# block 1

Fig. 1: block 1, signal wires on met4
Drawn at 3 px/um. Cells faint in the background.
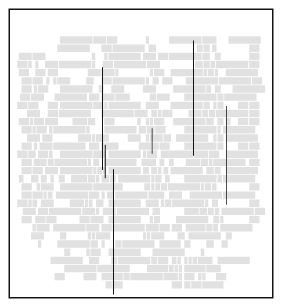

### src/rtl/barrel_pkg.sv
// Shared types and helpers for the pipelined barrel shifter.
package barrel_pkg;

  // Operation selector carried alongside each beat through the pipeline.
  typedef enum logic [1:0] {
    ROL = 2'b00,
    ROR = 2'b01,
    SLL = 2'b10,
    SRA = 2'b11
  } shift_mode_t;

  // Shift-amount width, which is also the pipeline depth (one stage per shamt bit).
  function automatic int unsigned shamt_width(input int unsigned width);
    return (width < 2) ? 1 : $clog2(width);
  endfunction

endpackage

### src/rtl/barrel_stage.sv
// One log2 step of the barrel shifter: moves data by SHIFT positions when enabled.
// Purely combinational; the pipeline registers live in barrel_pipe.
module barrel_stage
  import barrel_pkg::*;
#(
  parameter int unsigned WIDTH = 16,
  parameter int unsigned SHIFT = 1
) (
  input  logic [WIDTH-1:0] data_in,
  input  logic             enable,
  input  shift_mode_t      mode,
  output logic [WIDTH-1:0] data_out
);

  // Select the shifted/rotated form for this stage, or pass through.
  always_comb begin
    data_out = data_in;
    if (enable) begin
      unique case (mode)
        ROL: data_out = {data_in[WIDTH-SHIFT-1:0], data_in[WIDTH-1:WIDTH-SHIFT]};
        ROR: data_out = {data_in[SHIFT-1:0], data_in[WIDTH-1:SHIFT]};
        SLL: data_out = {data_in[WIDTH-SHIFT-1:0], {SHIFT{1'b0}}};
        // Sign bit is preserved by every earlier SRA stage, so the current MSB
        // is still the original operand's sign.
        SRA: data_out = {{SHIFT{data_in[WIDTH-1]}}, data_in[WIDTH-1:SHIFT]};
        default: data_out = data_in;
      endcase
    end
  end

endmodule

### src/rtl/barrel_pipe.sv
// Pipelined barrel shifter: rotate left/right, logical shift left, arithmetic
// shift right. One pipeline register per shamt bit (LSB first), valid/ready
// handshake on both sides with whole-pipeline stall under backpressure.
// Optional feature macro: BARREL_ZERO_FLAG_EN adds a registered out_zero flag.
module barrel_pipe
  import barrel_pkg::*;
#(
  parameter int unsigned WIDTH   = 16,
  parameter int unsigned SHAMT_W = shamt_width(WIDTH)
) (
  input  logic               clk,
  input  logic               rst,
  input  logic               in_valid,
  output logic               in_ready,
  input  logic [WIDTH-1:0]   in_data,
  input  logic [SHAMT_W-1:0] in_shamt,
  input  shift_mode_t        in_mode,
  output logic               out_valid,
  input  logic               out_ready,
  output logic [WIDTH-1:0]   out_data
`ifdef BARREL_ZERO_FLAG_EN
  ,
  output logic               out_zero
`endif
);

  // Pipeline state, index k is the register after stage k.
  logic [SHAMT_W-1:0] valid_q;
  logic [WIDTH-1:0]   data_q  [SHAMT_W];
  logic [SHAMT_W-1:0] shamt_q [SHAMT_W];
  shift_mode_t        mode_q  [SHAMT_W];

  // Inputs and outputs of each combinational stage.
  logic [SHAMT_W-1:0] stage_valid;
  logic [WIDTH-1:0]   stage_data  [SHAMT_W];
  logic [SHAMT_W-1:0] stage_shamt [SHAMT_W];
  shift_mode_t        stage_mode  [SHAMT_W];
  logic [WIDTH-1:0]   stage_out   [SHAMT_W];

  logic advance;
  logic accept;

  // The whole pipeline moves together; it only stalls when the output is held.
  assign advance  = out_ready | ~out_valid;
  assign in_ready = advance;
  assign accept   = in_valid & in_ready;

  for (genvar k = 0; k < SHAMT_W; k++) begin : g_stage
    if (k == 0) begin : g_first
      assign stage_valid[k] = accept;
      assign stage_data[k]  = in_data;
      assign stage_shamt[k] = in_shamt;
      assign stage_mode[k]  = in_mode;
    end else begin : g_rest
      assign stage_valid[k] = valid_q[k-1];
      assign stage_data[k]  = data_q[k-1];
      assign stage_shamt[k] = shamt_q[k-1];
      assign stage_mode[k]  = mode_q[k-1];
    end

    barrel_stage #(
      .WIDTH (WIDTH),
      .SHIFT (2 ** k)
    ) u_stage (
      .data_in  (stage_data[k]),
      .enable   (stage_shamt[k][k]),
      .mode     (stage_mode[k]),
      .data_out (stage_out[k])
    );
  end

  // Pipeline registers: clear everything on reset, shift forward on advance.
  always_ff @(posedge clk) begin
    if (rst) begin
      valid_q <= '0;
      for (int k = 0; k < SHAMT_W; k++) begin
        data_q[k]  <= '0;
        shamt_q[k] <= '0;
        mode_q[k]  <= ROL;
      end
    end else if (advance) begin
      valid_q <= stage_valid;
      for (int k = 0; k < SHAMT_W; k++) begin
        data_q[k]  <= stage_out[k];
        shamt_q[k] <= stage_shamt[k];
        mode_q[k]  <= stage_mode[k];
      end
    end
  end

  assign out_valid = valid_q[SHAMT_W-1];
  assign out_data  = data_q[SHAMT_W-1];

`ifdef BARREL_ZERO_FLAG_EN
  logic zero_q;

  // Zero flag registered in lockstep with the last data stage.
  always_ff @(posedge clk) begin
    if (rst) begin
      zero_q <= 1'b0;
    end else if (advance) begin
      zero_q <= (stage_out[SHAMT_W-1] == '0);
    end
  end

  assign out_zero = zero_q;
`endif

  // The last stage's control fields have no consumer beyond the pipeline end.
  logic unused_last;
  assign unused_last = ^{shamt_q[SHAMT_W-1], mode_q[SHAMT_W-1]};

endmodule

### config.mk
export PLATFORM = sky130hd
export DESIGN_NAME = barrel_pipe
export DESIGN_NICKNAME = d
export VERILOG_FILES = /design/src/rtl/barrel_pkg.sv /design/src/rtl/barrel_stage.sv /design/src/rtl/barrel_pipe.sv
export SDC_FILE = /design/constraint.sdc
export NUM_CORES = 1
export LEC_CHECK = 0
export CAP_MARGIN = 20
export CORE_ASPECT_RATIO = 1.1
export CORE_MARGIN = 2
export CORE_UTILIZATION = 57
export CTS_CLUSTER_SIZE = 28
export DETAILED_ROUTE_END_ITERATION = 16
export PLACE_DENSITY = 0.88
export SLEW_MARGIN = 30
export SYNTH_ARGS = -nofsm -noshare
export SYNTH_HDL_FRONTEND = slang
export SYNTH_SLANG_ARGS = --single-unit
export TNS_END_PERCENT = 30
### constraint.sdc
create_clock -name clk -period 3.68 [get_ports clk]
set_input_delay 0.736 -clock clk [delete_from_list [all_inputs] [get_ports clk]]
set_output_delay 0.736 -clock clk [all_outputs]
set_load 0.02 [all_outputs]
# block 2

File: src/rtl/mips_pkg.sv
// Shared MIPS pipeline definitions: destination-select encodings, fixed register
// numbers and the stage-entry record carried by the destination pipeline.
package mips_pkg;

   typedef enum logic [1:0] {
      REG_DST_RT   = 2'b00,
      REG_DST_RD   = 2'b01,
      REG_DST_LINK = 2'b10,
      REG_DST_ILL  = 2'b11
   } reg_dst_e;

   localparam int REG_ZERO   = 0;
   localparam int REG_RA     = 31;

   // Widest register address a stage entry can hold; narrower addresses are zero-extended.
   localparam int MAX_ADDR_W = 8;

   typedef struct packed {
      logic                  valid;
      logic                  write;
      logic [MAX_ADDR_W-1:0] addr;
   } stage_t;

endpackage

File: src/rtl/regdst_sel.sv
// Combinational destination-register select and effective write-enable for the
// instruction currently in decode.
module regdst_sel
   import mips_pkg::*;
#(
   parameter int ADDR_W   = 5,
   parameter int LINK_REG = REG_RA
) (
   input  logic [ADDR_W-1:0] inst_rt,
   input  logic [ADDR_W-1:0] inst_rd,
   input  logic [1:0]        reg_dst,
   input  logic              reg_write,
   input  logic              in_valid,
   output logic [ADDR_W-1:0] dest,
   output logic              eff_write,
   output logic              is_ill
);

   always_comb begin
      dest   = inst_rt;
      is_ill = 1'b0;
      case (reg_dst_e'(reg_dst))
         REG_DST_RT:   dest   = inst_rt;
         REG_DST_RD:   dest   = inst_rd;
         REG_DST_LINK: dest   = ADDR_W'(LINK_REG);
         REG_DST_ILL:  is_ill = 1'b1;
         default:      is_ill = 1'b1;
      endcase
      // $0 is hard-wired, so writes to it are dropped here rather than at write-back.
      eff_write = in_valid & reg_write & (dest != ADDR_W'(REG_ZERO)) & ~is_ill;
   end

endmodule

File: src/rtl/regdst_pipe.sv
// Destination-register pipeline: carries {valid, write, addr} from decode to
// write-back through DEPTH stages and reports forwarding matches against decode sources.
module regdst_pipe
   import mips_pkg::*;
#(
   parameter int ADDR_W   = 5,
   parameter int DEPTH    = 3,
   parameter int LINK_REG = REG_RA,
   parameter int NUM_SRC  = 2,
   localparam int SW      = $clog2((DEPTH > 2) ? DEPTH : 2)
) (
   input  logic                      clk,
   input  logic                      rst_n,
   input  logic [ADDR_W-1:0]         inst_rt,
   input  logic [ADDR_W-1:0]         inst_rd,
   input  logic [1:0]                reg_dst,
   input  logic                      reg_write,
   input  logic                      in_valid,
   input  logic                      stall,
   input  logic                      flush,
   input  logic [NUM_SRC*ADDR_W-1:0] src_addr,
   output logic [ADDR_W-1:0]         wb_addr,
   output logic                      wb_en,
   output logic [NUM_SRC-1:0]        fwd_hit,
   output logic [NUM_SRC*SW-1:0]     fwd_stage,
   output logic                      illegal
);

   localparam stage_t BUBBLE = '0;

   logic [ADDR_W-1:0] dest;
   logic              eff_write;
   logic              is_ill;

   stage_t stage_d [DEPTH];
   stage_t stage_q [DEPTH];
   logic   illegal_d;
   logic   illegal_q;

   logic [NUM_SRC-1:0][DEPTH-1:0] hit;

   regdst_sel #(
      .ADDR_W   (ADDR_W),
      .LINK_REG (LINK_REG)
   ) u_sel (
      .inst_rt   (inst_rt),
      .inst_rd   (inst_rd),
      .reg_dst   (reg_dst),
      .reg_write (reg_write),
      .in_valid  (in_valid),
      .dest      (dest),
      .eff_write (eff_write),
      .is_ill    (is_ill)
   );

   // Only stage 0 honours stall; later stages always advance so in-flight results drain.
   always_comb begin
      stage_d[0] = stage_q[0];
      if (flush) begin
         stage_d[0] = BUBBLE;
      end else if (!stall) begin
         stage_d[0].valid = in_valid;
         stage_d[0].write = eff_write;
         stage_d[0].addr  = MAX_ADDR_W'(dest);
      end
      for (int k = 1; k < DEPTH; k++) begin
         stage_d[k] = (k == 1 && stall) ? BUBBLE : stage_q[k-1];
      end
      illegal_d = illegal_q | (in_valid & is_ill & ~flush & ~stall);
   end

   for (genvar k = 0; k < DEPTH; k++) begin : g_stage
      always_ff @(posedge clk or negedge rst_n) begin
         if (!rst_n) stage_q[k] <= BUBBLE;
         else        stage_q[k] <= stage_d[k];
      end
   end

   always_ff @(posedge clk or negedge rst_n) begin
      if (!rst_n) illegal_q <= 1'b0;
      else        illegal_q <= illegal_d;
   end

   assign illegal = illegal_q;
   assign wb_en   = stage_q[DEPTH-1].valid & stage_q[DEPTH-1].write;
   assign wb_addr = wb_en ? stage_q[DEPTH-1].addr[ADDR_W-1:0] : '0;

   for (genvar s = 0; s < NUM_SRC; s++) begin : g_src
      for (genvar k = 0; k < DEPTH; k++) begin : g_k
         assign hit[s][k] = stage_q[k].valid & stage_q[k].write
                          & (stage_q[k].addr == MAX_ADDR_W'(src_addr[s*ADDR_W +: ADDR_W]))
                          & (src_addr[s*ADDR_W +: ADDR_W] != ADDR_W'(REG_ZERO));
      end
   end

   // Scan oldest to youngest so the lowest matching stage index is the one left standing.
   always_comb begin
      fwd_hit   = '0;
      fwd_stage = '0;
      for (int s = 0; s < NUM_SRC; s++) begin
         fwd_hit[s] = |hit[s];
         for (int k = DEPTH - 1; k >= 0; k--) begin
            if (hit[s][k]) fwd_stage[s*SW +: SW] = SW'(k);
         end
      end
   end

endmodule

File: config.mk
export PLATFORM = sky130hd
export DESIGN_NAME = regdst_pipe
export DESIGN_NICKNAME = d
export VERILOG_FILES = /design/src/rtl/mips_pkg.sv /design/src/rtl/regdst_sel.sv /design/src/rtl/regdst_pipe.sv
export SDC_FILE = /design/constraint.sdc
export NUM_CORES = 1
export LEC_CHECK = 0
export CAP_MARGIN = 20
export CORE_ASPECT_RATIO = 0.75
export CORE_UTILIZATION = 42
export DETAILED_ROUTE_END_ITERATION = 10
export GPL_TIMING_DRIVEN = 0
export PLACE_DENSITY_LB_ADDON = 0.08
export SETUP_SLACK_MARGIN = 0.1
export SKIP_LAST_GASP = 1
export SYNTH_ARGS = -nofsm -noshare
export SYNTH_HDL_FRONTEND = slang
export SYNTH_HIERARCHICAL = 1
export SYNTH_SLANG_ARGS = --single-unit
File: constraint.sdc
create_clock -name clk -period 1.81 [get_ports clk]
set_clock_uncertainty 0.15 [all_clocks]
set_input_delay 0.543 -clock clk [delete_from_list [all_inputs] [get_ports clk]]
set_output_delay 0.543 -clock clk [all_outputs]
set_load 0.05 [all_outputs]
# block 3

File: src/rtl/memory_stage_pkg.sv
// Shared types for the RV64 memory stage: op/size encodings, pipeline payloads,
// data-bus request/response and the op decode helper.
package memory_stage_pkg;

    localparam logic [63:0] MIS_LOAD_CAUSE  = 64'd4;
    localparam logic [63:0] MIS_STORE_CAUSE = 64'd6;

    typedef enum logic [2:0] {
        SZ_B = 3'd0,
        SZ_H = 3'd1,
        SZ_W = 3'd2,
        SZ_D = 3'd3
    } msize_t;

    typedef enum logic [3:0] {
        OP_ALU, OP_LB, OP_LH, OP_LW, OP_LD, OP_LBU, OP_LHU, OP_LWU,
        OP_SB, OP_SH, OP_SW, OP_SD
    } op_t;

    typedef struct packed {
        logic       is_load;
        logic       is_store;
        msize_t     size;
        logic [3:0] bytes;
        logic       sext;
    } mem_info_t;

    typedef struct packed {
        logic        valid;
        logic [63:0] cause;
        logic [63:0] tval;
    } ex_t;

    typedef struct packed {
        logic [63:0] pc;
        logic [31:0] instr;
        op_t         op;
        logic        jump;
        logic        regwrite;
        logic [4:0]  dst;
        logic [63:0] aluout;
        logic [63:0] storedata;
        logic        skip;
        logic        csrwrite;
        logic [11:0] csr_dst;
        logic [63:0] csrdata;
        ex_t         ex_data;
    } execute_data_t;

    typedef struct packed {
        logic [63:0] pc;
        logic [31:0] instr;
        op_t         op;
        logic        jump;
        logic        regwrite;
        logic [4:0]  dst;
        logic [63:0] regdata;
        logic [63:0] address;
        logic        skip;
        logic        csrwrite;
        logic [11:0] csr_dst;
        logic [63:0] csrdata;
        ex_t         ex_data;
    } memory_data_t;

    typedef struct packed {
        logic        valid;
        logic [63:0] addr;
        logic [2:0]  size;
        logic [7:0]  strobe;
        logic [63:0] data;
    } dbus_req_t;

    typedef struct packed {
        logic        data_ok;
        logic [63:0] data;
    } dbus_resp_t;

    function automatic mem_info_t mem_info(input op_t op);
        mem_info_t m;
        m = '{is_load: 1'b0, is_store: 1'b0, size: SZ_D, bytes: 4'd8, sext: 1'b0};
        case (op)
            OP_LB:  m = '{is_load: 1'b1, is_store: 1'b0, size: SZ_B, bytes: 4'd1, sext: 1'b1};
            OP_LH:  m = '{is_load: 1'b1, is_store: 1'b0, size: SZ_H, bytes: 4'd2, sext: 1'b1};
            OP_LW:  m = '{is_load: 1'b1, is_store: 1'b0, size: SZ_W, bytes: 4'd4, sext: 1'b1};
            OP_LD:  m = '{is_load: 1'b1, is_store: 1'b0, size: SZ_D, bytes: 4'd8, sext: 1'b0};
            OP_LBU: m = '{is_load: 1'b1, is_store: 1'b0, size: SZ_B, bytes: 4'd1, sext: 1'b0};
            OP_LHU: m = '{is_load: 1'b1, is_store: 1'b0, size: SZ_H, bytes: 4'd2, sext: 1'b0};
            OP_LWU: m = '{is_load: 1'b1, is_store: 1'b0, size: SZ_W, bytes: 4'd4, sext: 1'b0};
            OP_SB:  m = '{is_load: 1'b0, is_store: 1'b1, size: SZ_B, bytes: 4'd1, sext: 1'b0};
            OP_SH:  m = '{is_load: 1'b0, is_store: 1'b1, size: SZ_H, bytes: 4'd2, sext: 1'b0};
            OP_SW:  m = '{is_load: 1'b0, is_store: 1'b1, size: SZ_W, bytes: 4'd4, sext: 1'b0};
            OP_SD:  m = '{is_load: 1'b0, is_store: 1'b1, size: SZ_D, bytes: 4'd8, sext: 1'b0};
            default: ;
        endcase
        return m;
    endfunction

endpackage

File: src/rtl/memory_stage_align.sv
// Combinational data-path helper: store lane shifting and strobes, load lane
// extraction with sign/zero extension, and misalignment detection.
module mem_align
    import memory_stage_pkg::*;
#(
    parameter int unsigned XLEN = 64
) (
    input  op_t               op,
    input  logic [XLEN-1:0]   addr,
    input  logic [XLEN-1:0]   storedata,
    input  logic [XLEN-1:0]   rdata,
    output logic              is_load,
    output logic              is_store,
    output logic              misaligned,
    output logic [2:0]        size,
    output logic [XLEN/8-1:0] strobe,
    output logic [XLEN-1:0]   wdata,
    output logic [XLEN-1:0]   ldata
);

    mem_info_t       info;
    logic [2:0]      off;
    logic [15:0]     mask;
    logic [XLEN-1:0] raw;

    always_comb begin
        info     = mem_info(op);
        off      = addr[2:0];
        is_load  = info.is_load;
        is_store = info.is_store;
        size     = info.size;

        case (info.size)
            SZ_H:    misaligned = addr[0];
            SZ_W:    misaligned = |addr[1:0];
            SZ_D:    misaligned = |off;
            default: misaligned = 1'b0;
        endcase
        misaligned = misaligned && (info.is_load || info.is_store);

        mask   = (16'd1 << info.bytes) - 16'd1;
        strobe = info.is_store ? (mask[XLEN/8-1:0] << off) : '0;
        wdata  = info.is_store ? (storedata << {off, 3'b000}) : '0;

        raw = rdata >> {off, 3'b000};
        case (info.size)
            SZ_B:    ldata = info.sext ? {{(XLEN-8){raw[7]}}, raw[7:0]}    : {{(XLEN-8){1'b0}}, raw[7:0]};
            SZ_H:    ldata = info.sext ? {{(XLEN-16){raw[15]}}, raw[15:0]} : {{(XLEN-16){1'b0}}, raw[15:0]};
            SZ_W:    ldata = info.sext ? {{(XLEN-32){raw[31]}}, raw[31:0]} : {{(XLEN-32){1'b0}}, raw[31:0]};
            default: ldata = raw;
        endcase
    end

endmodule

File: src/rtl/memory_stage.sv
// Memory-access stage: issues dbus transactions, holds the pipe while one is
// outstanding, and registers the writeback payload.
module memory_stage
    import memory_stage_pkg::*;
#(
    parameter int unsigned XLEN            = 64,
    parameter logic [63:0] MIS_LOAD_CAUSE  = memory_stage_pkg::MIS_LOAD_CAUSE,
    parameter logic [63:0] MIS_STORE_CAUSE = memory_stage_pkg::MIS_STORE_CAUSE
) (
    input  logic          clk,
    input  logic          reset,
    input  execute_data_t dataE,
    input  logic          valid_in,
    input  logic          flush,
    output logic          stall_out,
    output dbus_req_t     dreq,
    input  dbus_resp_t    dresp,
    output memory_data_t  dataM,
    output logic          valid_out
);

    typedef enum logic {IDLE, WAIT} state_t;

    state_t          state;
    logic            kill;
    logic            is_load, is_store, is_mem, misaligned, issue;
    logic [2:0]      size;
    logic [7:0]      strobe;
    logic [XLEN-1:0] wdata, ldata;
    memory_data_t    base, mem_res, exc_res;

    mem_align #(.XLEN(XLEN)) u_align (
        .op         (dataE.op),
        .addr       (dataE.aluout),
        .storedata  (dataE.storedata),
        .rdata      (dresp.data),
        .is_load    (is_load),
        .is_store   (is_store),
        .misaligned (misaligned),
        .size       (size),
        .strobe     (strobe),
        .wdata      (wdata),
        .ldata      (ldata)
    );

    // The request is built from the held dataE, so it stays constant across WAIT;
    // gating with reset keeps the bus quiet while reset is held low.
    always_comb begin
        is_mem = is_load || is_store;
        issue  = (state == IDLE) && valid_in && !flush && is_mem && !misaligned;
        dreq   = '0;
        if (reset && (issue || state == WAIT)) begin
            dreq.valid  = 1'b1;
            dreq.addr   = {dataE.aluout[63:3], 3'b000};
            dreq.size   = size;
            dreq.strobe = strobe;
            dreq.data   = wdata;
        end
        stall_out = dreq.valid && !dresp.data_ok;
    end

    always_comb begin
        base = '{pc: dataE.pc, instr: dataE.instr, op: dataE.op, jump: dataE.jump,
                 regwrite: dataE.regwrite, dst: dataE.dst, regdata: dataE.aluout,
                 address: dataE.aluout, skip: dataE.skip, csrwrite: dataE.csrwrite,
                 csr_dst: dataE.csr_dst, csrdata: dataE.csrdata, ex_data: dataE.ex_data};

        mem_res         = base;
        mem_res.regdata = is_load ? ldata : '0;

        exc_res          = base;
        exc_res.regwrite = 1'b0;
        exc_res.regdata  = '0;
        exc_res.ex_data  = '{valid: 1'b1, cause: is_load ? MIS_LOAD_CAUSE : MIS_STORE_CAUSE,
                             tval: dataE.aluout};
    end

    always_ff @(posedge clk or negedge reset) begin
        if (!reset) begin
            state     <= IDLE;
            kill      <= 1'b0;
            dataM     <= '0;
            valid_out <= 1'b0;
        end else begin
            valid_out <= 1'b0;
            case (state)
                IDLE: begin
                    if (valid_in && !flush) begin
                        if (!is_mem) begin
                            dataM     <= base;
                            valid_out <= 1'b1;
                        end else if (misaligned) begin
                            dataM     <= exc_res;
                            valid_out <= 1'b1;
                        end else if (dresp.data_ok) begin
                            dataM     <= mem_res;
                            valid_out <= 1'b1;
                        end else begin
                            state <= WAIT;
                        end
                    end
                end
                WAIT: begin
                    // A flushed transaction still has to drain; it just retires silently.
                    if (dresp.data_ok) begin
                        state <= IDLE;
                        kill  <= 1'b0;
                        if (!kill && !flush) begin
                            dataM     <= mem_res;
                            valid_out <= 1'b1;
                        end
                    end else if (flush) begin
                        kill <= 1'b1;
                    end
                end
                default: state <= IDLE;
            endcase
        end
    end

endmodule

File: config.mk
export PLATFORM = sky130hd
export DESIGN_NAME = memory_stage
export DESIGN_NICKNAME = d
export VERILOG_FILES = /design/src/rtl/memory_stage_pkg.sv /design/src/rtl/memory_stage_align.sv /design/src/rtl/memory_stage.sv
export SDC_FILE = /design/constraint.sdc
export NUM_CORES = 1
export LEC_CHECK = 0
export CAP_MARGIN = 20
export CORE_AREA = 5 5 428 430
export DETAILED_ROUTE_END_ITERATION = 16
export DIE_AREA = 0 0 433 435
export PLACE_DENSITY = 0.41
export SETUP_SLACK_MARGIN = 0.4
export SYNTH_ARGS = -nofsm -noshare
export SYNTH_HDL_FRONTEND = slang
export SYNTH_SLANG_ARGS = --single-unit
export TNS_END_PERCENT = 10
File: constraint.sdc
create_clock -name clk -period 5.13 [get_ports clk]
set_clock_uncertainty 0.2 [all_clocks]
set_input_delay 1.026 -clock clk [delete_from_list [all_inputs] [get_ports clk]]
set_output_delay 1.026 -clock clk [all_outputs]
set_load 0.1 [all_outputs]
# block 4

**config.mk**
```make
export PLATFORM = sky130hd
export DESIGN_NAME = uart_rx_os_flat
export DESIGN_NICKNAME = d
export VERILOG_FILES = /design/src/rtl/uart_rx_os_if.sv /design/src/rtl/uart_rx_os.sv /design/src/flat_wrapper.sv
export SDC_FILE = /design/constraint.sdc
export NUM_CORES = 1
export LEC_CHECK = 0
export CORE_MARGIN = 2
export CORE_UTILIZATION = 50
export CTS_CLUSTER_SIZE = 12
export DETAILED_ROUTE_END_ITERATION = 10
export GPL_TIMING_DRIVEN = 0
export MAX_ROUTING_LAYER = met4
export PLACE_DENSITY_LB_ADDON = 0.25
export SETUP_SLACK_MARGIN = 0.05
export SYNTH_ARGS = -nofsm -noshare
export SYNTH_HDL_FRONTEND = slang
export SYNTH_SLANG_ARGS = --single-unit
```
**constraint.sdc**
```tcl
create_clock -name clk -period 2.63 [get_ports clk]
set_input_delay 0.526 -clock clk [delete_from_list [all_inputs] [get_ports clk]]
set_output_delay 0.526 -clock clk [all_outputs]
set_load 0.02 [all_outputs]
```
**src/rtl/uart_rx_os_if.sv**
```systemverilog
`default_nettype none
// ============================================================================
// Module   : uart_rx_os_if
// Purpose  : Byte-delivery handshake between the oversampling UART receiver
//            and the logic that consumes received bytes.
// Signals  : rx_data_o  - received byte, stable while rx_valid_o is high
//            rx_valid_o - byte available, held until accepted
//            rx_ready_i - consumer accepts when rx_valid_o && rx_ready_i
// Modports : master (receiver side), slave (consumer side)
// Revision : 1.0 - initial release
// ============================================================================
interface uart_rx_os_if #(
    parameter int DATA_BITS = 8
);
    logic [DATA_BITS-1:0] rx_data_o;
    logic                 rx_valid_o;
    logic                 rx_ready_i;

    modport master (
        output rx_data_o,
        output rx_valid_o,
        input  rx_ready_i
    );

    modport slave (
        input  rx_data_o,
        input  rx_valid_o,
        output rx_ready_i
    );
endinterface
`default_nettype wire

```
**src/rtl/uart_rx_os.sv**
```systemverilog
`default_nettype none
// ============================================================================
// Module   : uart_rx_os
// Purpose  : Oversampling 8N1 UART receiver. Synchronises the rx line,
//            detects and validates start bits, majority-votes each bit at
//            mid-bit and delivers bytes through a valid/ready holding register.
// Ports    : clk           - system clock
//            rst_n         - asynchronous active-low reset
//            rx_i          - serial line, idle high, asynchronous to clk
//            bus (master)  - rx_data_o / rx_valid_o / rx_ready_i handshake
//            frame_err_o   - one-cycle pulse, stop bit sampled low
//            overrun_err_o - one-cycle pulse, byte completed while still valid
//            busy_o        - high whenever the receiver is not idle
// Revision : 1.0 - initial release
// ============================================================================
module uart_rx_os #(
    parameter int BAUD_DIV  = 27,
    parameter int OSR       = 16,
    parameter int DATA_BITS = 8
) (
    input  wire logic    clk,
    input  wire logic    rst_n,
    input  wire logic    rx_i,
    uart_rx_os_if.master bus,
    output logic         frame_err_o,
    output logic         overrun_err_o,
    output logic         busy_o
);

    localparam int c_tick_w = (BAUD_DIV > 1) ? $clog2(BAUD_DIV) : 1;
    localparam int c_idx_w  = $clog2(DATA_BITS + 1);

    localparam logic [c_tick_w-1:0] c_tick_last = c_tick_w'(BAUD_DIV - 1);
    localparam logic [3:0]          c_samp_last = 4'(OSR - 1);
    localparam logic [c_idx_w-1:0]  c_bit_last  = c_idx_w'(DATA_BITS - 1);

    localparam logic [1:0] c_st_idle  = 2'd0;
    localparam logic [1:0] c_st_start = 2'd1;
    localparam logic [1:0] c_st_data  = 2'd2;
    localparam logic [1:0] c_st_stop  = 2'd3;

    logic                 r_sync1, r_sync2, r_rx_prev;
    logic [c_tick_w-1:0]  r_tick_cnt;
    logic [3:0]           r_samp_cnt;
    logic                 r_s7, r_s8;
    logic [c_idx_w-1:0]   r_bit_idx;
    logic [DATA_BITS-1:0] r_shift;
    logic [DATA_BITS-1:0] r_data;
    logic                 r_valid;
    logic                 r_ferr, r_ovr;
    logic [1:0]           r_state;

    logic                 w_fall, w_tick, w_eval, w_vote, w_accept;
    logic [1:0]           w_state_nxt;
    logic                 w_start, w_shift_en, w_stop_ok, w_stop_bad;
    logic [DATA_BITS:0]   w_cat;

    assign w_fall   = r_rx_prev & ~r_sync2;
    assign w_tick   = (r_tick_cnt == c_tick_last);
    assign w_eval   = w_tick && (r_samp_cnt == 4'd9);
    // Tick-9 sample is taken live from the synchroniser; ticks 7 and 8 were stored.
    assign w_vote   = (r_s7 & r_s8) | (r_s7 & r_sync2) | (r_s8 & r_sync2);
    assign w_accept = r_valid & bus.rx_ready_i;
    assign w_cat    = {w_vote, r_shift};

    // ---------------- FSM: state register ----------------
    always_ff @(posedge clk or negedge rst_n) begin
        if (!rst_n) r_state <= c_st_idle;
        else        r_state <= w_state_nxt;
    end

    // ---------------- FSM: next state ----------------
    always_comb begin
        w_state_nxt = r_state;
        case (r_state)
            c_st_idle:  if (w_fall) w_state_nxt = c_st_start;
            c_st_start: if (w_eval) w_state_nxt = w_vote ? c_st_idle : c_st_data;
            c_st_data:  if (w_eval && (r_bit_idx == c_bit_last)) w_state_nxt = c_st_stop;
            c_st_stop:  if (w_eval) w_state_nxt = c_st_idle;
            default:    w_state_nxt = c_st_idle;
        endcase
    end

    // ---------------- FSM: outputs / strobes ----------------
    always_comb begin
        busy_o     = (r_state != c_st_idle);
        w_start    = (r_state == c_st_idle) && w_fall;
        w_shift_en = (r_state == c_st_data) && w_eval;
        w_stop_ok  = (r_state == c_st_stop) && w_eval && w_vote;
        w_stop_bad = (r_state == c_st_stop) && w_eval && !w_vote;
    end

    // ---------------- Datapath ----------------
    always_ff @(posedge clk or negedge rst_n) begin
        if (!rst_n) begin
            r_sync1    <= 1'b1;
            r_sync2    <= 1'b1;
            r_rx_prev  <= 1'b1;
            r_tick_cnt <= '0;
            r_samp_cnt <= 4'd0;
            r_s7       <= 1'b1;
            r_s8       <= 1'b1;
            r_bit_idx  <= '0;
            r_shift    <= '0;
            r_data     <= '0;
            r_valid    <= 1'b0;
            r_ferr     <= 1'b0;
            r_ovr      <= 1'b0;
        end else begin
            r_sync1   <= rx_i;
            r_sync2   <= r_sync1;
            r_rx_prev <= r_sync2;

            // Restarting on the start edge aligns the sampling phase to the edge.
            if (w_start || w_tick) r_tick_cnt <= '0;
            else                   r_tick_cnt <= r_tick_cnt + 1'b1;

            if (w_start)
                r_samp_cnt <= 4'd0;
            else if (busy_o && w_tick)
                r_samp_cnt <= (r_samp_cnt == c_samp_last) ? 4'd0 : r_samp_cnt + 4'd1;

            if (w_tick && (r_samp_cnt == 4'd7)) r_s7 <= r_sync2;
            if (w_tick && (r_samp_cnt == 4'd8)) r_s8 <= r_sync2;

            if (w_start)         r_bit_idx <= '0;
            else if (w_shift_en) r_bit_idx <= r_bit_idx + 1'b1;

            // LSB first: each vote enters at the top and walks down to bit 0.
            if (w_shift_en) r_shift <= w_cat[DATA_BITS:1];

            // A completion in the same clock as an accept reloads without overrun.
            if (w_stop_ok && (!r_valid || w_accept)) begin
                r_data  <= r_shift;
                r_valid <= 1'b1;
            end else if (w_accept) begin
                r_valid <= 1'b0;
            end

            r_ovr  <= w_stop_ok && r_valid && !w_accept;
            r_ferr <= w_stop_bad;
        end
    end

    assign bus.rx_data_o  = r_data;
    assign bus.rx_valid_o = r_valid;
    assign frame_err_o    = r_ferr;
    assign overrun_err_o  = r_ovr;

endmodule
`default_nettype wire

```
**src/flat_wrapper.sv**
```systemverilog
// flat-port wrapper written by rule: the top's interface ports become plain ports
module uart_rx_os_flat 
#(
    parameter int BAUD_DIV  = 27,
    parameter int OSR       = 16,
    parameter int DATA_BITS = 8
)
  (clk, rst_n, rx_i, frame_err_o, overrun_err_o, busy_o, bus_rx_data_o, bus_rx_valid_o, bus_rx_ready_i);
  uart_rx_os_if #(.DATA_BITS(DATA_BITS)) bus_i ();
  input  wire logic clk;
  input  wire logic rst_n;
  input  wire logic rx_i;
  output logic frame_err_o;
  output logic overrun_err_o;
  output logic busy_o;
  output wire logic [$bits(bus_i.rx_data_o)-1:0] bus_rx_data_o;
  output wire logic [$bits(bus_i.rx_valid_o)-1:0] bus_rx_valid_o;
  input wire logic [$bits(bus_i.rx_ready_i)-1:0] bus_rx_ready_i;
  assign bus_rx_data_o = bus_i.rx_data_o;
  assign bus_rx_valid_o = bus_i.rx_valid_o;
  assign bus_i.rx_ready_i = bus_rx_ready_i;
  uart_rx_os #(.BAUD_DIV(BAUD_DIV), .OSR(OSR), .DATA_BITS(DATA_BITS)) u_core (.clk(clk), .rst_n(rst_n), .rx_i(rx_i), .bus(bus_i), .frame_err_o(frame_err_o), .overrun_err_o(overrun_err_o), .busy_o(busy_o));
endmodule
```
Fig. 2: block 1, met3 routing
Drawn at 3 px/um. Cells faint in the background.
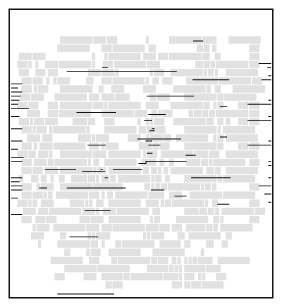
nets with wire on the layer = 54
share of all routed wire = 4.7%
wire length on this layer = 353 um
main direction = horizontal
grt met3 use: 0.03431
Routed WL: 7482 um

About Fig. 1:
wire length on this layer = 165 um
longest straight run = 41.5 um
main direction = vertical
routed vias: 2823

==> impl_metrics.json, block 1 <==
{
  "status": "finished clean",
  "post_cts_buffers": 0,
  "nNonClkBuffers": 47,
  "num_antenna_cells": 0,
  "hold_depth": 2,
  "nets": 403,
  "clkbuf_count": 9,
  "cellPowerDensity_mw_per_mm2": 405.4,
  "core_area_mm2": 0.007432,
  "final_cell_area_mm2": 0.004930,
  "syn_to_final_growth_pct": 13.15,
  "io_pins": 44,
  "critPathArrivalTime_ns": 2.05,
  "hpwlAfterDp_um": 5171,
  "place_ws_ns": 0.8885,
  "synth_top_cell_by_count": "edfxtp_1",
  "worstHoldPathType": "register to register",
  "cts_buffer_depth": 2,
  "place.gp.congestion": 0.8693,
  "fin_crit_sh": 0.7571,
  "rows": 33,
  "post_cts_resized": 0,
  "fin_worst_skew_ns": 0.005144,
  "largest_register": "data_q",
  "fillers": 531,
  "area_leaders": "edfxtp_1, a211oi_2, mux2i_1, nor2_1, nand2b_1",
  "die_width_um": 87.36,
  "largest_reg_flops": 64,
  "worstRegToRegCells": 3,
  "post_drt_wl_per_cell_um": 15.95,
  "power_leader": "registers",
  "crit_top_cell": "clkdlybuf4s50_1",
  "synth_cells": 345,
  "p_sw_frac": 0.2498,
  "flop_area_mm2": 0.002362
}
block 1: critical path, delay by kind of cell:
family                 cells  cell delay, ns
buffers and inverters      3            1.06
AND/OR/NAND/NOR            1            0.25
block 1: worst max path at each step:
stage,from,end,cells after the start
2_1_floorplan,rst,data_q[0][0],1
3_3_place_gp,out_ready,in_ready,4
3_5_place_dp,out_ready,in_ready,4
4_1_cts,out_ready,in_ready,4
5_1_grt,out_ready,in_ready,4
6_report,out_ready,in_ready,4
block 1: cells by family after synthesis:
group,count (synthesis),synth area share
flops,80,0.5422
simple gates,117,0.1356
mux,35,0.08041
buf+inv,28,0.04767
compound gates,85,0.1941
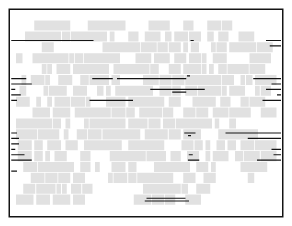
Fig. 3. Met3 routing (block 2).
Drawn at 4 px/um. Cells faint in the background.
longest straight run = 20.2 um
share of all routed wire = 5.0%
main direction = horizontal
wire length on this layer = 176 um
grt met3 use: 0.03348
routed vias: 1218

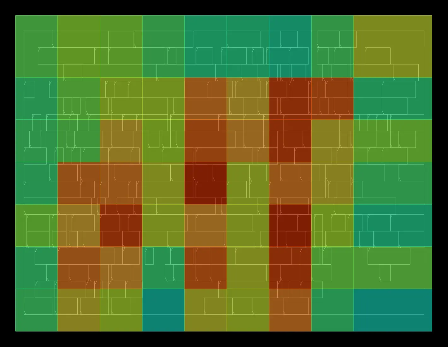
Fig. 4. Congestion heat map (block 2).
wire per inst: 15.18 um
GR Util met2: 0.3856
met1 Track Usage GR: 0.2592

==> impl_metrics.json, block 2 <==
{
  "status": "complete, but fails checks",
  "violations": "negative setup slack",
  "antenna_found_initial": 0,
  "finalNonFillerCells": 233,
  "fp_nets": 173,
  "fin_ws_ns": -0.6755,
  "ys.flop_type": "dfrtp_1",
  "die_width_um": 67.98,
  "power_switching_mw": 0.3437,
  "cts_tree": "done",
  "first_global_vias": 1207,
  "worstHoldPathType": "register to register",
  "fillers": 231,
  "worstReg2RegEnd": "stage_q[22]",
  "pwr-share-seq": 0.454,
  "post_cts_buffers": 5,
  "sh_comb_area": 0.4468,
  "dr.first_iter.drc_count": 28,
  "place_ws_ns": -1.663,
  "routed-wl-met2_um": 1830,
  "ys_seq_frac": 0.4015,
  "rsz0062_at_grt": "yes",
  "place.gp.congestion": 0.8616,
  "tightest_slew_ns": 0.3399,
  "top_area_cell": "dfrtp_1",
  "nets": 227,
  "ys_sh_xor": 0.1661,
  "finalPower_mw": 1.225,
  "clock.fmax_ghz": 0.4023,
  "setup_viol": 7,
  "worst-endpoint-required_ns": 1.12,
  "hold_depth": 0,
  "dpl_cell_area_mm2": 0.001889,
  "p_sw_frac": 0.2807,
  "min_from": "stage_d[9]",
  "fp-utilization": 0.4540,
  "ys_sh_adder": 0.02737,
  "syn_to_final_growth_pct": 56.02,
  "rr_startpoint": "stage_q[22]",
  "dp.cells": 218,
  "grt_first_pass_wirelength_um": 5478,
  "irDropWorstVdd_mv": 0.3639,
  "mux_share": 0.05109,
  "num_antenna_cells": 0,
  "wl_um": 3536,
  "top_cell_area_share": 0.4015,
  "logic_area_um2": 955.9,
  "end_kind": "output pin",
  "nNonClkInverters": 6,
  "p_int_mw": 0.8809,
  "hpwlAfterDp_um": 2589,
  "cts_buffers": 3,
  "tool_warnings": 31,
  "crit_start": "stage_d[0]"
}
-- block 2: power groups by stage --
stage | clock network, mW | logic, mW | registers [mW]
after floorplan | 0 | 0.151 | 0.566
after global placement | 0 | 0.271 | 0.561
after detailed placement | 0 | 0.282 | 0.562
after CTS | 0.346 | 0.294 | 0.553
after global routing | 0.371 | 0.350 | 0.559
final | 0.345 | 0.324 | 0.555
-- block 2: worst max-delay path, delay by kind of cell, from the launching register on --
kind	cells	cell delay (ns)
AND/OR/NAND/NOR	3	0.79
flip-flops	1	0.41
XOR/XNOR	1	0.18
buffers and inverters	1	0.15
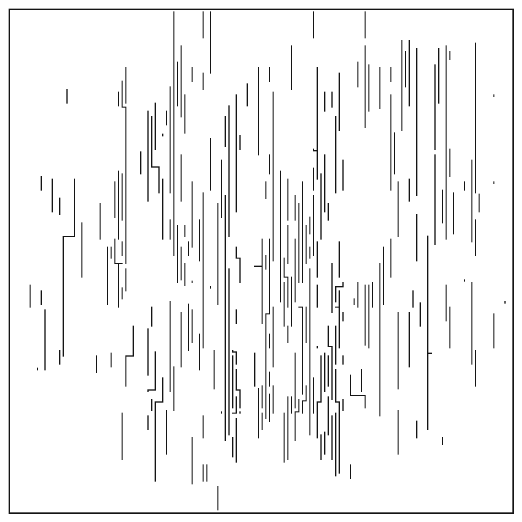
Fig. 5. Met2 routing (block 4).
Drawn at 8 px/um.
nets with wire on the layer = 143
wire length on this layer = 1360 um
share of all routed wire = 51%
longest straight run = 30.6 um
GR Util met2: 0.2675
routed vias: 1051

==> impl_metrics.json, block 4 <==
{
  "status": "finished clean",
  "nonClkBufAreaFrac": 0.08121,
  "cts_tree": "done",
  "antenna_found_initial": 0,
  "end_kind": "output pin",
  "p_leak_nw": 0.9679,
  "crit_end": "busy_o",
  "fp-utilization": 0.5182,
  "fin_worst_skew_ns": 0.009732,
  "mux_share": 0.1230,
  "finalMaxSlewViolations": 0,
  "numPortBuffers": 15,
  "post_cts_buffers": 0,
  "max_stage_delay_ns": 0.53,
  "rsz0062_at_grt": "no",
  "maxCapViolCount": 0,
  "ff_count": 39,
  "final_cell_area_mm2": 0.002018,
  "crit_buf_inv": 2,
  "final_cell_mix": "dfrtp_1, mux2_2, nor2_1, clkdlybuf4s50_1",
  "fin_setup_tns_ns": 0,
  "drc": 0,
  "fillers": 290,
  "wl_met3_um": 113,
  "aoi_share": 0.02533,
  "tool_warnings": 29,
  "crit_family": "buffers and inverters",
  "ys_warn_count": 0,
  "hpwlAfterDp_um": 1926,
  "fin_ws_ns": 0.5039,
  "sh_comb_area": 0.3515,
  "worstRegToRegCells": 7,
  "core_area_mm2": 0.003337,
  "clock_latency_ns": 0.34,
  "finalNonFillerCells": 201,
  "yosys_area_mm2": 0.001729,
  "cp_num_cells": 3,
  "top_cell_area_share": 0.4920,
  "die_width_um": 62.81,
  "hold_buffers": 0,
  "max_slew_margin": 0.4514,
  "cpMaxStageDelayCell": "clkdlybuf4s50_1",
  "dpl_cell_area_mm2": 0.001932,
  "postSynthAreaPerCell_um2": 13.10,
  "flop_area_um2": 982.2,
  "criticalPathCategory": "register to output pin",
  "clkbuf_count": 6,
  "first_pass_iters": 4,
  "finalHoldViolCount": 0,
  "critical_path.max_fanout": 5,
  "ys.flop_type": "dfrtp_1",
  "seq_share": 0.4867,
  "clk_share": 0.04278,
  "dr.first_iter.drc_count": 46,
  "finalPower_mw": 1.322,
  "worstHoldPathType": "input pin to asynchronous set/reset pin",
  "dp.cells": 193,
  "wl_um": 2675,
  "highest_layer": "met4"
}
==> block 4: power by group <==
group / switching [mW] / total [mW] / internal (mW)
Sequential: 0.0615 / 0.718 / 0.657
Combinational: 0.104 / 0.194 / 0.0905
Clock: 0.184 / 0.409 / 0.225
==> block 4: registers in the layout, summed over array words and instances (netlist names), 4 cells and up, named ones only <==
register              count
u_core.bus.rx_data_o      8
u_core.r_bit_idx          4
u_core.r_samp_cnt         4
u_core.r_shift            8
u_core.r_tick_cnt         5
==> block 4: layer usage <==
metal,global-route usage,vias up
li1,-,501
met1,0.1874,527
met2,0.2675,18
met3,0.05225,5
met4,0.06667,0
met5,-,-
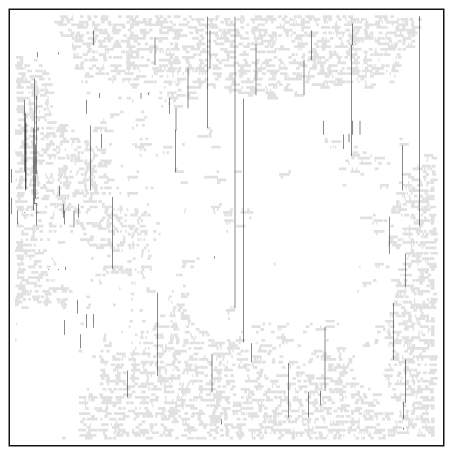
Fig. 6. Signal wires on met4 (block 3).
Drawn at 1 px/um. Cells faint in the background.
wire length on this layer = 2880 um
share of all routed wire = 1.7%
longest straight run = 290 um
routed vias: 23050
Routed WL: 165300 um

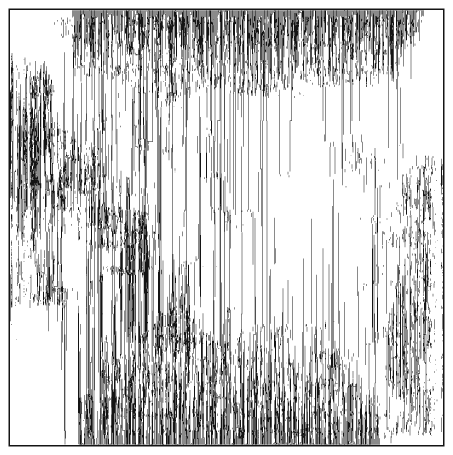
Fig. 7. Met2 routing (block 3).
Drawn at 1 px/um.
nets with wire on the layer = 3344
share of all routed wire = 51%
GR Util met2: 0.3053

==> impl_metrics.json, block 3 <==
{
  "status": "finished clean",
  "highest_layer": "met5",
  "tool_warnings": 44,
  "maxCapViolCount": 0,
  "place.gp.congestion": 0.8656,
  "nonClkBufAreaFrac": 0.3359,
  "fillers": 19630,
  "synth_top_cell_by_count": "nand2_1",
  "drive_gt1_frac": 0.1400,
  "finalMaxSlewViolations": 0,
  "logic_area_mm2": 0.01032,
  "cpMaxStageDelayCell": "or3b_4",
  "common_cells": "nand2_1, dfrtp_1, nor2_1, mux2i_1, a21oi_1",
  "finalHoldViolCount": 0,
  "clkPwrFrac": 0.228,
  "fin_ws_ns": 0.4989,
  "ant_nets": 0,
  "grt_max_degree": 191,
  "tapCellCount": 2370
}
block 3: registers in the layout, indices dropped and copies added (netlist names):
signal and cells:
dataM 442, kill 1, valid_out 1, state 1
block 3: cells by family (layout without fill, tap and decap cells):
family	Yosys count	in the layout	synth area share
other	2	26	0.0003375
AOI/OAI and AO/OA	455	455	0.1303
xor gates and xnor gates	1	1	0.0003936
buffers and inverters	209	1326	0.04841
DFF	445	445	0.5004
and+or+nand+nor	1176	1176	0.2163
muxes	191	191	0.1033
adders and majority gates	1	1	0.0005622

# block 5

Fig. 8: block 5, met2 routing
Drawn at 4 px/um.
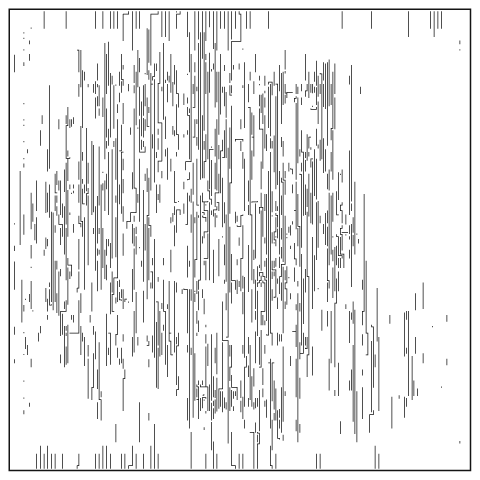

===== config.mk =====
export PLATFORM = sky130hd
export DESIGN_NAME = cover_toggle_collector
export DESIGN_NICKNAME = d
export VERILOG_FILES = /design/src/rtl/cover_pkg.sv /design/src/rtl/cover_fifo.sv /design/src/rtl/cover_toggle_collector.sv
export SDC_FILE = /design/constraint.sdc
export NUM_CORES = 1
export LEC_CHECK = 0
export CAP_MARGIN = 10
export CORE_MARGIN = 2
export CORE_UTILIZATION = 43
export DETAILED_ROUTE_END_ITERATION = 10
export MAX_ROUTING_LAYER = met4
export PLACE_DENSITY = 0.7
export SLEW_MARGIN = 25
export SYNTH_ARGS = -nofsm -noshare
export SYNTH_HDL_FRONTEND = slang
export SYNTH_SLANG_ARGS = --single-unit

===== constraint.sdc =====
create_clock -name clock -period 19.1 [get_ports clock]
set_clock_uncertainty 0.1 [all_clocks]
set_input_delay 3.82 -clock clock [delete_from_list [all_inputs] [get_ports clock]]
set_output_delay 3.82 -clock clock [all_outputs]
set_load 0.02 [all_outputs]

===== src/rtl/cover_pkg.sv =====
// Shared types for the toggle cover collector: the 64-bit cover index and
// the width of the saturating coalesce counter.
package cover_pkg;

    localparam int unsigned IDX_W      = 64;
    localparam int unsigned COALESCE_W = 16;

    typedef logic [IDX_W-1:0] cover_idx_t;

endpackage


===== src/rtl/cover_fifo.sv =====
// Synchronous non-fallthrough FIFO holding reported cover indices.
// Ports:
//   clock, reset      clock and synchronous active-low reset
//   flush_i           drop all entries at the next edge (wins over push/pop)
//   push_i, data_i    write request and payload
//   pop_i             read request; the head is data_o
//   data_o            current head entry (valid when empty_o=0)
//   full_o, empty_o   registered occupancy flags
// A push into a full FIFO is accepted when a pop happens in the same cycle.
module cover_fifo
    import cover_pkg::*;
#(
    parameter int unsigned DEPTH = 4
) (
    input  logic       clock,
    input  logic       reset,
    input  logic       flush_i,
    input  logic       push_i,
    input  cover_idx_t data_i,
    input  logic       pop_i,
    output cover_idx_t data_o,
    output logic       full_o,
    output logic       empty_o
);

    localparam int unsigned AW = (DEPTH > 1) ? $clog2(DEPTH) : 1;

    cover_idx_t  mem_q [DEPTH];
    logic [AW:0] wr_ptr_q, wr_ptr_d;
    logic [AW:0] rd_ptr_q, rd_ptr_d;
    logic        full_q, full_d;
    logic        empty_q, empty_d;
    logic        do_push, do_pop;

    assign do_pop  = pop_i & ~empty_q;
    assign do_push = push_i & (~full_q | do_pop);

    // Next pointers and flags; flags are registered from the next pointers.
    always_comb begin
        wr_ptr_d = wr_ptr_q;
        rd_ptr_d = rd_ptr_q;
        if (flush_i) begin
            wr_ptr_d = '0;
            rd_ptr_d = '0;
        end else begin
            if (do_push) wr_ptr_d = wr_ptr_q + (AW+1)'(1);
            if (do_pop)  rd_ptr_d = rd_ptr_q + (AW+1)'(1);
        end
        empty_d = (wr_ptr_d == rd_ptr_d);
        full_d  = (wr_ptr_d[AW] != rd_ptr_d[AW]) &&
                  (wr_ptr_d[AW-1:0] == rd_ptr_d[AW-1:0]);
    end

    always_ff @(posedge clock) begin
        if (!reset) begin
            wr_ptr_q <= '0;
            rd_ptr_q <= '0;
            full_q   <= 1'b0;
            empty_q  <= 1'b1;
        end else begin
            wr_ptr_q <= wr_ptr_d;
            rd_ptr_q <= rd_ptr_d;
            full_q   <= full_d;
            empty_q  <= empty_d;
        end
    end

    // Storage needs no reset; pointers define which entries are live.
    always_ff @(posedge clock) begin
        if (reset && !flush_i && do_push) begin
            mem_q[wr_ptr_q[AW-1:0]] <= data_i;
        end
    end

    assign data_o  = mem_q[rd_ptr_q[AW-1:0]];
    assign full_o  = full_q;
    assign empty_o = empty_q;

endmodule


===== src/rtl/cover_toggle_collector.sv =====
// Toggle coverage collector: records which of WIDTH cover points have been
// hit (sticky map), queues newly hit points (pending map), drains the lowest
// pending point per cycle into an output FIFO as COVER_INDEX+i.
// Ports:
//   clock, reset          clock and synchronous active-low reset
//   enable, clear         sample gate; flush all coverage state
//   valid[WIDTH]          per-point hit this cycle
//   out_valid/out_ready   output handshake; out_index is the reported index
//   hit_count             number of distinct points hit since clear
//   all_covered           every point has been hit
//   coalesce_count        saturating count of cycles with merged re-hits
module cover_toggle_collector
    import cover_pkg::*;
#(
    parameter int unsigned WIDTH       = 28,
    parameter cover_idx_t  COVER_INDEX = '0,
    parameter int unsigned FIFO_DEPTH  = 4,
    parameter int unsigned ONCE        = 1
) (
    input  logic                       clock,
    input  logic                       reset,
    input  logic                       enable,
    input  logic                       clear,
    input  logic [WIDTH-1:0]           valid,
    output logic                       out_valid,
    input  logic                       out_ready,
    output cover_idx_t                 out_index,
    output logic [$clog2(WIDTH+1)-1:0] hit_count,
    output logic                       all_covered,
    output logic [COALESCE_W-1:0]      coalesce_count
);

    localparam int unsigned CNT_W = $clog2(WIDTH+1);
    localparam int unsigned SEL_W = (WIDTH > 1) ? $clog2(WIDTH) : 1;

    logic [WIDTH-1:0]      sticky_q, sticky_d;
    logic [WIDTH-1:0]      pending_q, pending_d;
    logic [WIDTH-1:0]      hit, set_mask, drain_mask, merged;
    logic [CNT_W-1:0]      hit_count_q, hit_count_d;
    logic                  all_covered_q;
    logic [COALESCE_W-1:0] coalesce_q, coalesce_d;
    logic [SEL_W-1:0]      sel_idx;
    logic                  sel_any;
    logic                  fifo_full, fifo_empty;
    logic                  pop, drain;

    // Lowest-numbered pending point wins.
    always_comb begin
        sel_any = 1'b0;
        sel_idx = '0;
        for (int i = WIDTH - 1; i >= 0; i--) begin
            if (pending_q[i]) begin
                sel_any = 1'b1;
                sel_idx = SEL_W'(i);
            end
        end
    end

    assign pop        = ~fifo_empty & out_ready;
    // A full FIFO still accepts a push when it is popped in the same cycle.
    assign drain      = sel_any & (~fifo_full | pop) & ~clear;
    assign drain_mask = drain ? (WIDTH'(1) << sel_idx) : '0;

    // Coverage state update; clear overrides every other effect.
    always_comb begin
        hit      = (enable && !clear) ? valid : '0;
        set_mask = (ONCE != 0) ? (hit & ~sticky_q) : hit;
        // A hit on a bit being drained this cycle re-arms it, not a merge.
        merged   = (ONCE != 0) ? '0 : (hit & pending_q & ~drain_mask);

        sticky_d    = clear ? '0 : (sticky_q | hit);
        pending_d   = clear ? '0 : ((pending_q & ~drain_mask) | set_mask);

        coalesce_d = coalesce_q;
        if (clear) begin
            coalesce_d = '0;
        end else if ((|merged) && (coalesce_q != '1)) begin
            coalesce_d = coalesce_q + COALESCE_W'(1);
        end

        hit_count_d = '0;
        for (int i = 0; i < WIDTH; i++) begin
            hit_count_d = hit_count_d + CNT_W'(sticky_d[i]);
        end
    end

    always_ff @(posedge clock) begin
        if (!reset) begin
            sticky_q      <= '0;
            pending_q     <= '0;
            hit_count_q   <= '0;
            all_covered_q <= 1'b0;
            coalesce_q    <= '0;
        end else begin
            sticky_q      <= sticky_d;
            pending_q     <= pending_d;
            hit_count_q   <= hit_count_d;
            all_covered_q <= (hit_count_d == CNT_W'(WIDTH));
            coalesce_q    <= coalesce_d;
        end
    end

    cover_fifo #(
        .DEPTH (FIFO_DEPTH)
    ) u_fifo (
        .clock   (clock),
        .reset   (reset),
        .flush_i (clear),
        .push_i  (drain),
        .data_i  (COVER_INDEX + IDX_W'(sel_idx)),
        .pop_i   (pop),
        .data_o  (out_index),
        .full_o  (fifo_full),
        .empty_o (fifo_empty)
    );

    assign out_valid      = ~fifo_empty;
    assign hit_count      = hit_count_q;
    assign all_covered    = all_covered_q;
    assign coalesce_count = coalesce_q;

endmodule


# block 6

$ cat src/rtl/bpsk_bit_serializer.sv
// bpsk_bit_serializer: shifts parallel words out MSB first as SYM_CLKS-cycle symbols on sel.
module bpsk_bit_serializer #(
    parameter int DATA_WIDTH = 8,
    parameter int SYM_CLKS   = 16
) (
    input  logic                  clk,
    input  logic                  rst,
    input  logic [DATA_WIDTH-1:0] in_data,
    input  logic                  in_valid,
    output logic                  in_ready,
    output logic                  sel,
    output logic                  busy,
    output logic                  sym_start,
    output logic                  frame_done
);
    localparam int SW = (SYM_CLKS > 1) ? $clog2(SYM_CLKS) : 1;
    localparam int BW = (DATA_WIDTH > 1) ? $clog2(DATA_WIDTH) : 1;

    typedef enum logic {IDLE, SHIFT} state_t;

    state_t                r_state, w_next;
    logic [DATA_WIDTH-1:0] r_shift;
    logic [SW-1:0]         r_sym;
    logic [BW-1:0]         r_bit;
    logic                  w_sym_last, w_bit_last, w_end, w_ready, w_xfer;

    assign w_sym_last = r_sym == SW'(SYM_CLKS - 1);
    assign w_bit_last = r_bit == BW'(DATA_WIDTH - 1);
    assign w_end      = (r_state == SHIFT) && w_sym_last && w_bit_last;
    // ready depends only on registered state so in_valid never loops back combinationally
    assign w_ready    = (r_state == IDLE) || w_end;
    assign w_xfer     = in_valid && w_ready;

    always_ff @(posedge clk)
        r_state <= rst ? IDLE : w_next;

    always_comb begin
        w_next     = w_xfer ? SHIFT : (w_end ? IDLE : r_state);
        in_ready   = w_ready;
        busy       = r_state == SHIFT;
        sel        = (r_state == SHIFT) && r_shift[DATA_WIDTH-1];
        sym_start  = (r_state == SHIFT) && (r_sym == '0);
        frame_done = w_end;
    end

    always_ff @(posedge clk) begin
        if (rst) begin
            r_shift <= '0;
            r_sym   <= '0;
            r_bit   <= '0;
        end else if (w_xfer) begin
            r_shift <= in_data;
            r_sym   <= '0;
            r_bit   <= '0;
        end else if (r_state == SHIFT) begin
            r_sym <= w_sym_last ? '0 : r_sym + SW'(1);
            if (w_sym_last) begin
                r_shift <= r_shift << 1;
                r_bit   <= w_bit_last ? '0 : r_bit + BW'(1);
            end
        end
    end
endmodule

$ cat config.mk
export PLATFORM = sky130hd
export DESIGN_NAME = bpsk_bit_serializer
export DESIGN_NICKNAME = d
export VERILOG_FILES = /design/src/rtl/bpsk_bit_serializer.sv
export SDC_FILE = /design/constraint.sdc
export NUM_CORES = 1
export LEC_CHECK = 0
export ABC_AREA = 1
export CORE_MARGIN = 10
export CORE_UTILIZATION = 31
export CTS_BUF_LIST = sky130_fd_sc_hd__clkbuf_16
export CTS_CLUSTER_SIZE = 20
export DETAILED_ROUTE_END_ITERATION = 6
export GPL_TIMING_DRIVEN = 0
export PLACE_DENSITY = 0.56
export SLEW_MARGIN = 20
export SYNTH_ARGS = -nofsm -noshare
export SYNTH_HDL_FRONTEND = slang
export SYNTH_SLANG_ARGS = --single-unit
$ cat constraint.sdc
create_clock -name clk -period 1.9 [get_ports clk]
set_clock_uncertainty 0.05 [all_clocks]
set_input_delay 0.19 -clock clk [delete_from_list [all_inputs] [get_ports clk]]
set_output_delay 0.19 -clock clk [all_outputs]
set_load 0.02 [all_outputs]

==> screenshots <==
Pin placement.
panel A
Drawn at 4 px/um. Pins as bars across the die edge, other pins in gray.
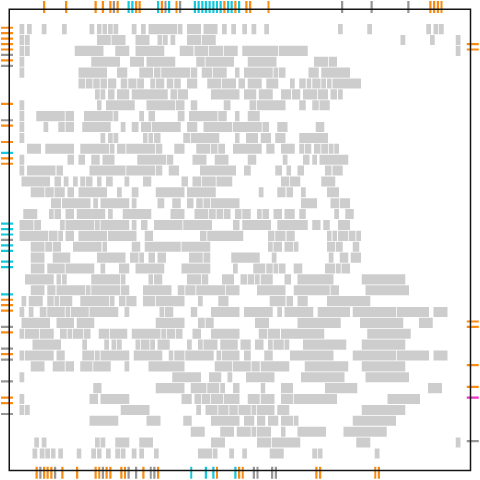
panel B
Drawn at 6 px/um. Pins as bars across the die edge, other pins in gray.
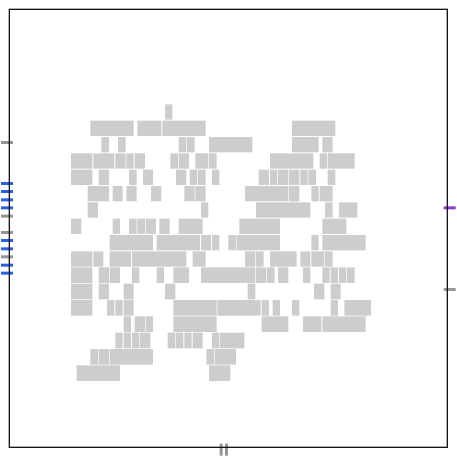
block 5 -> panel A
block 6 -> panel B

Fig. 9: block 6, met2 routing
Drawn at 6 px/um.
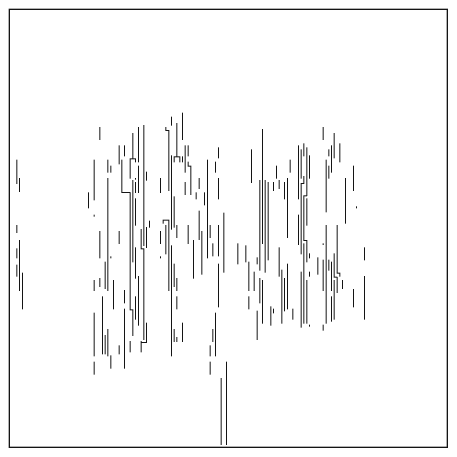
main direction = vertical
wire length on this layer = 843 um
share of all routed wire = 45%
longest straight run = 20.1 um
nets with wire on the layer = 118
routed vias: 805
Routed WL: 1891 um
GR Util met2: 0.1252

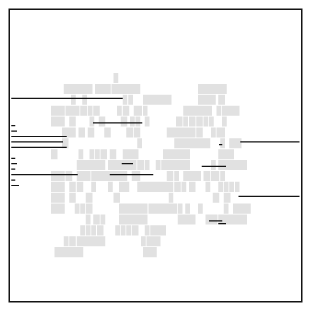
Fig. 10. Met3 routing (block 6).
Drawn at 4 px/um. Cells faint in the background.
share of all routed wire = 8.2%
wire length on this layer = 156 um
main direction = horizontal
nets with wire on the layer = 18
grt met3 use: 0.04082

==> impl_metrics.json, block 6 <==
{
  "fin_crit_ns": 1.780,
  "post_cts_buffers": 0,
  "die_width_um": 72.77,
  "largestRegisters": "r_shift (8), r_sym (4), r_bit (3)",
  "grt-ovfl-total": 0,
  "rr_startpoint": "r_bit[0]",
  "rsz0062_at_grt": "no",
  "fp.dieH_um": 72.77,
  "simple_gate_share": 0.3087,
  "p_int_mw": 0.6939,
  "drive_gt1_frac": 0.1079,
  "final_cell_area_mm2": 0.001114,
  "drc": 0,
  "clkPwrFrac": 0.447,
  "p_comb_frac": 0.150,
  "place_ws_ns": -0.04453,
  "post_cts_resized": 4,
  "status": "finished clean",
  "common_cells": "nand2_1, inv_1, nand3_1, dfxtp_1, a21oi_1",
  "numPortBuffers": 14,
  "crit_start": "r_sym[0]",
  "nets": 156,
  "cellPowerDensity_mw_per_mm2": 809.3,
  "clkbuf_count": 3,
  "synth_top_cell_by_count": "nand2_1",
  "clock_latency_ns": 0.24,
  "regToRegSetupSlack_ns": 0.39,
  "wl_met3_um": 155,
  "ff_count": 16,
  "first_global_vias": 830,
  "largest_register": "r_shift",
  "min_from": "in_valid",
  "synth.cell_area_um2": 863.3,
  "p_leak_nw": 0.5546,
  "p_seq_mw": 0.363,
  "cts.clk_slew.worst_paths_ns": 0.05,
  "critPathArrivalTime_ns": 1.54,
  "mux_share": 0,
  "edf_count": 0,
  "worstRegToRegCells": 7,
  "antenna_found_initial": 0,
  "ys_sh_adder": 0.05797,
  "track_usage": 0.07915,
  "top_cell_area_share": 0.3710,
  "syn_to_final_growth_pct": 28.99,
  "final_core_util": 0.4109,
  "core_area_mm2": 0.002710,
  "tool_warnings": 27,
  "ys.flops": 16,
  "io_pins": 16,
  "clk_share": 0.06742,
  "seq_share": 0.2876,
  "dr.first_iter.drc_count": 52,
  "criticalPathCategory": "register to output pin",
  "whs_endpoint": "r_shift[0]",
  "top_area_cell": "dfxtp_1",
  "place.gp.congestion": 0.7746,
  "finalNonFillerCells": 170,
  "powerComb_mw": 0.135,
  "pwr-share-seq": 0.403,
  "finalPower_mw": 0.9013,
  "end_kind": "output pin",
  "logic_gates": 79,
  "synth_cell_types": 19,
  "flop_area_um2": 320.3
}
## block 6: worst max-delay path: stages, from the launching register on
cell	delay, ns
dfxtp_1	0.37
ha_1	0.22
nand2_2	0.09
nor2_4	0.13
inv_4	0.08
nor2_1	0.08
dlygate4sd2_1	0.33
## block 6: layout by cell type, fill, tap and decap left out, drive strengths merged, types with 2 or more instances in the layout
cell type / n
a21oi: 8
buf: 5
clkbuf: 3
clkdlybuf4s50: 11
dfxtp: 16
ha: 4
inv: 23
nand2: 29
nand3: 19
nor2: 8
nor3: 2
o21ai: 7
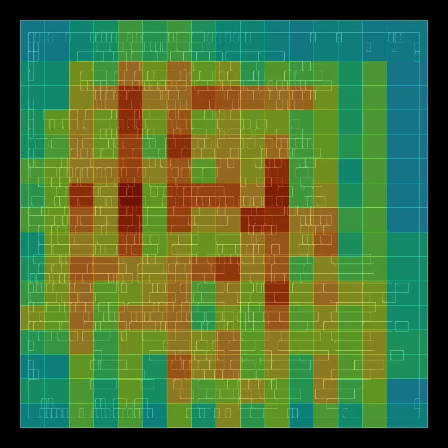
Fig. 11. Congestion heat map (block 5).
Final Core Density: 0.4860
wire per inst: 16.11 um
grt met3 use: 0.04692
met1 Track Usage GR: 0.2495
GRT Total Usage: 0.1911

Notes on Fig. 8 above:
wire length on this layer = 5970 um
nets with wire on the layer = 584
longest straight run = 53.9 um
main direction = vertical
GR Util met2: 0.2996
routed vias: 3981
Routed WL: 12050 um

==> impl_metrics.json, block 5 <==
{
  "tool_warnings": 29,
  "first_global_vias": 3623,
  "cts_buffer_depth": 2,
  "ant_nets": 0,
  "dominant_cells": "multi-input combinational cells",
  "top_cell_area_share": 0.2648,
  "worstRegToRegCells": 18,
  "fp.dieH_um": 114.9,
  "synth_cells": 564,
  "final_cell_area_mm2": 0.005838,
  "hold_depth": 2,
  "setup_viol": 0,
  "clock_latency_ns": 0.35,
  "yosys_cells": 564,
  "cpMaxStageDelayCell": "fa_1",
  "via_per_inst": 5.322,
  "ys_seq_frac": 0.3783,
  "end_kind": "register",
  "post_cts_resized": 0,
  "worstHoldPathType": "register to register",
  "fin_setup_tns_ns": 0,
  "rsz0062_at_grt": "no",
  "p_comb_frac": 0.306,
  "finalNonFillerCells": 748,
  "hpwlAfterDp_um": 9165,
  "status": "finished clean",
  "powerClk_mw": 0.172,
  "seq_share": 0.3429,
  "crit_chain": "clkdlybuf4s50_1, buf_4, nor2_1, fa_1, inv_1, fa_1, fa_1, fa_1, fa_1, fa_1, inv_1, ha_1, inv_1, fa_1, inv_1, a21o_1, a21oi_1, xor2_1, nor2_1, and3_1",
  "clock.fmax_ghz": 0.1090,
  "fillers": 1126,
  "aoi_share": 0.1234,
  "top_logic_kind": "simple AND/OR/NAND/NOR gates",
  "mux_share": 0.02506,
  "async_reset_ff_frac": 0,
  "drc": 0,
  "worstReg2RegEnd": "all_covered",
  "tightest_slew_ns": 0.9967,
  "place.gp.congestion": 0.8553,
  "dp.cells": 732,
  "power_leader": "registers",
  "critPathArrivalTime_ns": 9.32,
  "simple_gate_share": 0.2028,
  "logic_gates": 418
}
## block 5: metal layers
layer	GRT usage	up-vias	part of all wire
li1	-	1902	-
met3	0.04692	13	0.067
met1	0.2495	1897	0.42
met5	-	-	0
met2	0.2996	169	0.50
met4	0.04819	0	0.013
## block 5: how the worst max path moves through the flow
stage | to | slack [ns] | startpoint
floorplan | all_covered | 10.07 | clear
global placement | all_covered | 9.22 | enable
detailed placement | all_covered | 8.99 | enable
CTS | all_covered | 9.35 | enable
global route | all_covered | 9.61 | clear
finish | all_covered | 9.93 | clear

# block 7

===== src/rtl/cpu_ctrl_pkg.sv =====
// cpu_ctrl_pkg
// Shared definitions for the phase-1 CPU hardwired control sequencer:
//   - opcode values (5-bit, IR[31:27])
//   - sequencer state encoding (RST, T0..T6, HALT)
//   - IR field bit positions (opcode, Ra, Rb, Rc)
package cpu_ctrl_pkg;

  // Opcodes
  localparam logic [4:0] OP_ADD  = 5'b00011;
  localparam logic [4:0] OP_SUB  = 5'b00100;
  localparam logic [4:0] OP_SHR  = 5'b00101;
  localparam logic [4:0] OP_SHRA = 5'b00110;
  localparam logic [4:0] OP_SHL  = 5'b00111;
  localparam logic [4:0] OP_ROR  = 5'b01000;
  localparam logic [4:0] OP_ROL  = 5'b01001;
  localparam logic [4:0] OP_AND  = 5'b01010;
  localparam logic [4:0] OP_OR   = 5'b01011;
  localparam logic [4:0] OP_MUL  = 5'b01111;
  localparam logic [4:0] OP_DIV  = 5'b10000;
  localparam logic [4:0] OP_NEG  = 5'b10001;
  localparam logic [4:0] OP_NOT  = 5'b10010;
  localparam logic [4:0] OP_NOP  = 5'b11010;
  localparam logic [4:0] OP_HALT = 5'b11011;

  // Sequencer state encoding
  localparam logic [3:0] S_RST  = 4'd0;
  localparam logic [3:0] S_T0   = 4'd1;
  localparam logic [3:0] S_T1   = 4'd2;
  localparam logic [3:0] S_T2   = 4'd3;
  localparam logic [3:0] S_T3   = 4'd4;
  localparam logic [3:0] S_T4   = 4'd5;
  localparam logic [3:0] S_T5   = 4'd6;
  localparam logic [3:0] S_T6   = 4'd7;
  localparam logic [3:0] S_HALT = 4'd8;

  // IR field positions (MSB of each field)
  localparam int IR_OP_MSB = 31;
  localparam int IR_RA_MSB = 26;
  localparam int IR_RB_MSB = 22;
  localparam int IR_RC_MSB = 18;
  localparam int IR_REG_W  = 4;

endpackage


===== src/rtl/op_decode.sv =====
// op_decode
// Combinational opcode classifier for the control sequencer.
// Build option: MULDIV_EN -- when defined, mul/div are ALU ops that use the
// extra HI write-back state; when undefined they classify as illegal.
// Ports:
//   opcode     in  OPW  opcode to classify
//   is_alu     out 1    instruction executes T3..T5 (incl. mul/div if enabled)
//   is_unary   out 1    neg/not: second operand comes from Rb, not Rc
//   is_muldiv  out 1    mul/div: writes LO in T5 and HI in T6
//   is_nop     out 1    nop
//   is_halt    out 1    halt
//   illegal    out 1    none of the above
module op_decode
  import cpu_ctrl_pkg::*;
#(
  parameter int OPW = 5
) (
  input  logic [OPW-1:0] opcode,
  output logic           is_alu,
  output logic           is_unary,
  output logic           is_muldiv,
  output logic           is_nop,
  output logic           is_halt,
  output logic           illegal
);

  always_comb begin
    is_alu    = 1'b0;
    is_unary  = 1'b0;
    is_muldiv = 1'b0;
    is_nop    = 1'b0;
    is_halt   = 1'b0;
    illegal   = 1'b0;
    case (opcode)
      OPW'(OP_ADD), OPW'(OP_SUB), OPW'(OP_SHR), OPW'(OP_SHRA), OPW'(OP_SHL),
      OPW'(OP_ROR), OPW'(OP_ROL), OPW'(OP_AND), OPW'(OP_OR): begin
        is_alu = 1'b1;
      end
      OPW'(OP_NEG), OPW'(OP_NOT): begin
        is_alu   = 1'b1;
        is_unary = 1'b1;
      end
      OPW'(OP_MUL), OPW'(OP_DIV): begin
`ifdef MULDIV_EN
        is_alu    = 1'b1;
        is_muldiv = 1'b1;
`else
        illegal   = 1'b1;
`endif
      end
      OPW'(OP_NOP):  is_nop  = 1'b1;
      OPW'(OP_HALT): is_halt = 1'b1;
      default:       illegal = 1'b1;
    endcase
  end

endmodule


===== src/rtl/alu_ctrl_seq.sv =====
// alu_ctrl_seq
// Hardwired control sequencer for the phase-1 CPU datapath. Fetches an
// instruction (T0..T2, with a Mem_ready handshake in T1), then sequences
// register-register ALU execution (T3..T5, plus T6 for mul/div).
// Build option: MULDIV_EN -- enables mul/div (T5 writes LO, T6 writes HI).
// Without it T6 is not built, mul/div halt as illegal, and HIin, LOin and
// ZHighout are constant 0.
// Ports:
//   Clock      in  1    system clock, rising edge
//   Reset_n    in  1    asynchronous active-low reset
//   IR         in  32   instruction register (opcode IR[31:27])
//   Mem_ready  in  1    memory read data valid (only looked at in T1)
//   Stop       in  1    halt at the next instruction boundary
//   PCout, Zlowout, ZHighout, MDRout                out  bus-drive strobes
//   MARin, PCin, MDRin, IRin, Yin, Zin, HIin, LOin  out  register loads
//   IncPC, Read                                     out  PC increment, mem read
//   Gra, Grb, Grc, Rin, Rout                        out  register select/encode
//   ALU_op     out OPW  ALU operation (nonzero only in T4)
//   Run        out 1    high in T0..T6
module alu_ctrl_seq
  import cpu_ctrl_pkg::*;
#(
  parameter int OPW = 5
) (
  input  logic           Clock,
  input  logic           Reset_n,
  input  logic [31:0]    IR,
  input  logic           Mem_ready,
  input  logic           Stop,
  output logic           PCout,
  output logic           Zlowout,
  output logic           ZHighout,
  output logic           MDRout,
  output logic           MARin,
  output logic           PCin,
  output logic           MDRin,
  output logic           IRin,
  output logic           Yin,
  output logic           Zin,
  output logic           HIin,
  output logic           LOin,
  output logic           IncPC,
  output logic           Read,
  output logic           Gra,
  output logic           Grb,
  output logic           Grc,
  output logic           Rin,
  output logic           Rout,
  output logic [OPW-1:0] ALU_op,
  output logic           Run
);

  logic [3:0]     state;
  logic [3:0]     state_nxt;
  logic [OPW-1:0] op_q;
  logic [OPW-1:0] op_sel;
  logic           is_alu, is_unary, is_muldiv, is_nop, is_halt, illegal;
  logic           unused_ir;

  // Only the opcode field is consumed; register fields go to the datapath
  // directly and are selected there by Gra/Grb/Grc.
  assign unused_ir = ^IR[IR_OP_MSB-OPW:0];

  // In T2 the opcode is not latched yet, so the branch after T2 decodes IR
  // directly; from T3 on the latched copy drives the decode.
  assign op_sel = (state == S_T2) ? IR[IR_OP_MSB -: OPW] : op_q;

  op_decode #(.OPW(OPW)) u_op_decode (
    .opcode    (op_sel),
    .is_alu    (is_alu),
    .is_unary  (is_unary),
    .is_muldiv (is_muldiv),
    .is_nop    (is_nop),
    .is_halt   (is_halt),
    .illegal   (illegal)
  );

  always_ff @(posedge Clock or negedge Reset_n) begin
    if (!Reset_n) state <= S_RST;
    else          state <= state_nxt;
  end

  // Opcode captured on the T2->T3 edge
  always_ff @(posedge Clock) begin
    if (state == S_T2) op_q <= IR[IR_OP_MSB -: OPW];
  end

  always_comb begin
    state_nxt = state;
    case (state)
      S_RST:  state_nxt = S_T0;
      S_T0:   state_nxt = S_T1;
      S_T1:   if (Mem_ready) state_nxt = S_T2;
      S_T2: begin
        if (is_alu)                  state_nxt = S_T3;
        else if (is_halt || illegal) state_nxt = S_HALT;
        else if (is_nop)             state_nxt = Stop ? S_HALT : S_T0;
        else                         state_nxt = S_HALT;
      end
      S_T3:   state_nxt = S_T4;
      S_T4:   state_nxt = S_T5;
      S_T5: begin
        if (is_muldiv) state_nxt = S_T6;
        else           state_nxt = Stop ? S_HALT : S_T0;
      end
`ifdef MULDIV_EN
      S_T6:   state_nxt = Stop ? S_HALT : S_T0;
`endif
      S_HALT: state_nxt = S_HALT;
      default: state_nxt = S_RST;
    endcase
  end

  always_comb begin
    PCout    = 1'b0;
    Zlowout  = 1'b0;
    ZHighout = 1'b0;
    MDRout   = 1'b0;
    MARin    = 1'b0;
    PCin     = 1'b0;
    MDRin    = 1'b0;
    IRin     = 1'b0;
    Yin      = 1'b0;
    Zin      = 1'b0;
    HIin     = 1'b0;
    LOin     = 1'b0;
    IncPC    = 1'b0;
    Read     = 1'b0;
    Gra      = 1'b0;
    Grb      = 1'b0;
    Grc      = 1'b0;
    Rin      = 1'b0;
    Rout     = 1'b0;
    ALU_op   = '0;
    Run      = 1'b0;
    case (state)
      S_T0: begin
        Run = 1'b1; PCout = 1'b1; MARin = 1'b1; IncPC = 1'b1; Zin = 1'b1;
      end
      S_T1: begin
        // PC+1 is held in Z across the wait; load PC only on the exit cycle
        Run = 1'b1; Zlowout = 1'b1; Read = 1'b1; MDRin = 1'b1;
        PCin = Mem_ready;
      end
      S_T2: begin
        Run = 1'b1; MDRout = 1'b1; IRin = 1'b1;
      end
      S_T3: begin
        Run = 1'b1; Grb = 1'b1; Rout = 1'b1; Yin = 1'b1;
      end
      S_T4: begin
        Run = 1'b1; Rout = 1'b1; Zin = 1'b1; ALU_op = op_q;
        if (is_unary) Grb = 1'b1;
        else          Grc = 1'b1;
      end
      S_T5: begin
        Run = 1'b1; Zlowout = 1'b1;
`ifdef MULDIV_EN
        if (is_muldiv) LOin = 1'b1;
        else begin
          Gra = 1'b1; Rin = 1'b1;
        end
`else
        Gra = 1'b1; Rin = 1'b1;
`endif
      end
`ifdef MULDIV_EN
      S_T6: begin
        Run = 1'b1; ZHighout = 1'b1; HIin = 1'b1;
      end
`endif
      default: ;
    endcase
  end

endmodule


===== config.mk =====
export PLATFORM = sky130hd
export DESIGN_NAME = alu_ctrl_seq
export DESIGN_NICKNAME = d
export VERILOG_FILES = /design/src/rtl/cpu_ctrl_pkg.sv /design/src/rtl/op_decode.sv /design/src/rtl/alu_ctrl_seq.sv
export SDC_FILE = /design/constraint.sdc
export NUM_CORES = 1
export LEC_CHECK = 0
export ABC_AREA = 1
export CORE_AREA = 2 2 51 53
export DETAILED_ROUTE_END_ITERATION = 10
export DIE_AREA = 0 0 53 55
export PLACE_DENSITY = 0.81
export SETUP_SLACK_MARGIN = 0.2
export SYNTH_ARGS = -nofsm -noshare
export SYNTH_HDL_FRONTEND = slang
export SYNTH_HIERARCHICAL = 1
export SYNTH_SLANG_ARGS = --single-unit

===== constraint.sdc =====
create_clock -name Clock -period 3.4 [get_ports Clock]
set_clock_uncertainty 0.1 [all_clocks]
set_input_delay 0.34 -clock Clock [delete_from_list [all_inputs] [get_ports Clock]]
set_output_delay 0.34 -clock Clock [all_outputs]
set_load 0.1 [all_outputs]

# block 8

--- config.mk ---
export PLATFORM = sky130hd
export DESIGN_NAME = servo_pwm_channel
export DESIGN_NICKNAME = d
export VERILOG_FILES = /design/src/rtl/servo_pkg.sv /design/src/rtl/servo_frame_timer.sv /design/src/rtl/servo_pwm_channel.sv
export SDC_FILE = /design/constraint.sdc
export NUM_CORES = 1
export LEC_CHECK = 0
export CORE_MARGIN = 3
export CORE_UTILIZATION = 49
export CTS_CLUSTER_SIZE = 25
export DETAILED_ROUTE_END_ITERATION = 12
export PLACE_DENSITY = 0.68
export REMOVE_ABC_BUFFERS = 1
export SETUP_SLACK_MARGIN = 0.1
export SLEW_MARGIN = 25
export SYNTH_ARGS = -nofsm -noshare
export SYNTH_HDL_FRONTEND = slang
export SYNTH_SLANG_ARGS = --single-unit
--- constraint.sdc ---
create_clock -name i_Clk -period 4 [get_ports i_Clk]
set_input_delay 0.6 -clock i_Clk [delete_from_list [all_inputs] [get_ports i_Clk]]
set_output_delay 0.6 -clock i_Clk [all_outputs]
set_load 0.02 [all_outputs]
--- src/rtl/servo_pkg.sv ---
// Shared constants for the servo PWM channel: angle codes, FSM encoding and
// 25 MHz timing defaults.
package servo_pkg;

    localparam logic [3:0] ANG_HOLD    = 4'd0;
    localparam logic [3:0] ANG_NEG     = 4'd1;
    localparam logic [3:0] ANG_POS     = 4'd2;
    localparam logic [3:0] ANG_RELEASE = 4'd5;

    typedef enum logic [1:0] {
        ST_IDLE  = 2'd0,
        ST_RUN   = 2'd1,
        ST_DRAIN = 2'd2
    } state_t;

    localparam int DEF_CLKS_PER_FRAME = 500000;
    localparam int DEF_CNT_W          = 20;
    localparam int DEF_MIN_W          = 25000;
    localparam int DEF_MAX_W          = 50000;
    localparam int DEF_CENTER_W       = 37500;
    localparam int DEF_STEP_W         = 250;
    localparam int DEF_PARK_W         = 25000;
    localparam int DEF_ACTIVE_W       = 50000;

    // Absolute-mode channels power up parked; incremental ones start centred.
    function automatic int reset_width(input int mode, input int center_w, input int park_w);
        return (mode == 1) ? park_w : center_w;
    endfunction

endpackage

--- src/rtl/servo_frame_timer.sv ---
// Frame counter for one servo channel: counts 0..CLKS_PER_FRAME-1 while running,
// flags the last cycle of the frame and the first cycle of each running frame.
module servo_frame_timer
    import servo_pkg::*;
#(
    parameter int CLKS_PER_FRAME = DEF_CLKS_PER_FRAME,
    parameter int CNT_W          = DEF_CNT_W
) (
    input  logic             i_Clk,
    input  logic             i_Rst_n,
    input  logic             i_Run,
    output logic [CNT_W-1:0] o_Count,
    output logic             o_Wrap,
    output logic             o_Frame_Start
);

    localparam logic [CNT_W-1:0] LAST = CNT_W'(CLKS_PER_FRAME - 1);

    // NOTE: non-blocking assignments on every flop so all registers sample pre-edge values.
    always_ff @(posedge i_Clk or negedge i_Rst_n) begin
        if (!i_Rst_n) begin
            o_Count <= '0;
        end else if (!i_Run || o_Wrap) begin
            o_Count <= '0;
        end else begin
            o_Count <= o_Count + 1'b1;
        end
    end

    assign o_Wrap        = i_Run && (o_Count == LAST);
    assign o_Frame_Start = i_Run && (o_Count == '0);

endmodule

--- src/rtl/servo_pwm_channel.sv ---
// One hobby-servo PWM channel: frame FSM, per-frame width update from the angle
// code, and the registered pulse output.
module servo_pwm_channel
    import servo_pkg::*;
#(
    parameter int CLKS_PER_FRAME = DEF_CLKS_PER_FRAME,
    parameter int CNT_W          = DEF_CNT_W,
    parameter int MIN_W          = DEF_MIN_W,
    parameter int MAX_W          = DEF_MAX_W,
    parameter int CENTER_W       = DEF_CENTER_W,
    parameter int STEP_W         = DEF_STEP_W,
    parameter int MODE           = 0,
    parameter int PARK_W         = DEF_PARK_W,
    parameter int ACTIVE_W       = DEF_ACTIVE_W
) (
    input  logic             i_Clk,
    input  logic             i_Rst_n,
    input  logic             i_Enable,
    input  logic [3:0]       i_Angle,
    output logic             o_PWM,
    output logic [CNT_W-1:0] o_Width,
    output logic             o_Frame_Start,
    output logic             o_At_Min,
    output logic             o_At_Max
);

    localparam logic [CNT_W-1:0] RST_W    = CNT_W'(reset_width(MODE, CENTER_W, PARK_W));
    localparam logic [CNT_W-1:0] MIN_C    = CNT_W'(MIN_W);
    localparam logic [CNT_W-1:0] MAX_C    = CNT_W'(MAX_W);
    localparam logic [CNT_W-1:0] PARK_C   = CNT_W'(PARK_W);
    localparam logic [CNT_W-1:0] ACTIVE_C = CNT_W'(ACTIVE_W);
    localparam logic [CNT_W:0]   MIN_X    = (CNT_W+1)'(MIN_W);
    localparam logic [CNT_W:0]   MAX_X    = (CNT_W+1)'(MAX_W);
    localparam logic [CNT_W:0]   STEP_X   = (CNT_W+1)'(STEP_W);

    state_t           state;
    state_t           state_nxt;
    logic             run;
    logic             upd;
    logic [CNT_W-1:0] count;
    logic             wrap;
    logic [3:0]       code_q;
    logic [CNT_W-1:0] width_next;
    logic [CNT_W-1:0] width_calc;
    logic [CNT_W:0]   w_dec;
    logic [CNT_W:0]   w_inc;

    servo_frame_timer #(
        .CLKS_PER_FRAME (CLKS_PER_FRAME),
        .CNT_W          (CNT_W)
    ) u_timer (
        .i_Clk         (i_Clk),
        .i_Rst_n       (i_Rst_n),
        .i_Run         (run),
        .o_Count       (count),
        .o_Wrap        (wrap),
        .o_Frame_Start (o_Frame_Start)
    );

    always_ff @(posedge i_Clk or negedge i_Rst_n) begin
        if (!i_Rst_n) state <= ST_IDLE;
        else          state <= state_nxt;
    end

    // NOTE: default assignment first so no path leaves the signal unassigned (no latch).
    always_comb begin
        state_nxt = state;
        case (state)
            ST_IDLE:  if (i_Enable) state_nxt = ST_RUN;
            ST_RUN:   if (!i_Enable) state_nxt = wrap ? ST_IDLE : ST_DRAIN;
            ST_DRAIN: if (wrap) state_nxt = ST_IDLE;
            default:  state_nxt = ST_IDLE;
        endcase
    end

    always_comb begin
        run = (state != ST_IDLE);
        upd = (state == ST_RUN) && wrap;
    end

    always_ff @(posedge i_Clk or negedge i_Rst_n) begin
        if (!i_Rst_n) code_q <= ANG_HOLD;
        else          code_q <= i_Angle;
    end

    // One extra bit exposes the borrow/carry so clamping never sees a wrapped value.
    assign w_dec = {1'b0, o_Width} - STEP_X;
    assign w_inc = {1'b0, o_Width} + STEP_X;

    always_comb begin
        width_calc = o_Width;
        if (MODE == 1) begin
            width_calc = (code_q == ANG_NEG) ? ACTIVE_C : PARK_C;
        end else begin
            case (code_q)
                ANG_NEG: width_calc = (w_dec[CNT_W] || (w_dec < MIN_X)) ? MIN_C : w_dec[CNT_W-1:0];
                ANG_POS: width_calc = (w_inc > MAX_X) ? MAX_C : w_inc[CNT_W-1:0];
                default: width_calc = o_Width;
            endcase
        end
    end

    // o_Width takes the new value at the end of counter 0; the pulse is high for
    // counter 0 under any legal width, so the whole frame follows the new width.
    always_ff @(posedge i_Clk or negedge i_Rst_n) begin
        if (!i_Rst_n) begin
            width_next <= RST_W;
            o_Width    <= RST_W;
        end else begin
            if (upd)           width_next <= width_calc;
            if (o_Frame_Start) o_Width    <= width_next;
        end
    end

    always_ff @(posedge i_Clk or negedge i_Rst_n) begin
        if (!i_Rst_n) o_PWM <= 1'b0;
        else          o_PWM <= run && (count < o_Width);
    end

    assign o_At_Min = (o_Width == MIN_C);
    assign o_At_Max = (o_Width == MAX_C);

endmodule

# block 9

===== config.mk =====
export PLATFORM = sky130hd
export DESIGN_NAME = i2c_txn_sequencer_flat
export DESIGN_NICKNAME = d
export VERILOG_FILES = /design/src/rtl/i2c_pkg.sv /design/src/rtl/i2c_txn_sequencer_if.sv /design/src/rtl/i2c_seq_timeout.sv /design/src/rtl/i2c_txn_sequencer.sv /design/src/flat_wrapper.sv
export SDC_FILE = /design/constraint.sdc
export NUM_CORES = 1
export LEC_CHECK = 0
export CAP_MARGIN = 20
export CORE_MARGIN = 4
export CORE_UTILIZATION = 35
export DETAILED_ROUTE_END_ITERATION = 10
export GPL_ROUTABILITY_DRIVEN = 0
export GPL_TIMING_DRIVEN = 0
export PLACE_DENSITY = 0.69
export SLEW_MARGIN = 10
export SYNTH_ARGS = -nofsm -noshare
export SYNTH_HDL_FRONTEND = slang
export SYNTH_SLANG_ARGS = --single-unit

===== constraint.sdc =====
create_clock -name PCLK -period 1.8 [get_ports PCLK]
set_input_delay 0.18 -clock PCLK [delete_from_list [all_inputs] [get_ports PCLK]]
set_output_delay 0.18 -clock PCLK [all_outputs]
set_load 0.02 [all_outputs]

===== src/rtl/i2c_pkg.sv =====
`default_nettype none
// ============================================================================
// Module      : i2c_pkg
// Description : Shared constants for the I2C transaction sequencer: engine
//               op codes, sequencer state encoding, command-register bits.
// Revision    : 1.0  initial release
// ============================================================================
package i2c_pkg;

  // Byte-engine operation codes (eng_op)
  localparam logic [1:0] OP_START = 2'd0;
  localparam logic [1:0] OP_STOP  = 2'd1;
  localparam logic [1:0] OP_WRITE = 2'd2;
  localparam logic [1:0] OP_READ  = 2'd3;

  // Sequencer state encoding
  localparam logic [2:0] S_IDLE      = 3'd0;
  localparam logic [2:0] S_START     = 3'd1;
  localparam logic [2:0] S_ADDR      = 3'd2;
  localparam logic [2:0] S_WAIT_DATA = 3'd3;
  localparam logic [2:0] S_XFER      = 3'd4;
  localparam logic [2:0] S_STOP      = 3'd5;

  // Command-register bit positions in the APB register block
  localparam int CMD_EN_BIT = 0;
  localparam int CMD_GO_BIT = 1;
  localparam int CMD_RW_BIT = 2;

endpackage
`default_nettype wire


===== src/rtl/i2c_txn_sequencer_if.sv =====
`default_nettype none
// ============================================================================
// Module      : i2c_txn_sequencer_if
// Description : Command, FIFO, byte-engine and status signals of the I2C
//               transaction sequencer. master = sequencer side, slave = the
//               register block / FIFOs / byte engine side.
// Revision    : 1.0  initial release
// ============================================================================
interface i2c_txn_sequencer_if #(
  parameter int LEN_W = 8
) ();
  logic             enable;
  logic             cmd_go;
  logic             cmd_rw;
  logic [LEN_W-1:0] cmd_len;
  logic [6:0]       slave_addr;
  logic             tx_empty;
  logic [7:0]       tx_data;
  logic             tx_pop;
  logic             rx_full;
  logic             rx_push;
  logic [7:0]       rx_data;
  logic             eng_req;
  logic [1:0]       eng_op;
  logic [7:0]       eng_wdata;
  logic             eng_last;
  logic             eng_abort;
  logic             eng_done;
  logic             eng_ack;
  logic [7:0]       eng_rdata;
  logic             busy;
  logic             done;
  logic             nack_err;
  logic             to_err;

  modport master (
    input  enable, cmd_go, cmd_rw, cmd_len, slave_addr,
    input  tx_empty, tx_data, rx_full,
    input  eng_done, eng_ack, eng_rdata,
    output tx_pop, rx_push, rx_data,
    output eng_req, eng_op, eng_wdata, eng_last, eng_abort,
    output busy, done, nack_err, to_err
  );

  modport slave (
    output enable, cmd_go, cmd_rw, cmd_len, slave_addr,
    output tx_empty, tx_data, rx_full,
    output eng_done, eng_ack, eng_rdata,
    input  tx_pop, rx_push, rx_data,
    input  eng_req, eng_op, eng_wdata, eng_last, eng_abort,
    input  busy, done, nack_err, to_err
  );
endinterface
`default_nettype wire


===== src/rtl/i2c_seq_timeout.sv =====
`default_nettype none
// ============================================================================
// Module      : i2c_seq_timeout
// Description : Engine-response watchdog. Counts while run is high, clears on
//               clr, expires on the (2^TO_W-1)-th consecutive run cycle.
// Revision    : 1.0  initial release
// ============================================================================
module i2c_seq_timeout #(
  parameter int TO_W = 16
) (
  input  logic PCLK,
  input  logic PRESETn,
  input  logic i_clr,
  input  logic i_run,
  output logic o_expire
);
  localparam logic [TO_W-1:0] c_LIMIT = {{(TO_W-1){1'b1}}, 1'b0};
  localparam logic [TO_W-1:0] c_ONE   = {{(TO_W-1){1'b0}}, 1'b1};

  logic [TO_W-1:0] r_cnt;

  // Count request cycles; the count value at expiry is the (2^TO_W-1)-th cycle
  always_ff @(posedge PCLK or negedge PRESETn) begin
    if (!PRESETn)                 r_cnt <= '0;
    else if (i_clr)               r_cnt <= '0;
    else if (i_run && !o_expire)  r_cnt <= r_cnt + c_ONE;
  end

  assign o_expire = i_run && (r_cnt == c_LIMIT);
endmodule
`default_nettype wire


===== src/rtl/i2c_txn_sequencer.sv =====
`default_nettype none
// ============================================================================
// Module      : i2c_txn_sequencer
// Description : Sequences START, address, N data bytes and STOP through the
//               byte engine, moving data between TX/RX FIFOs and the engine,
//               with engine-response timeout and enable-drop handling.
// Revision    : 1.0  initial release
// ============================================================================
module i2c_txn_sequencer
  import i2c_pkg::*;
#(
  parameter int LEN_W = 8,
  parameter int TO_W  = 16
) (
  input logic                 PCLK,
  input logic                 PRESETn,
  i2c_txn_sequencer_if.master bus
);
  localparam logic [LEN_W-1:0] c_ONE = {{(LEN_W-1){1'b0}}, 1'b1};

  logic [2:0]       r_state;
  logic [LEN_W-1:0] r_cnt;
  logic             r_rw;
  logic [6:0]       r_addr;
  logic             r_req;
  logic [1:0]       r_op;
  logic [7:0]       r_wdata;
  logic             r_last;
  logic             r_abort;
  logic             r_pop;
  logic             r_push;
  logic [7:0]       r_rdata;
  logic             r_busy;
  logic             r_done;
  logic             r_nack;
  logic             r_to;
  logic             w_expire;
  logic             w_hs_done;

  // A fresh request always follows a cycle with eng_req low, so clearing on
  // !r_req restarts the watchdog for every request.
  i2c_seq_timeout #(.TO_W(TO_W)) u_timeout (
    .PCLK     (PCLK),
    .PRESETn  (PRESETn),
    .i_clr    (!r_req),
    .i_run    (r_req),
    .o_expire (w_expire)
  );

  assign w_hs_done = r_req && bus.eng_done;

  // Transaction FSM, engine handshake and status flags
  always_ff @(posedge PCLK or negedge PRESETn) begin
    if (!PRESETn) begin
      r_state <= S_IDLE;
      r_cnt   <= '0;
      r_rw    <= 1'b0;
      r_addr  <= '0;
      r_req   <= 1'b0;
      r_op    <= OP_START;
      r_wdata <= '0;
      r_last  <= 1'b0;
      r_abort <= 1'b0;
      r_pop   <= 1'b0;
      r_push  <= 1'b0;
      r_rdata <= '0;
      r_busy  <= 1'b0;
      r_done  <= 1'b0;
      r_nack  <= 1'b0;
      r_to    <= 1'b0;
    end else begin
      r_pop   <= 1'b0;
      r_push  <= 1'b0;
      r_done  <= 1'b0;
      r_abort <= 1'b0;
      case (r_state)
        S_IDLE: begin
          if (bus.enable && bus.cmd_go) begin
            r_rw    <= bus.cmd_rw;
            r_addr  <= bus.slave_addr;
            r_cnt   <= bus.cmd_len;
            r_nack  <= 1'b0;
            r_to    <= 1'b0;
            r_busy  <= 1'b1;
            r_state <= S_START;
          end
        end
        S_START: begin
          if (!r_req) begin
            r_req <= 1'b1;
            r_op  <= OP_START;
          end else if (w_hs_done) begin
            r_req   <= 1'b0;
            r_state <= bus.enable ? S_ADDR : S_STOP;
          end
        end
        S_ADDR: begin
          if (!r_req) begin
            r_req   <= 1'b1;
            r_op    <= OP_WRITE;
            r_wdata <= {r_addr, r_rw};
            r_last  <= 1'b0;
          end else if (w_hs_done) begin
            r_req <= 1'b0;
            if (!bus.eng_ack) begin
              r_nack  <= 1'b1;
              r_state <= S_STOP;
            end else if (r_cnt == '0 || !bus.enable) begin
              r_state <= S_STOP;
            end else begin
              r_state <= S_WAIT_DATA;
            end
          end
        end
        S_WAIT_DATA: begin
          // Waits on the FIFOs are unbounded; only an enable drop leaves early
          if (!bus.enable) begin
            r_state <= S_STOP;
          end else if (!r_rw) begin
            if (!bus.tx_empty) begin
              r_pop   <= 1'b1;
              r_wdata <= bus.tx_data;
              r_state <= S_XFER;
            end
          end else if (!bus.rx_full) begin
            r_state <= S_XFER;
          end
        end
        S_XFER: begin
          if (!r_req) begin
            r_req  <= 1'b1;
            r_op   <= r_rw ? OP_READ : OP_WRITE;
            r_last <= r_rw && (r_cnt == c_ONE);
          end else if (w_hs_done) begin
            r_req <= 1'b0;
            if (r_cnt != '0) r_cnt <= r_cnt - c_ONE;
            if (r_rw) begin
              r_push  <= 1'b1;
              r_rdata <= bus.eng_rdata;
            end
            if (!r_rw && !bus.eng_ack) begin
              r_nack  <= 1'b1;
              r_state <= S_STOP;
            end else if (r_cnt <= c_ONE || !bus.enable) begin
              r_state <= S_STOP;
            end else begin
              r_state <= S_WAIT_DATA;
            end
          end
        end
        S_STOP: begin
          if (!r_req) begin
            r_req  <= 1'b1;
            r_op   <= OP_STOP;
            r_last <= 1'b0;
          end else if (w_hs_done) begin
            r_req   <= 1'b0;
            r_busy  <= 1'b0;
            r_done  <= 1'b1;
            r_state <= S_IDLE;
          end
        end
        default: r_state <= S_IDLE;
      endcase
      // A stuck engine overrides whatever the state wanted this cycle:
      // abort it and return to IDLE without issuing STOP.
      if (r_req && !bus.eng_done && w_expire) begin
        r_req   <= 1'b0;
        r_abort <= 1'b1;
        r_to    <= 1'b1;
        r_done  <= 1'b1;
        r_busy  <= 1'b0;
        r_state <= S_IDLE;
      end
    end
  end

  assign bus.eng_req   = r_req;
  assign bus.eng_op    = r_op;
  assign bus.eng_wdata = r_wdata;
  assign bus.eng_last  = r_last;
  assign bus.eng_abort = r_abort;
  assign bus.tx_pop    = r_pop;
  assign bus.rx_push   = r_push;
  assign bus.rx_data   = r_rdata;
  assign bus.busy      = r_busy;
  assign bus.done      = r_done;
  assign bus.nack_err  = r_nack;
  assign bus.to_err    = r_to;
endmodule
`default_nettype wire


===== src/flat_wrapper.sv =====
// flat-port wrapper written by rule: the top's interface ports become plain ports
module i2c_txn_sequencer_flat import i2c_pkg::*;
#(
  parameter int LEN_W = 8,
  parameter int TO_W  = 16
)
  (PCLK, PRESETn, bus_enable, bus_cmd_go, bus_cmd_rw, bus_cmd_len, bus_slave_addr, bus_tx_empty, bus_tx_data, bus_rx_full, bus_eng_done, bus_eng_ack, bus_eng_rdata, bus_tx_pop, bus_rx_push, bus_rx_data, bus_eng_req, bus_eng_op, bus_eng_wdata, bus_eng_last, bus_eng_abort, bus_busy, bus_done, bus_nack_err, bus_to_err);
  i2c_txn_sequencer_if #(.LEN_W(LEN_W)) bus_i ();
  input logic PCLK;
  input logic PRESETn;
  input wire logic [$bits(bus_i.enable)-1:0] bus_enable;
  input wire logic [$bits(bus_i.cmd_go)-1:0] bus_cmd_go;
  input wire logic [$bits(bus_i.cmd_rw)-1:0] bus_cmd_rw;
  input wire logic [$bits(bus_i.cmd_len)-1:0] bus_cmd_len;
  input wire logic [$bits(bus_i.slave_addr)-1:0] bus_slave_addr;
  input wire logic [$bits(bus_i.tx_empty)-1:0] bus_tx_empty;
  input wire logic [$bits(bus_i.tx_data)-1:0] bus_tx_data;
  input wire logic [$bits(bus_i.rx_full)-1:0] bus_rx_full;
  input wire logic [$bits(bus_i.eng_done)-1:0] bus_eng_done;
  input wire logic [$bits(bus_i.eng_ack)-1:0] bus_eng_ack;
  input wire logic [$bits(bus_i.eng_rdata)-1:0] bus_eng_rdata;
  output wire logic [$bits(bus_i.tx_pop)-1:0] bus_tx_pop;
  output wire logic [$bits(bus_i.rx_push)-1:0] bus_rx_push;
  output wire logic [$bits(bus_i.rx_data)-1:0] bus_rx_data;
  output wire logic [$bits(bus_i.eng_req)-1:0] bus_eng_req;
  output wire logic [$bits(bus_i.eng_op)-1:0] bus_eng_op;
  output wire logic [$bits(bus_i.eng_wdata)-1:0] bus_eng_wdata;
  output wire logic [$bits(bus_i.eng_last)-1:0] bus_eng_last;
  output wire logic [$bits(bus_i.eng_abort)-1:0] bus_eng_abort;
  output wire logic [$bits(bus_i.busy)-1:0] bus_busy;
  output wire logic [$bits(bus_i.done)-1:0] bus_done;
  output wire logic [$bits(bus_i.nack_err)-1:0] bus_nack_err;
  output wire logic [$bits(bus_i.to_err)-1:0] bus_to_err;
  assign bus_i.enable = bus_enable;
  assign bus_i.cmd_go = bus_cmd_go;
  assign bus_i.cmd_rw = bus_cmd_rw;
  assign bus_i.cmd_len = bus_cmd_len;
  assign bus_i.slave_addr = bus_slave_addr;
  assign bus_i.tx_empty = bus_tx_empty;
  assign bus_i.tx_data = bus_tx_data;
  assign bus_i.rx_full = bus_rx_full;
  assign bus_i.eng_done = bus_eng_done;
  assign bus_i.eng_ack = bus_eng_ack;
  assign bus_i.eng_rdata = bus_eng_rdata;
  assign bus_tx_pop = bus_i.tx_pop;
  assign bus_rx_push = bus_i.rx_push;
  assign bus_rx_data = bus_i.rx_data;
  assign bus_eng_req = bus_i.eng_req;
  assign bus_eng_op = bus_i.eng_op;
  assign bus_eng_wdata = bus_i.eng_wdata;
  assign bus_eng_last = bus_i.eng_last;
  assign bus_eng_abort = bus_i.eng_abort;
  assign bus_busy = bus_i.busy;
  assign bus_done = bus_i.done;
  assign bus_nack_err = bus_i.nack_err;
  assign bus_to_err = bus_i.to_err;
  i2c_txn_sequencer #(.LEN_W(LEN_W), .TO_W(TO_W)) u_core (.PCLK(PCLK), .PRESETn(PRESETn), .bus(bus_i));
endmodule

Fig. 12: block 9, met3 routing
Drawn at 3 px/um. Cells faint in the background.
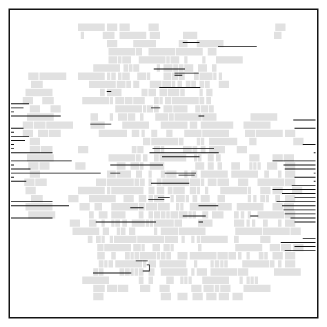
share of all routed wire = 7.4%
main direction = horizontal
nets with wire on the layer = 63
wire length on this layer = 591 um
Routed WL: 7983 um
routed vias: 2751

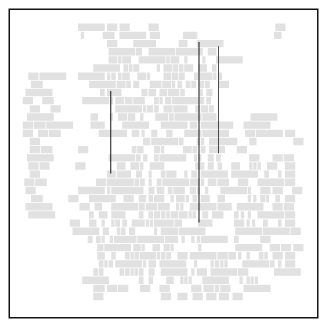
Fig. 13. Signal wires on met4 (block 9).
Drawn at 3 px/um. Cells faint in the background.
nets with wire on the layer = 2
main direction = vertical
wire length on this layer = 122 um

==> impl_metrics.json, block 9 <==
{
  "finalMaxSlewViolations": 0,
  "max_slew_margin": 0.4617,
  "grt_first_pass_wirelength_um": 12840,
  "ant_nets": 0,
  "simple_gate_share": 0.2211,
  "synth.cell_area_mm2": 0.003113,
  "die_area_mm2": 0.01047,
  "ff_count": 62,
  "postSynthAreaPerCell_um2": 9.491,
  "sh_comb_area": 0.3610,
  "critPathArrivalTime_ns": 2.02,
  "maxCapViolCount": 0,
  "yosys_area_mm2": 0.003113,
  "max_stage_delay_ns": 0.41,
  "via_per_inst": 5.230,
  "fin_crit_ns": 1.743,
  "synth_top_cell_by_count": "dfrtp_1",
  "nNonClkBuffers": 88,
  "largest_reg_flops": 16,
  "crit_family": "simple AND/OR/NAND/NOR gates",
  "first_pass_iters": 5,
  "tool_warnings": 29,
  "antenna_found_initial": 0,
  "top_area_cell": "dfrtp_1",
  "grt_busiest_layer": "met2",
  "worstReg2RegEnd": "u_core.r_cnt[0]",
  "highest_layer": "met4",
  "tightest_slew_ns": 0.8075,
  "rr_startpoint": "u_core.r_state[1]",
  "first_global_vias": 2601,
  "ys_warn_count": 0,
  "num_antenna_cells": 0,
  "met2_usage": 0.2474,
  "die_width_um": 102.3,
  "area_leaders": "dfrtp_1, nand2_1, o21ai_0, nor2_1, mux2_2",
  "crit_chain": "buf_6, or3b_4, nor2_4, a21oi_4, or3_1, o21ai_0",
  "finalHoldViolCount": 0,
  "ys.flop_type": "dfrtp_1",
  "numPortBuffers": 65,
  "cts_tree": "done",
  "top_cell_area_share": 0.4984,
  "status": "finished clean"
}
==> block 9: stage by stage <==
step / hold slack (ns) / area (um^2) / setup TNS [ns] / setup slack (ns)
6_report: 0.2133 / 4325 / 0 / 0.05727
3_5_place_dp: 0.3332 / 3896 / -5.474 / -0.3770
4_1_cts: 0.2001 / 4199 / 0 / 0.008013
3_3_place_gp: 0.4598 / 3899 / -102.24 / -1.567
5_1_grt: 0.2321 / 4325 / -0.01245 / -0.01240
2_1_floorplan: -0.1156 / 3113 / 0 / 0.01628
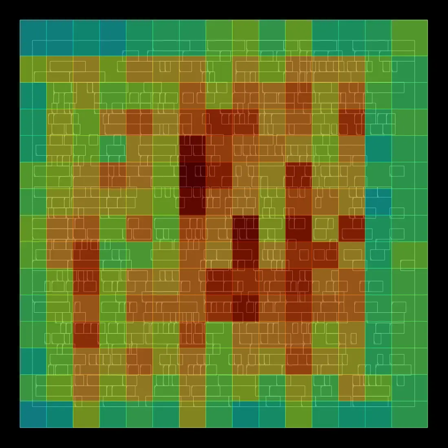
Fig. 14. Congestion heat map (block 8).
grt met3 use: 0.04129
GR Util met2: 0.4176
GRT Total Usage: 0.2682

==> impl_metrics.json, block 8 <==
{
  "place_ws_ns": 0.5086,
  "worstReg2RegEnd": "width_next[11]",
  "cp_num_cells": 10,
  "numPortBuffers": 30,
  "grt_busiest_layer": "met2",
  "cts_tree": "done",
  "status": "finished clean",
  "finalNonFillerCells": 717,
  "ys_seq_frac": 0.3467,
  "fin_crit_sh": 0.8830,
  "grt_first_pass_wirelength_um": 23800,
  "synth_cell_types": 86,
  "criticalPathCategory": "register to register",
  "first_pass_iters": 5,
  "yosys_cells": 565,
  "rows": 35,
  "clkbuf_count": 10,
  "worst-endpoint-required_ns": 4.23
}
==> block 8: cell families after synthesis <==
logic type / after synthesis
xor+xnor: 28
buf+inv: 53
compound gates: 155
simple gates: 235
flops: 67
mux: 4
fa+ha+maj: 23
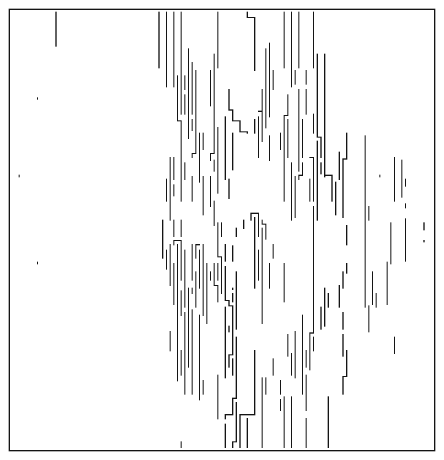
Fig. 15. Met2 routing (block 7).
Drawn at 8 px/um.
longest straight run = 21.4 um
nets with wire on the layer = 137
routed vias: 782
GR Util met2: 0.2104
Routed WL: 1673 um

==> impl_metrics.json, block 7 <==
{
  "nNonClkBuffers": 30,
  "maxCapViolCount": 0,
  "layout_top_cell": "nand2_1",
  "fp.dieH_um": 55,
  "cts_root_buffer": "clkbuf_4",
  "track_usage": 0.1286,
  "end_kind": "output pin",
  "logic_area_um2": 424.2,
  "fin_ws_ns": 0.5898,
  "drive_gt1_frac": 0.3203,
  "fillers": 243,
  "tapCellCount": 30,
  "critPathArrivalTime_ns": 2.37,
  "cts_buffers": 3,
  "clock.fmax_ghz": 0.3558,
  "rows": 18,
  "nNonClkInverters": 25,
  "synth_cell_types": 22,
  "status": "finished clean",
  "yosys_area_um2": 783.3,
  "first_global_vias": 685,
  "worstHoldPathType": "input pin to asynchronous set/reset pin",
  "largest_reg_flops": 5,
  "drc": 0,
  "postSynthAreaPerCell_um2": 6.167,
  "dr.first_iter.drc_count": 15,
  "wl_met1_um": 700
}
## block 7: cell usage after synthesis
library cell	n	area (um^2)
nand3_2	3	30.03
or2_2	1	6.260
o21ai_2	3	26.28
nor3_1	2	10.01
buf_4	9	67.56
inv_2	3	11.26
conb_1	2	7.510
dfxtp_1	5	100.1
nor2_1	24	90.09
buf_8	1	15.01
nor2_2	4	25.02
nand2_2	5	31.28
o21ai_1	2	10.01
inv_1	22	82.58
o211ai_1	2	15.01
nand2_4	1	11.26
nor2_4	1	11.26
a21oi_1	1	5.000
nand2_1	27	101.4
nand4_1	1	6.260
dfrtp_1	4	100.1
nand3_1	4	20.02

# block 10

--- src/rtl/mux_n_rr_reg_if.sv ---
// Bundle of the producer-side and consumer-side handshake signals of the
// N-input registered multiplexer. The master modport is the environment
// (producers plus consumer); the slave modport is the multiplexer itself.
interface mux_n_rr_reg_if #(
    parameter int N     = 4,
    parameter int WIDTH = 2
);
    localparam int SEL_W = $clog2(N);

    logic                 mode;
    logic [SEL_W-1:0]     sel;
    logic [N-1:0]         in_valid;
    logic [N*WIDTH-1:0]   in_data;
    logic [N-1:0]         in_ready;
    logic                 out_valid;
    logic [WIDTH-1:0]     out_data;
    logic [SEL_W-1:0]     out_src;
    logic                 out_ready;

    modport master (
        output mode, sel, in_valid, in_data, out_ready,
        input  in_ready, out_valid, out_data, out_src
    );

    modport slave (
        input  mode, sel, in_valid, in_data, out_ready,
        output in_ready, out_valid, out_data, out_src
    );
endinterface

--- src/rtl/mux_n_rr_reg.sv ---
// N-input, WIDTH-bit multiplexer with a one-deep registered output stage.
// Channel choice is either a fixed index (mode=0) or round-robin starting
// at rr_ptr (mode=1). The output register refills in the same cycle it is
// drained, so a continuously ready consumer sees one word per cycle.
module mux_n_rr_reg #(
    parameter int N     = 4,
    parameter int WIDTH = 2
) (
    input  logic           clk,
    input  logic           rst_n,
    mux_n_rr_reg_if.slave  bus
);
    localparam int SEL_W = $clog2(N);

    logic                 load_en_s;
    logic                 grant_vld_s;
    logic [SEL_W-1:0]     grant_idx_s;
    logic [WIDTH-1:0]     sel_data_s;
    logic [N-1:0]         in_ready_s;

    logic                 out_valid_q;
    logic                 out_valid_d;
    logic [WIDTH-1:0]     out_data_q;
    logic [WIDTH-1:0]     out_data_d;
    logic [SEL_W-1:0]     out_src_q;
    logic [SEL_W-1:0]     out_src_d;
    logic [SEL_W-1:0]     rr_ptr_q;
    logic [SEL_W-1:0]     rr_ptr_d;

    // The output register may take a new word when it is empty or being drained.
    assign load_en_s = !out_valid_q || bus.out_ready;

    // Grant selection: fixed index (out-of-range sel never grants) or the first
    // valid channel at or after rr_ptr, wrapping modulo N.
    always_comb begin
        grant_vld_s = 1'b0;
        grant_idx_s = '0;
        if (bus.mode == 1'b0) begin
            for (int i = 0; i < N; i++) begin
                if ((bus.sel == SEL_W'(i)) && bus.in_valid[i]) begin
                    grant_vld_s = 1'b1;
                    grant_idx_s = SEL_W'(i);
                end else begin
                    grant_vld_s = grant_vld_s;
                end
            end
        end else begin
            // Walk offsets from farthest to nearest so the nearest valid channel wins.
            for (int k = N - 1; k >= 0; k--) begin
                for (int i = 0; i < N; i++) begin
                    if (((int'(rr_ptr_q) + k == i) || (int'(rr_ptr_q) + k == i + N)) &&
                        bus.in_valid[i]) begin
                        grant_vld_s = 1'b1;
                        grant_idx_s = SEL_W'(i);
                    end else begin
                        grant_vld_s = grant_vld_s;
                    end
                end
            end
        end
    end

    // Data path: pick the granted channel's word from the packed input bus.
    always_comb begin
        sel_data_s = '0;
        for (int i = 0; i < N; i++) begin
            if (grant_idx_s == SEL_W'(i)) begin
                sel_data_s = bus.in_data[i*WIDTH +: WIDTH];
            end else begin
                sel_data_s = sel_data_s;
            end
        end
    end

    // Per-channel accept: one-hot on the granted channel, forced low during reset.
    always_comb begin
        in_ready_s = '0;
        for (int i = 0; i < N; i++) begin
            if (rst_n && load_en_s && grant_vld_s && (grant_idx_s == SEL_W'(i))) begin
                in_ready_s[i] = 1'b1;
            end else begin
                in_ready_s[i] = 1'b0;
            end
        end
    end

    // Next state of the output register and round-robin pointer.
    always_comb begin
        out_valid_d = out_valid_q;
        out_data_d  = out_data_q;
        out_src_d   = out_src_q;
        rr_ptr_d    = rr_ptr_q;
        if (load_en_s) begin
            if (grant_vld_s) begin
                out_valid_d = 1'b1;
                out_data_d  = sel_data_s;
                out_src_d   = grant_idx_s;
                if (bus.mode) begin
                    rr_ptr_d = (grant_idx_s == SEL_W'(N - 1)) ? '0 : grant_idx_s + SEL_W'(1);
                end else begin
                    rr_ptr_d = rr_ptr_q;
                end
            end else begin
                // Drained with nothing to replace it: data and source keep their last value.
                out_valid_d = 1'b0;
            end
        end else begin
            out_valid_d = out_valid_q;
        end
    end

    // State registers; reset discards any held word and rewinds the pointer.
    always_ff @(posedge clk or negedge rst_n) begin
        if (!rst_n) begin
            out_valid_q <= 1'b0;
            out_data_q  <= '0;
            out_src_q   <= '0;
            rr_ptr_q    <= '0;
        end else begin
            out_valid_q <= out_valid_d;
            out_data_q  <= out_data_d;
            out_src_q   <= out_src_d;
            rr_ptr_q    <= rr_ptr_d;
        end
    end

    assign bus.in_ready  = in_ready_s;
    assign bus.out_valid = out_valid_q;
    assign bus.out_data  = out_data_q;
    assign bus.out_src   = out_src_q;
endmodule

--- src/flat_wrapper.sv ---
// flat-port wrapper written by rule: the top's interface ports become plain ports
module mux_n_rr_reg_flat 
#(
    parameter int N     = 4,
    parameter int WIDTH = 2
)
  (clk, rst_n, bus_mode, bus_sel, bus_in_valid, bus_in_data, bus_out_ready, bus_in_ready, bus_out_valid, bus_out_data, bus_out_src);
  mux_n_rr_reg_if #(.N(N), .WIDTH(WIDTH)) bus_i ();
  input  logic clk;
  input  logic rst_n;
  input wire logic [$bits(bus_i.mode)-1:0] bus_mode;
  input wire logic [$bits(bus_i.sel)-1:0] bus_sel;
  input wire logic [$bits(bus_i.in_valid)-1:0] bus_in_valid;
  input wire logic [$bits(bus_i.in_data)-1:0] bus_in_data;
  input wire logic [$bits(bus_i.out_ready)-1:0] bus_out_ready;
  output wire logic [$bits(bus_i.in_ready)-1:0] bus_in_ready;
  output wire logic [$bits(bus_i.out_valid)-1:0] bus_out_valid;
  output wire logic [$bits(bus_i.out_data)-1:0] bus_out_data;
  output wire logic [$bits(bus_i.out_src)-1:0] bus_out_src;
  assign bus_i.mode = bus_mode;
  assign bus_i.sel = bus_sel;
  assign bus_i.in_valid = bus_in_valid;
  assign bus_i.in_data = bus_in_data;
  assign bus_i.out_ready = bus_out_ready;
  assign bus_in_ready = bus_i.in_ready;
  assign bus_out_valid = bus_i.out_valid;
  assign bus_out_data = bus_i.out_data;
  assign bus_out_src = bus_i.out_src;
  mux_n_rr_reg #(.N(N), .WIDTH(WIDTH)) u_core (.clk(clk), .rst_n(rst_n), .bus(bus_i));
endmodule
--- config.mk ---
export PLATFORM = sky130hd
export DESIGN_NAME = mux_n_rr_reg_flat
export DESIGN_NICKNAME = d
export VERILOG_FILES = /design/src/rtl/mux_n_rr_reg_if.sv /design/src/rtl/mux_n_rr_reg.sv /design/src/flat_wrapper.sv
export SDC_FILE = /design/constraint.sdc
export NUM_CORES = 1
export LEC_CHECK = 0
export ABC_AREA = 1
export CAP_MARGIN = 40
export CORE_UTILIZATION = 46
export CTS_BUF_LIST = sky130_fd_sc_hd__clkbuf_16
export DETAILED_ROUTE_END_ITERATION = 10
export PLACE_DENSITY_LB_ADDON = 0.25
export REMOVE_ABC_BUFFERS = 1
export SETUP_SLACK_MARGIN = 0.1
export SYNTH_ARGS = -nofsm -noshare
export SYNTH_HDL_FRONTEND = slang
export SYNTH_SLANG_ARGS = --single-unit
--- constraint.sdc ---
create_clock -name clk -period 4.35 [get_ports clk]
set_input_delay 0.435 -clock clk [delete_from_list [all_inputs] [get_ports clk]]
set_output_delay 0.435 -clock clk [all_outputs]
set_load 0.02 [all_outputs]
# block 11

===== src/rtl/slt_serial.sv =====
`default_nettype none
// slt_serial: digit-serial set-on-less-than, LSB digit first, signed/unsigned.
// Rev 1.0 - initial release.

module slt_serial #(
  parameter int WIDTH = 32,
  parameter int DIGIT = 4
) (
  input  logic             clk,
  input  logic             rst,
  input  logic             start,
  input  logic [WIDTH-1:0] rs,
  input  logic [WIDTH-1:0] rt,
  input  logic             is_unsigned,
  output logic             ready,
  output logic             busy,
  output logic             done,
  output logic [WIDTH-1:0] rd
);

  localparam int N  = WIDTH / DIGIT;
  localparam int CW = $clog2(N + 1);

  typedef enum logic [0:0] {
    IDLE = 1'b0,
    RUN  = 1'b1
  } state_t;

  state_t           state;
  logic [WIDTH-1:0] a_sh;
  logic [WIDTH-1:0] b_sh;
  logic [WIDTH-1:0] a_nxt;
  logic [WIDTH-1:0] b_nxt;
  logic             uns;
  logic             lt;
  logic             lt_next;
  logic             last;
  logic [CW-1:0]    cnt;

  assign last = (cnt == CW'(N - 1));
  assign busy = ~ready;

  // Operands shift right one digit per step, so the active digit is always at the bottom.
  generate
    if (DIGIT == WIDTH) begin : g_single
      assign a_nxt = '0;
      assign b_nxt = '0;
    end else begin : g_multi
      assign a_nxt = {{DIGIT{1'b0}}, a_sh[WIDTH-1:DIGIT]};
      assign b_nxt = {{DIGIT{1'b0}}, b_sh[WIDTH-1:DIGIT]};
    end
  endgenerate

  // Ripple the less-than flag across the digit; the signed MSB swaps the roles of a and b.
  always_comb begin
    lt_next = lt;
    for (int i = 0; i < DIGIT; i++) begin
      if (!uns && last && (i == DIGIT - 1)) begin
        lt_next = (a_sh[i] & ~b_sh[i]) | (~(a_sh[i] ^ b_sh[i]) & lt_next);
      end else begin
        lt_next = (b_sh[i] & ~a_sh[i]) | (~(a_sh[i] ^ b_sh[i]) & lt_next);
      end
    end
  end

  always_ff @(posedge clk) begin
    if (rst) begin
      state <= IDLE;
      ready <= 1'b1;
      done  <= 1'b0;
      rd    <= '0;
      lt    <= 1'b0;
      cnt   <= '0;
      a_sh  <= '0;
      b_sh  <= '0;
      uns   <= 1'b0;
    end else begin
      done <= 1'b0;
      case (state)
        IDLE: begin
          if (start) begin
            a_sh  <= rs;
            b_sh  <= rt;
            uns   <= is_unsigned;
            lt    <= 1'b0;
            cnt   <= '0;
            ready <= 1'b0;
            state <= RUN;
          end
        end
        RUN: begin
          lt   <= lt_next;
          cnt  <= cnt + CW'(1);
          a_sh <= a_nxt;
          b_sh <= b_nxt;
          if (last) begin
            rd    <= WIDTH'(lt_next);
            done  <= 1'b1;
            ready <= 1'b1;
            state <= IDLE;
          end
        end
        default: begin
          state <= IDLE;
          ready <= 1'b1;
        end
      endcase
    end
  end

endmodule

`default_nettype wire


===== config.mk =====
export PLATFORM = sky130hd
export DESIGN_NAME = slt_serial
export DESIGN_NICKNAME = d
export VERILOG_FILES = /design/src/rtl/slt_serial.sv
export SDC_FILE = /design/constraint.sdc
export NUM_CORES = 1
export LEC_CHECK = 0
export ABC_AREA = 1
export CAP_MARGIN = 40
export CORE_MARGIN = 2
export CORE_UTILIZATION = 40
export CTS_CLUSTER_DIAMETER = 200
export DETAILED_ROUTE_END_ITERATION = 8
export PLACE_DENSITY = 0.72
export SLEW_MARGIN = 15
export SYNTH_ARGS = -nofsm -noshare
export SYNTH_HDL_FRONTEND = slang
export SYNTH_SLANG_ARGS = --single-unit

===== constraint.sdc =====
create_clock -name clk -period 1.3 [get_ports clk]
set_clock_uncertainty 0.2 [all_clocks]
set_input_delay 0.325 -clock clk [delete_from_list [all_inputs] [get_ports clk]]
set_output_delay 0.325 -clock clk [all_outputs]
set_load 0.02 [all_outputs]

Fig. 16: block 10, pin placement
Drawn at 12 px/um. Pins as bars across the die edge, other pins in gray.
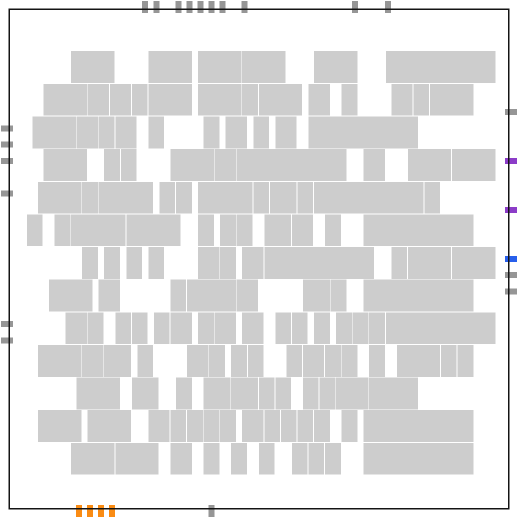
rst_n -> blue  # pins 1, direction input, edge east
bus_out_src -> purple  # pins 2, direction output, edge east
bus_in_valid -> orange  # pins 4, direction input, edge south
all pins by edge = 10 north, 6 west, 6 east, 5 south
PortBufs: 26
DIE WIDTH: 41.48 um
Die Ht: 41.48 um

==> impl_metrics.json, block 10 <==
{
  "wl_um": 1772,
  "clk_share": 0.07545,
  "clkSinkCount": 7,
  "synth.cell_area_um2": 716.9,
  "final_core_util": 0.7557,
  "mux_share": 0,
  "crit_end": "bus_in_ready[1]",
  "worstHoldPathType": "register to register",
  "final_cell_area_mm2": 0.001045,
  "hold_depth": 2,
  "grt-ovfl-total": 0,
  "syn_to_final_growth_pct": 45.72,
  "clkbuf_count": 3,
  "grt_first_pass_wirelength_um": 3098,
  "pwr-share-seq": 0.214,
  "nets": 169,
  "ff_count": 7,
  "status": "finished clean",
  "whs_ns": 0.4743,
  "ys_sh_xor": 0,
  "p_comb_frac": 0.529,
  "async_reset_ff_frac": 1.000
}
-- block 10: metal layers --
layer	track usage	routed length (um)
met4	0.09677	8
met5	0	0
met2	0.3719	833
met3	0.01304	112
met1	0.2954	817
-- block 10: worst max-delay path: cells and delay by family --
| family | cells | cell delay [ns] |
|---|---|---|
| adders and majority gates | 1 | 0.19 |
| and+or+nand+nor | 16 | 0.95 |
| buffers and inverters | 4 | 1.34 |
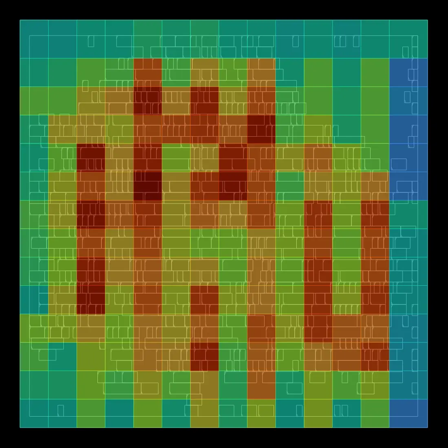
Fig. 17. Congestion heat map (block 11).
GR Util met2: 0.2833
GRT Total Usage: 0.1621
grt met3 use: 0.03830
Most Used Layer, Global Route: met2

==> impl_metrics.json, block 11 <==
{
  "area_leaders": "dfxtp_1, nand2_1, buf_4, inv_1, a22oi_1",
  "fp.dieH_um": 99.00,
  "critical_path.max_fanout": 2,
  "p_leak_nw": 3.082,
  "cpMaxStageDelayCell": "dfxtp_2",
  "numPortBuffers": 71,
  "first_global_vias": 3003,
  "powerComb_mw": 1.34,
  "setup_viol": 65,
  "mux_share": 0,
  "top_area_cell": "dfxtp_1",
  "fin_ws_ns": -0.1681,
  "fin_setup_tns_ns": -3.807,
  "dpl_cell_area_mm2": 0.004393,
  "hold_depth": 2,
  "die_width_um": 99.00,
  "whs_ns": 0.2617,
  "yosys_cells": 532,
  "hpwlAfterDp_um": 5551,
  "powerClk_mw": 1.72,
  "post_drt_wl_per_cell_um": 14.86,
  "ant_nets": 0,
  "ys.flop_type": "dfxtp_1",
  "p_sw_frac": 0.2898,
  "grt_first_pass_wirelength_um": 13020,
  "critPathArrivalTime_ns": 1.56,
  "clkPwrFrac": 0.309,
  "finalHoldViolCount": 0,
  "clock_latency_ns": 0.35,
  "whs_endpoint": "rd[0]",
  "violations": "negative setup slack",
  "cp_num_cells": 12,
  "final_cell_mix": "nand2_1, clkdlybuf4s50_1, inv_1, dfxtp_1",
  "aoi_share": 0.07695,
  "power_leader": "registers",
  "status": "complete, but fails checks",
  "grt_max_degree": 33,
  "ys_warn_count": 0,
  "ys.flops": 74,
  "drc": 0,
  "first_pass_iters": 5,
  "core_area_mm2": 0.008721,
  "maxCapViolCount": 0,
  "cts.clk_slew.worst_paths_ns": 0.08,
  "cellPowerDensity_mw_per_mm2": 978.0,
  "p_int_mw": 3.943,
  "place_ws_ns": -0.5298,
  "crit_top_cell": "nand2_1",
  "io_pins": 103,
  "fillers": 658,
  "top_cell_area_share": 0.4104,
  "via_count": 3620,
  "dp.cells": 699,
  "antenna_found_initial": 0,
  "place.gp.congestion": 0.8171,
  "dr.first_iter.drc_count": 184
}
## block 11: repair_timing
action,CTS,global route
endpoints found under the setup margin,73,74
cloned,1,16
hold buffers,0,0
endpoints found under the hold margin,0,0
pin swaps,1,41
buffers inserted,0,10
gates resized,38,165
## block 11: area by class of cell
class                      instances  area [um^2]  area share
timing repair inverter             1        8.758    0.001543
tap                              108        135.1     0.02380
inverter                          72        285.3     0.05024
timing repair buffer             112         1421      0.2503
clock inverter                     3        40.04    0.007052
clock buffer                      13        138.9     0.02446
sequential                        74         1495      0.2633
multi-input combinational        357         2153      0.3792


## Gallery

Metal 1.
image #1
Drawn at 6 px/um. Cells faint in the background.
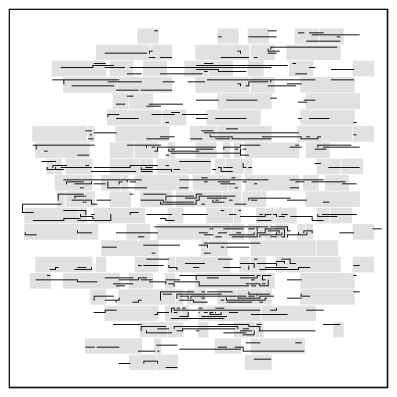
image #2
Drawn at 10 px/um. Cells faint in the background.
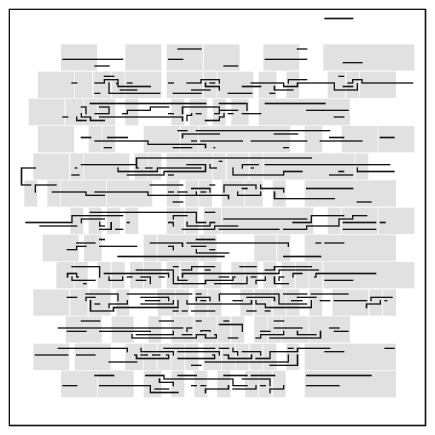
image #3
Drawn at 4 px/um. Cells faint in the background.
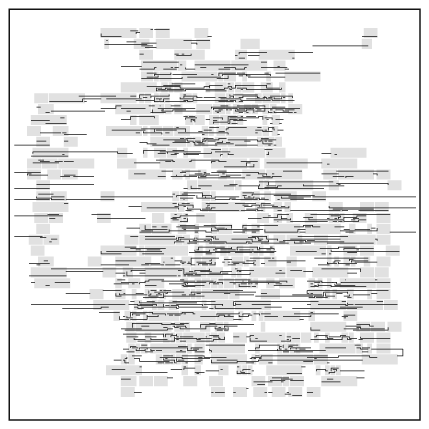
image #4
Drawn at 6 px/um. Cells faint in the background.
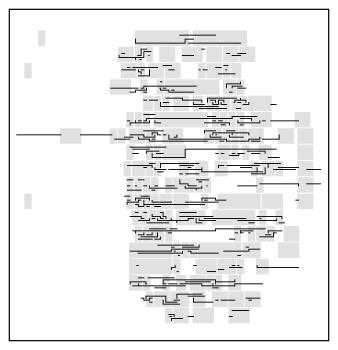
image #5
Drawn at 1 px/um. Cells faint in the background.
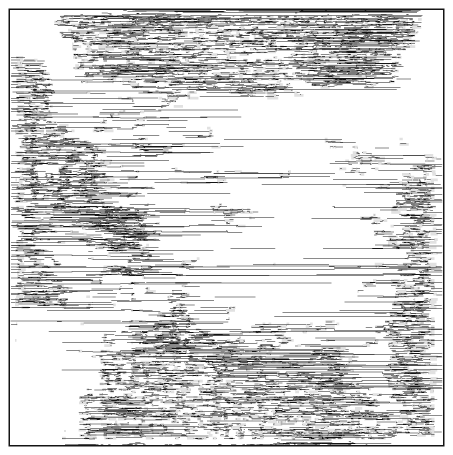
image #6
Drawn at 4 px/um. Cells faint in the background.
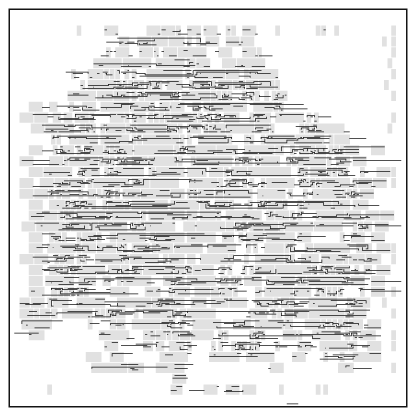
Block 4 is image #1.
Block 11 is image #6.
Block 3 is image #5.
Block 10 is image #2.
Block 7 is image #4.
Block 9 is image #3.

Key to image #5:
main direction = horizontal
share of all routed wire = 41%
longest straight run = 234 um
wire length on this layer = 67.0 mm
nets with wire on the layer = 3719


==> gallery <==
Pin placement.
(a)
Drawn at 8 px/um. Pins as bars across the die edge, other pins in gray.
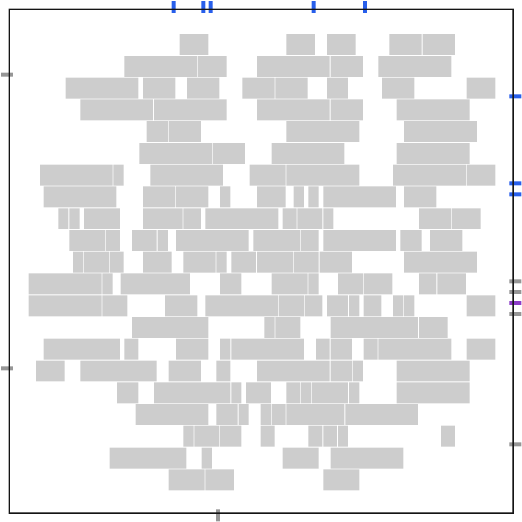
(b)
Drawn at 8 px/um. Pins as bars across the die edge, other pins in gray.
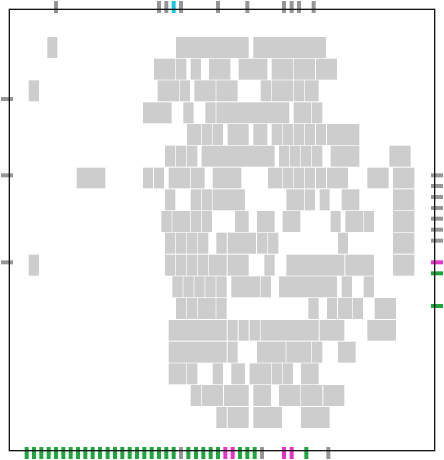
(c)
Drawn at 6 px/um. Pins as bars across the die edge, other pins in gray.
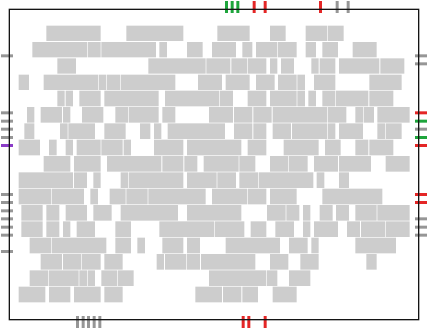
- block 7 = (b)
- block 4 = (a)
- block 2 = (c)

No activity file was given, so power comes from the tool's default toggle rates.
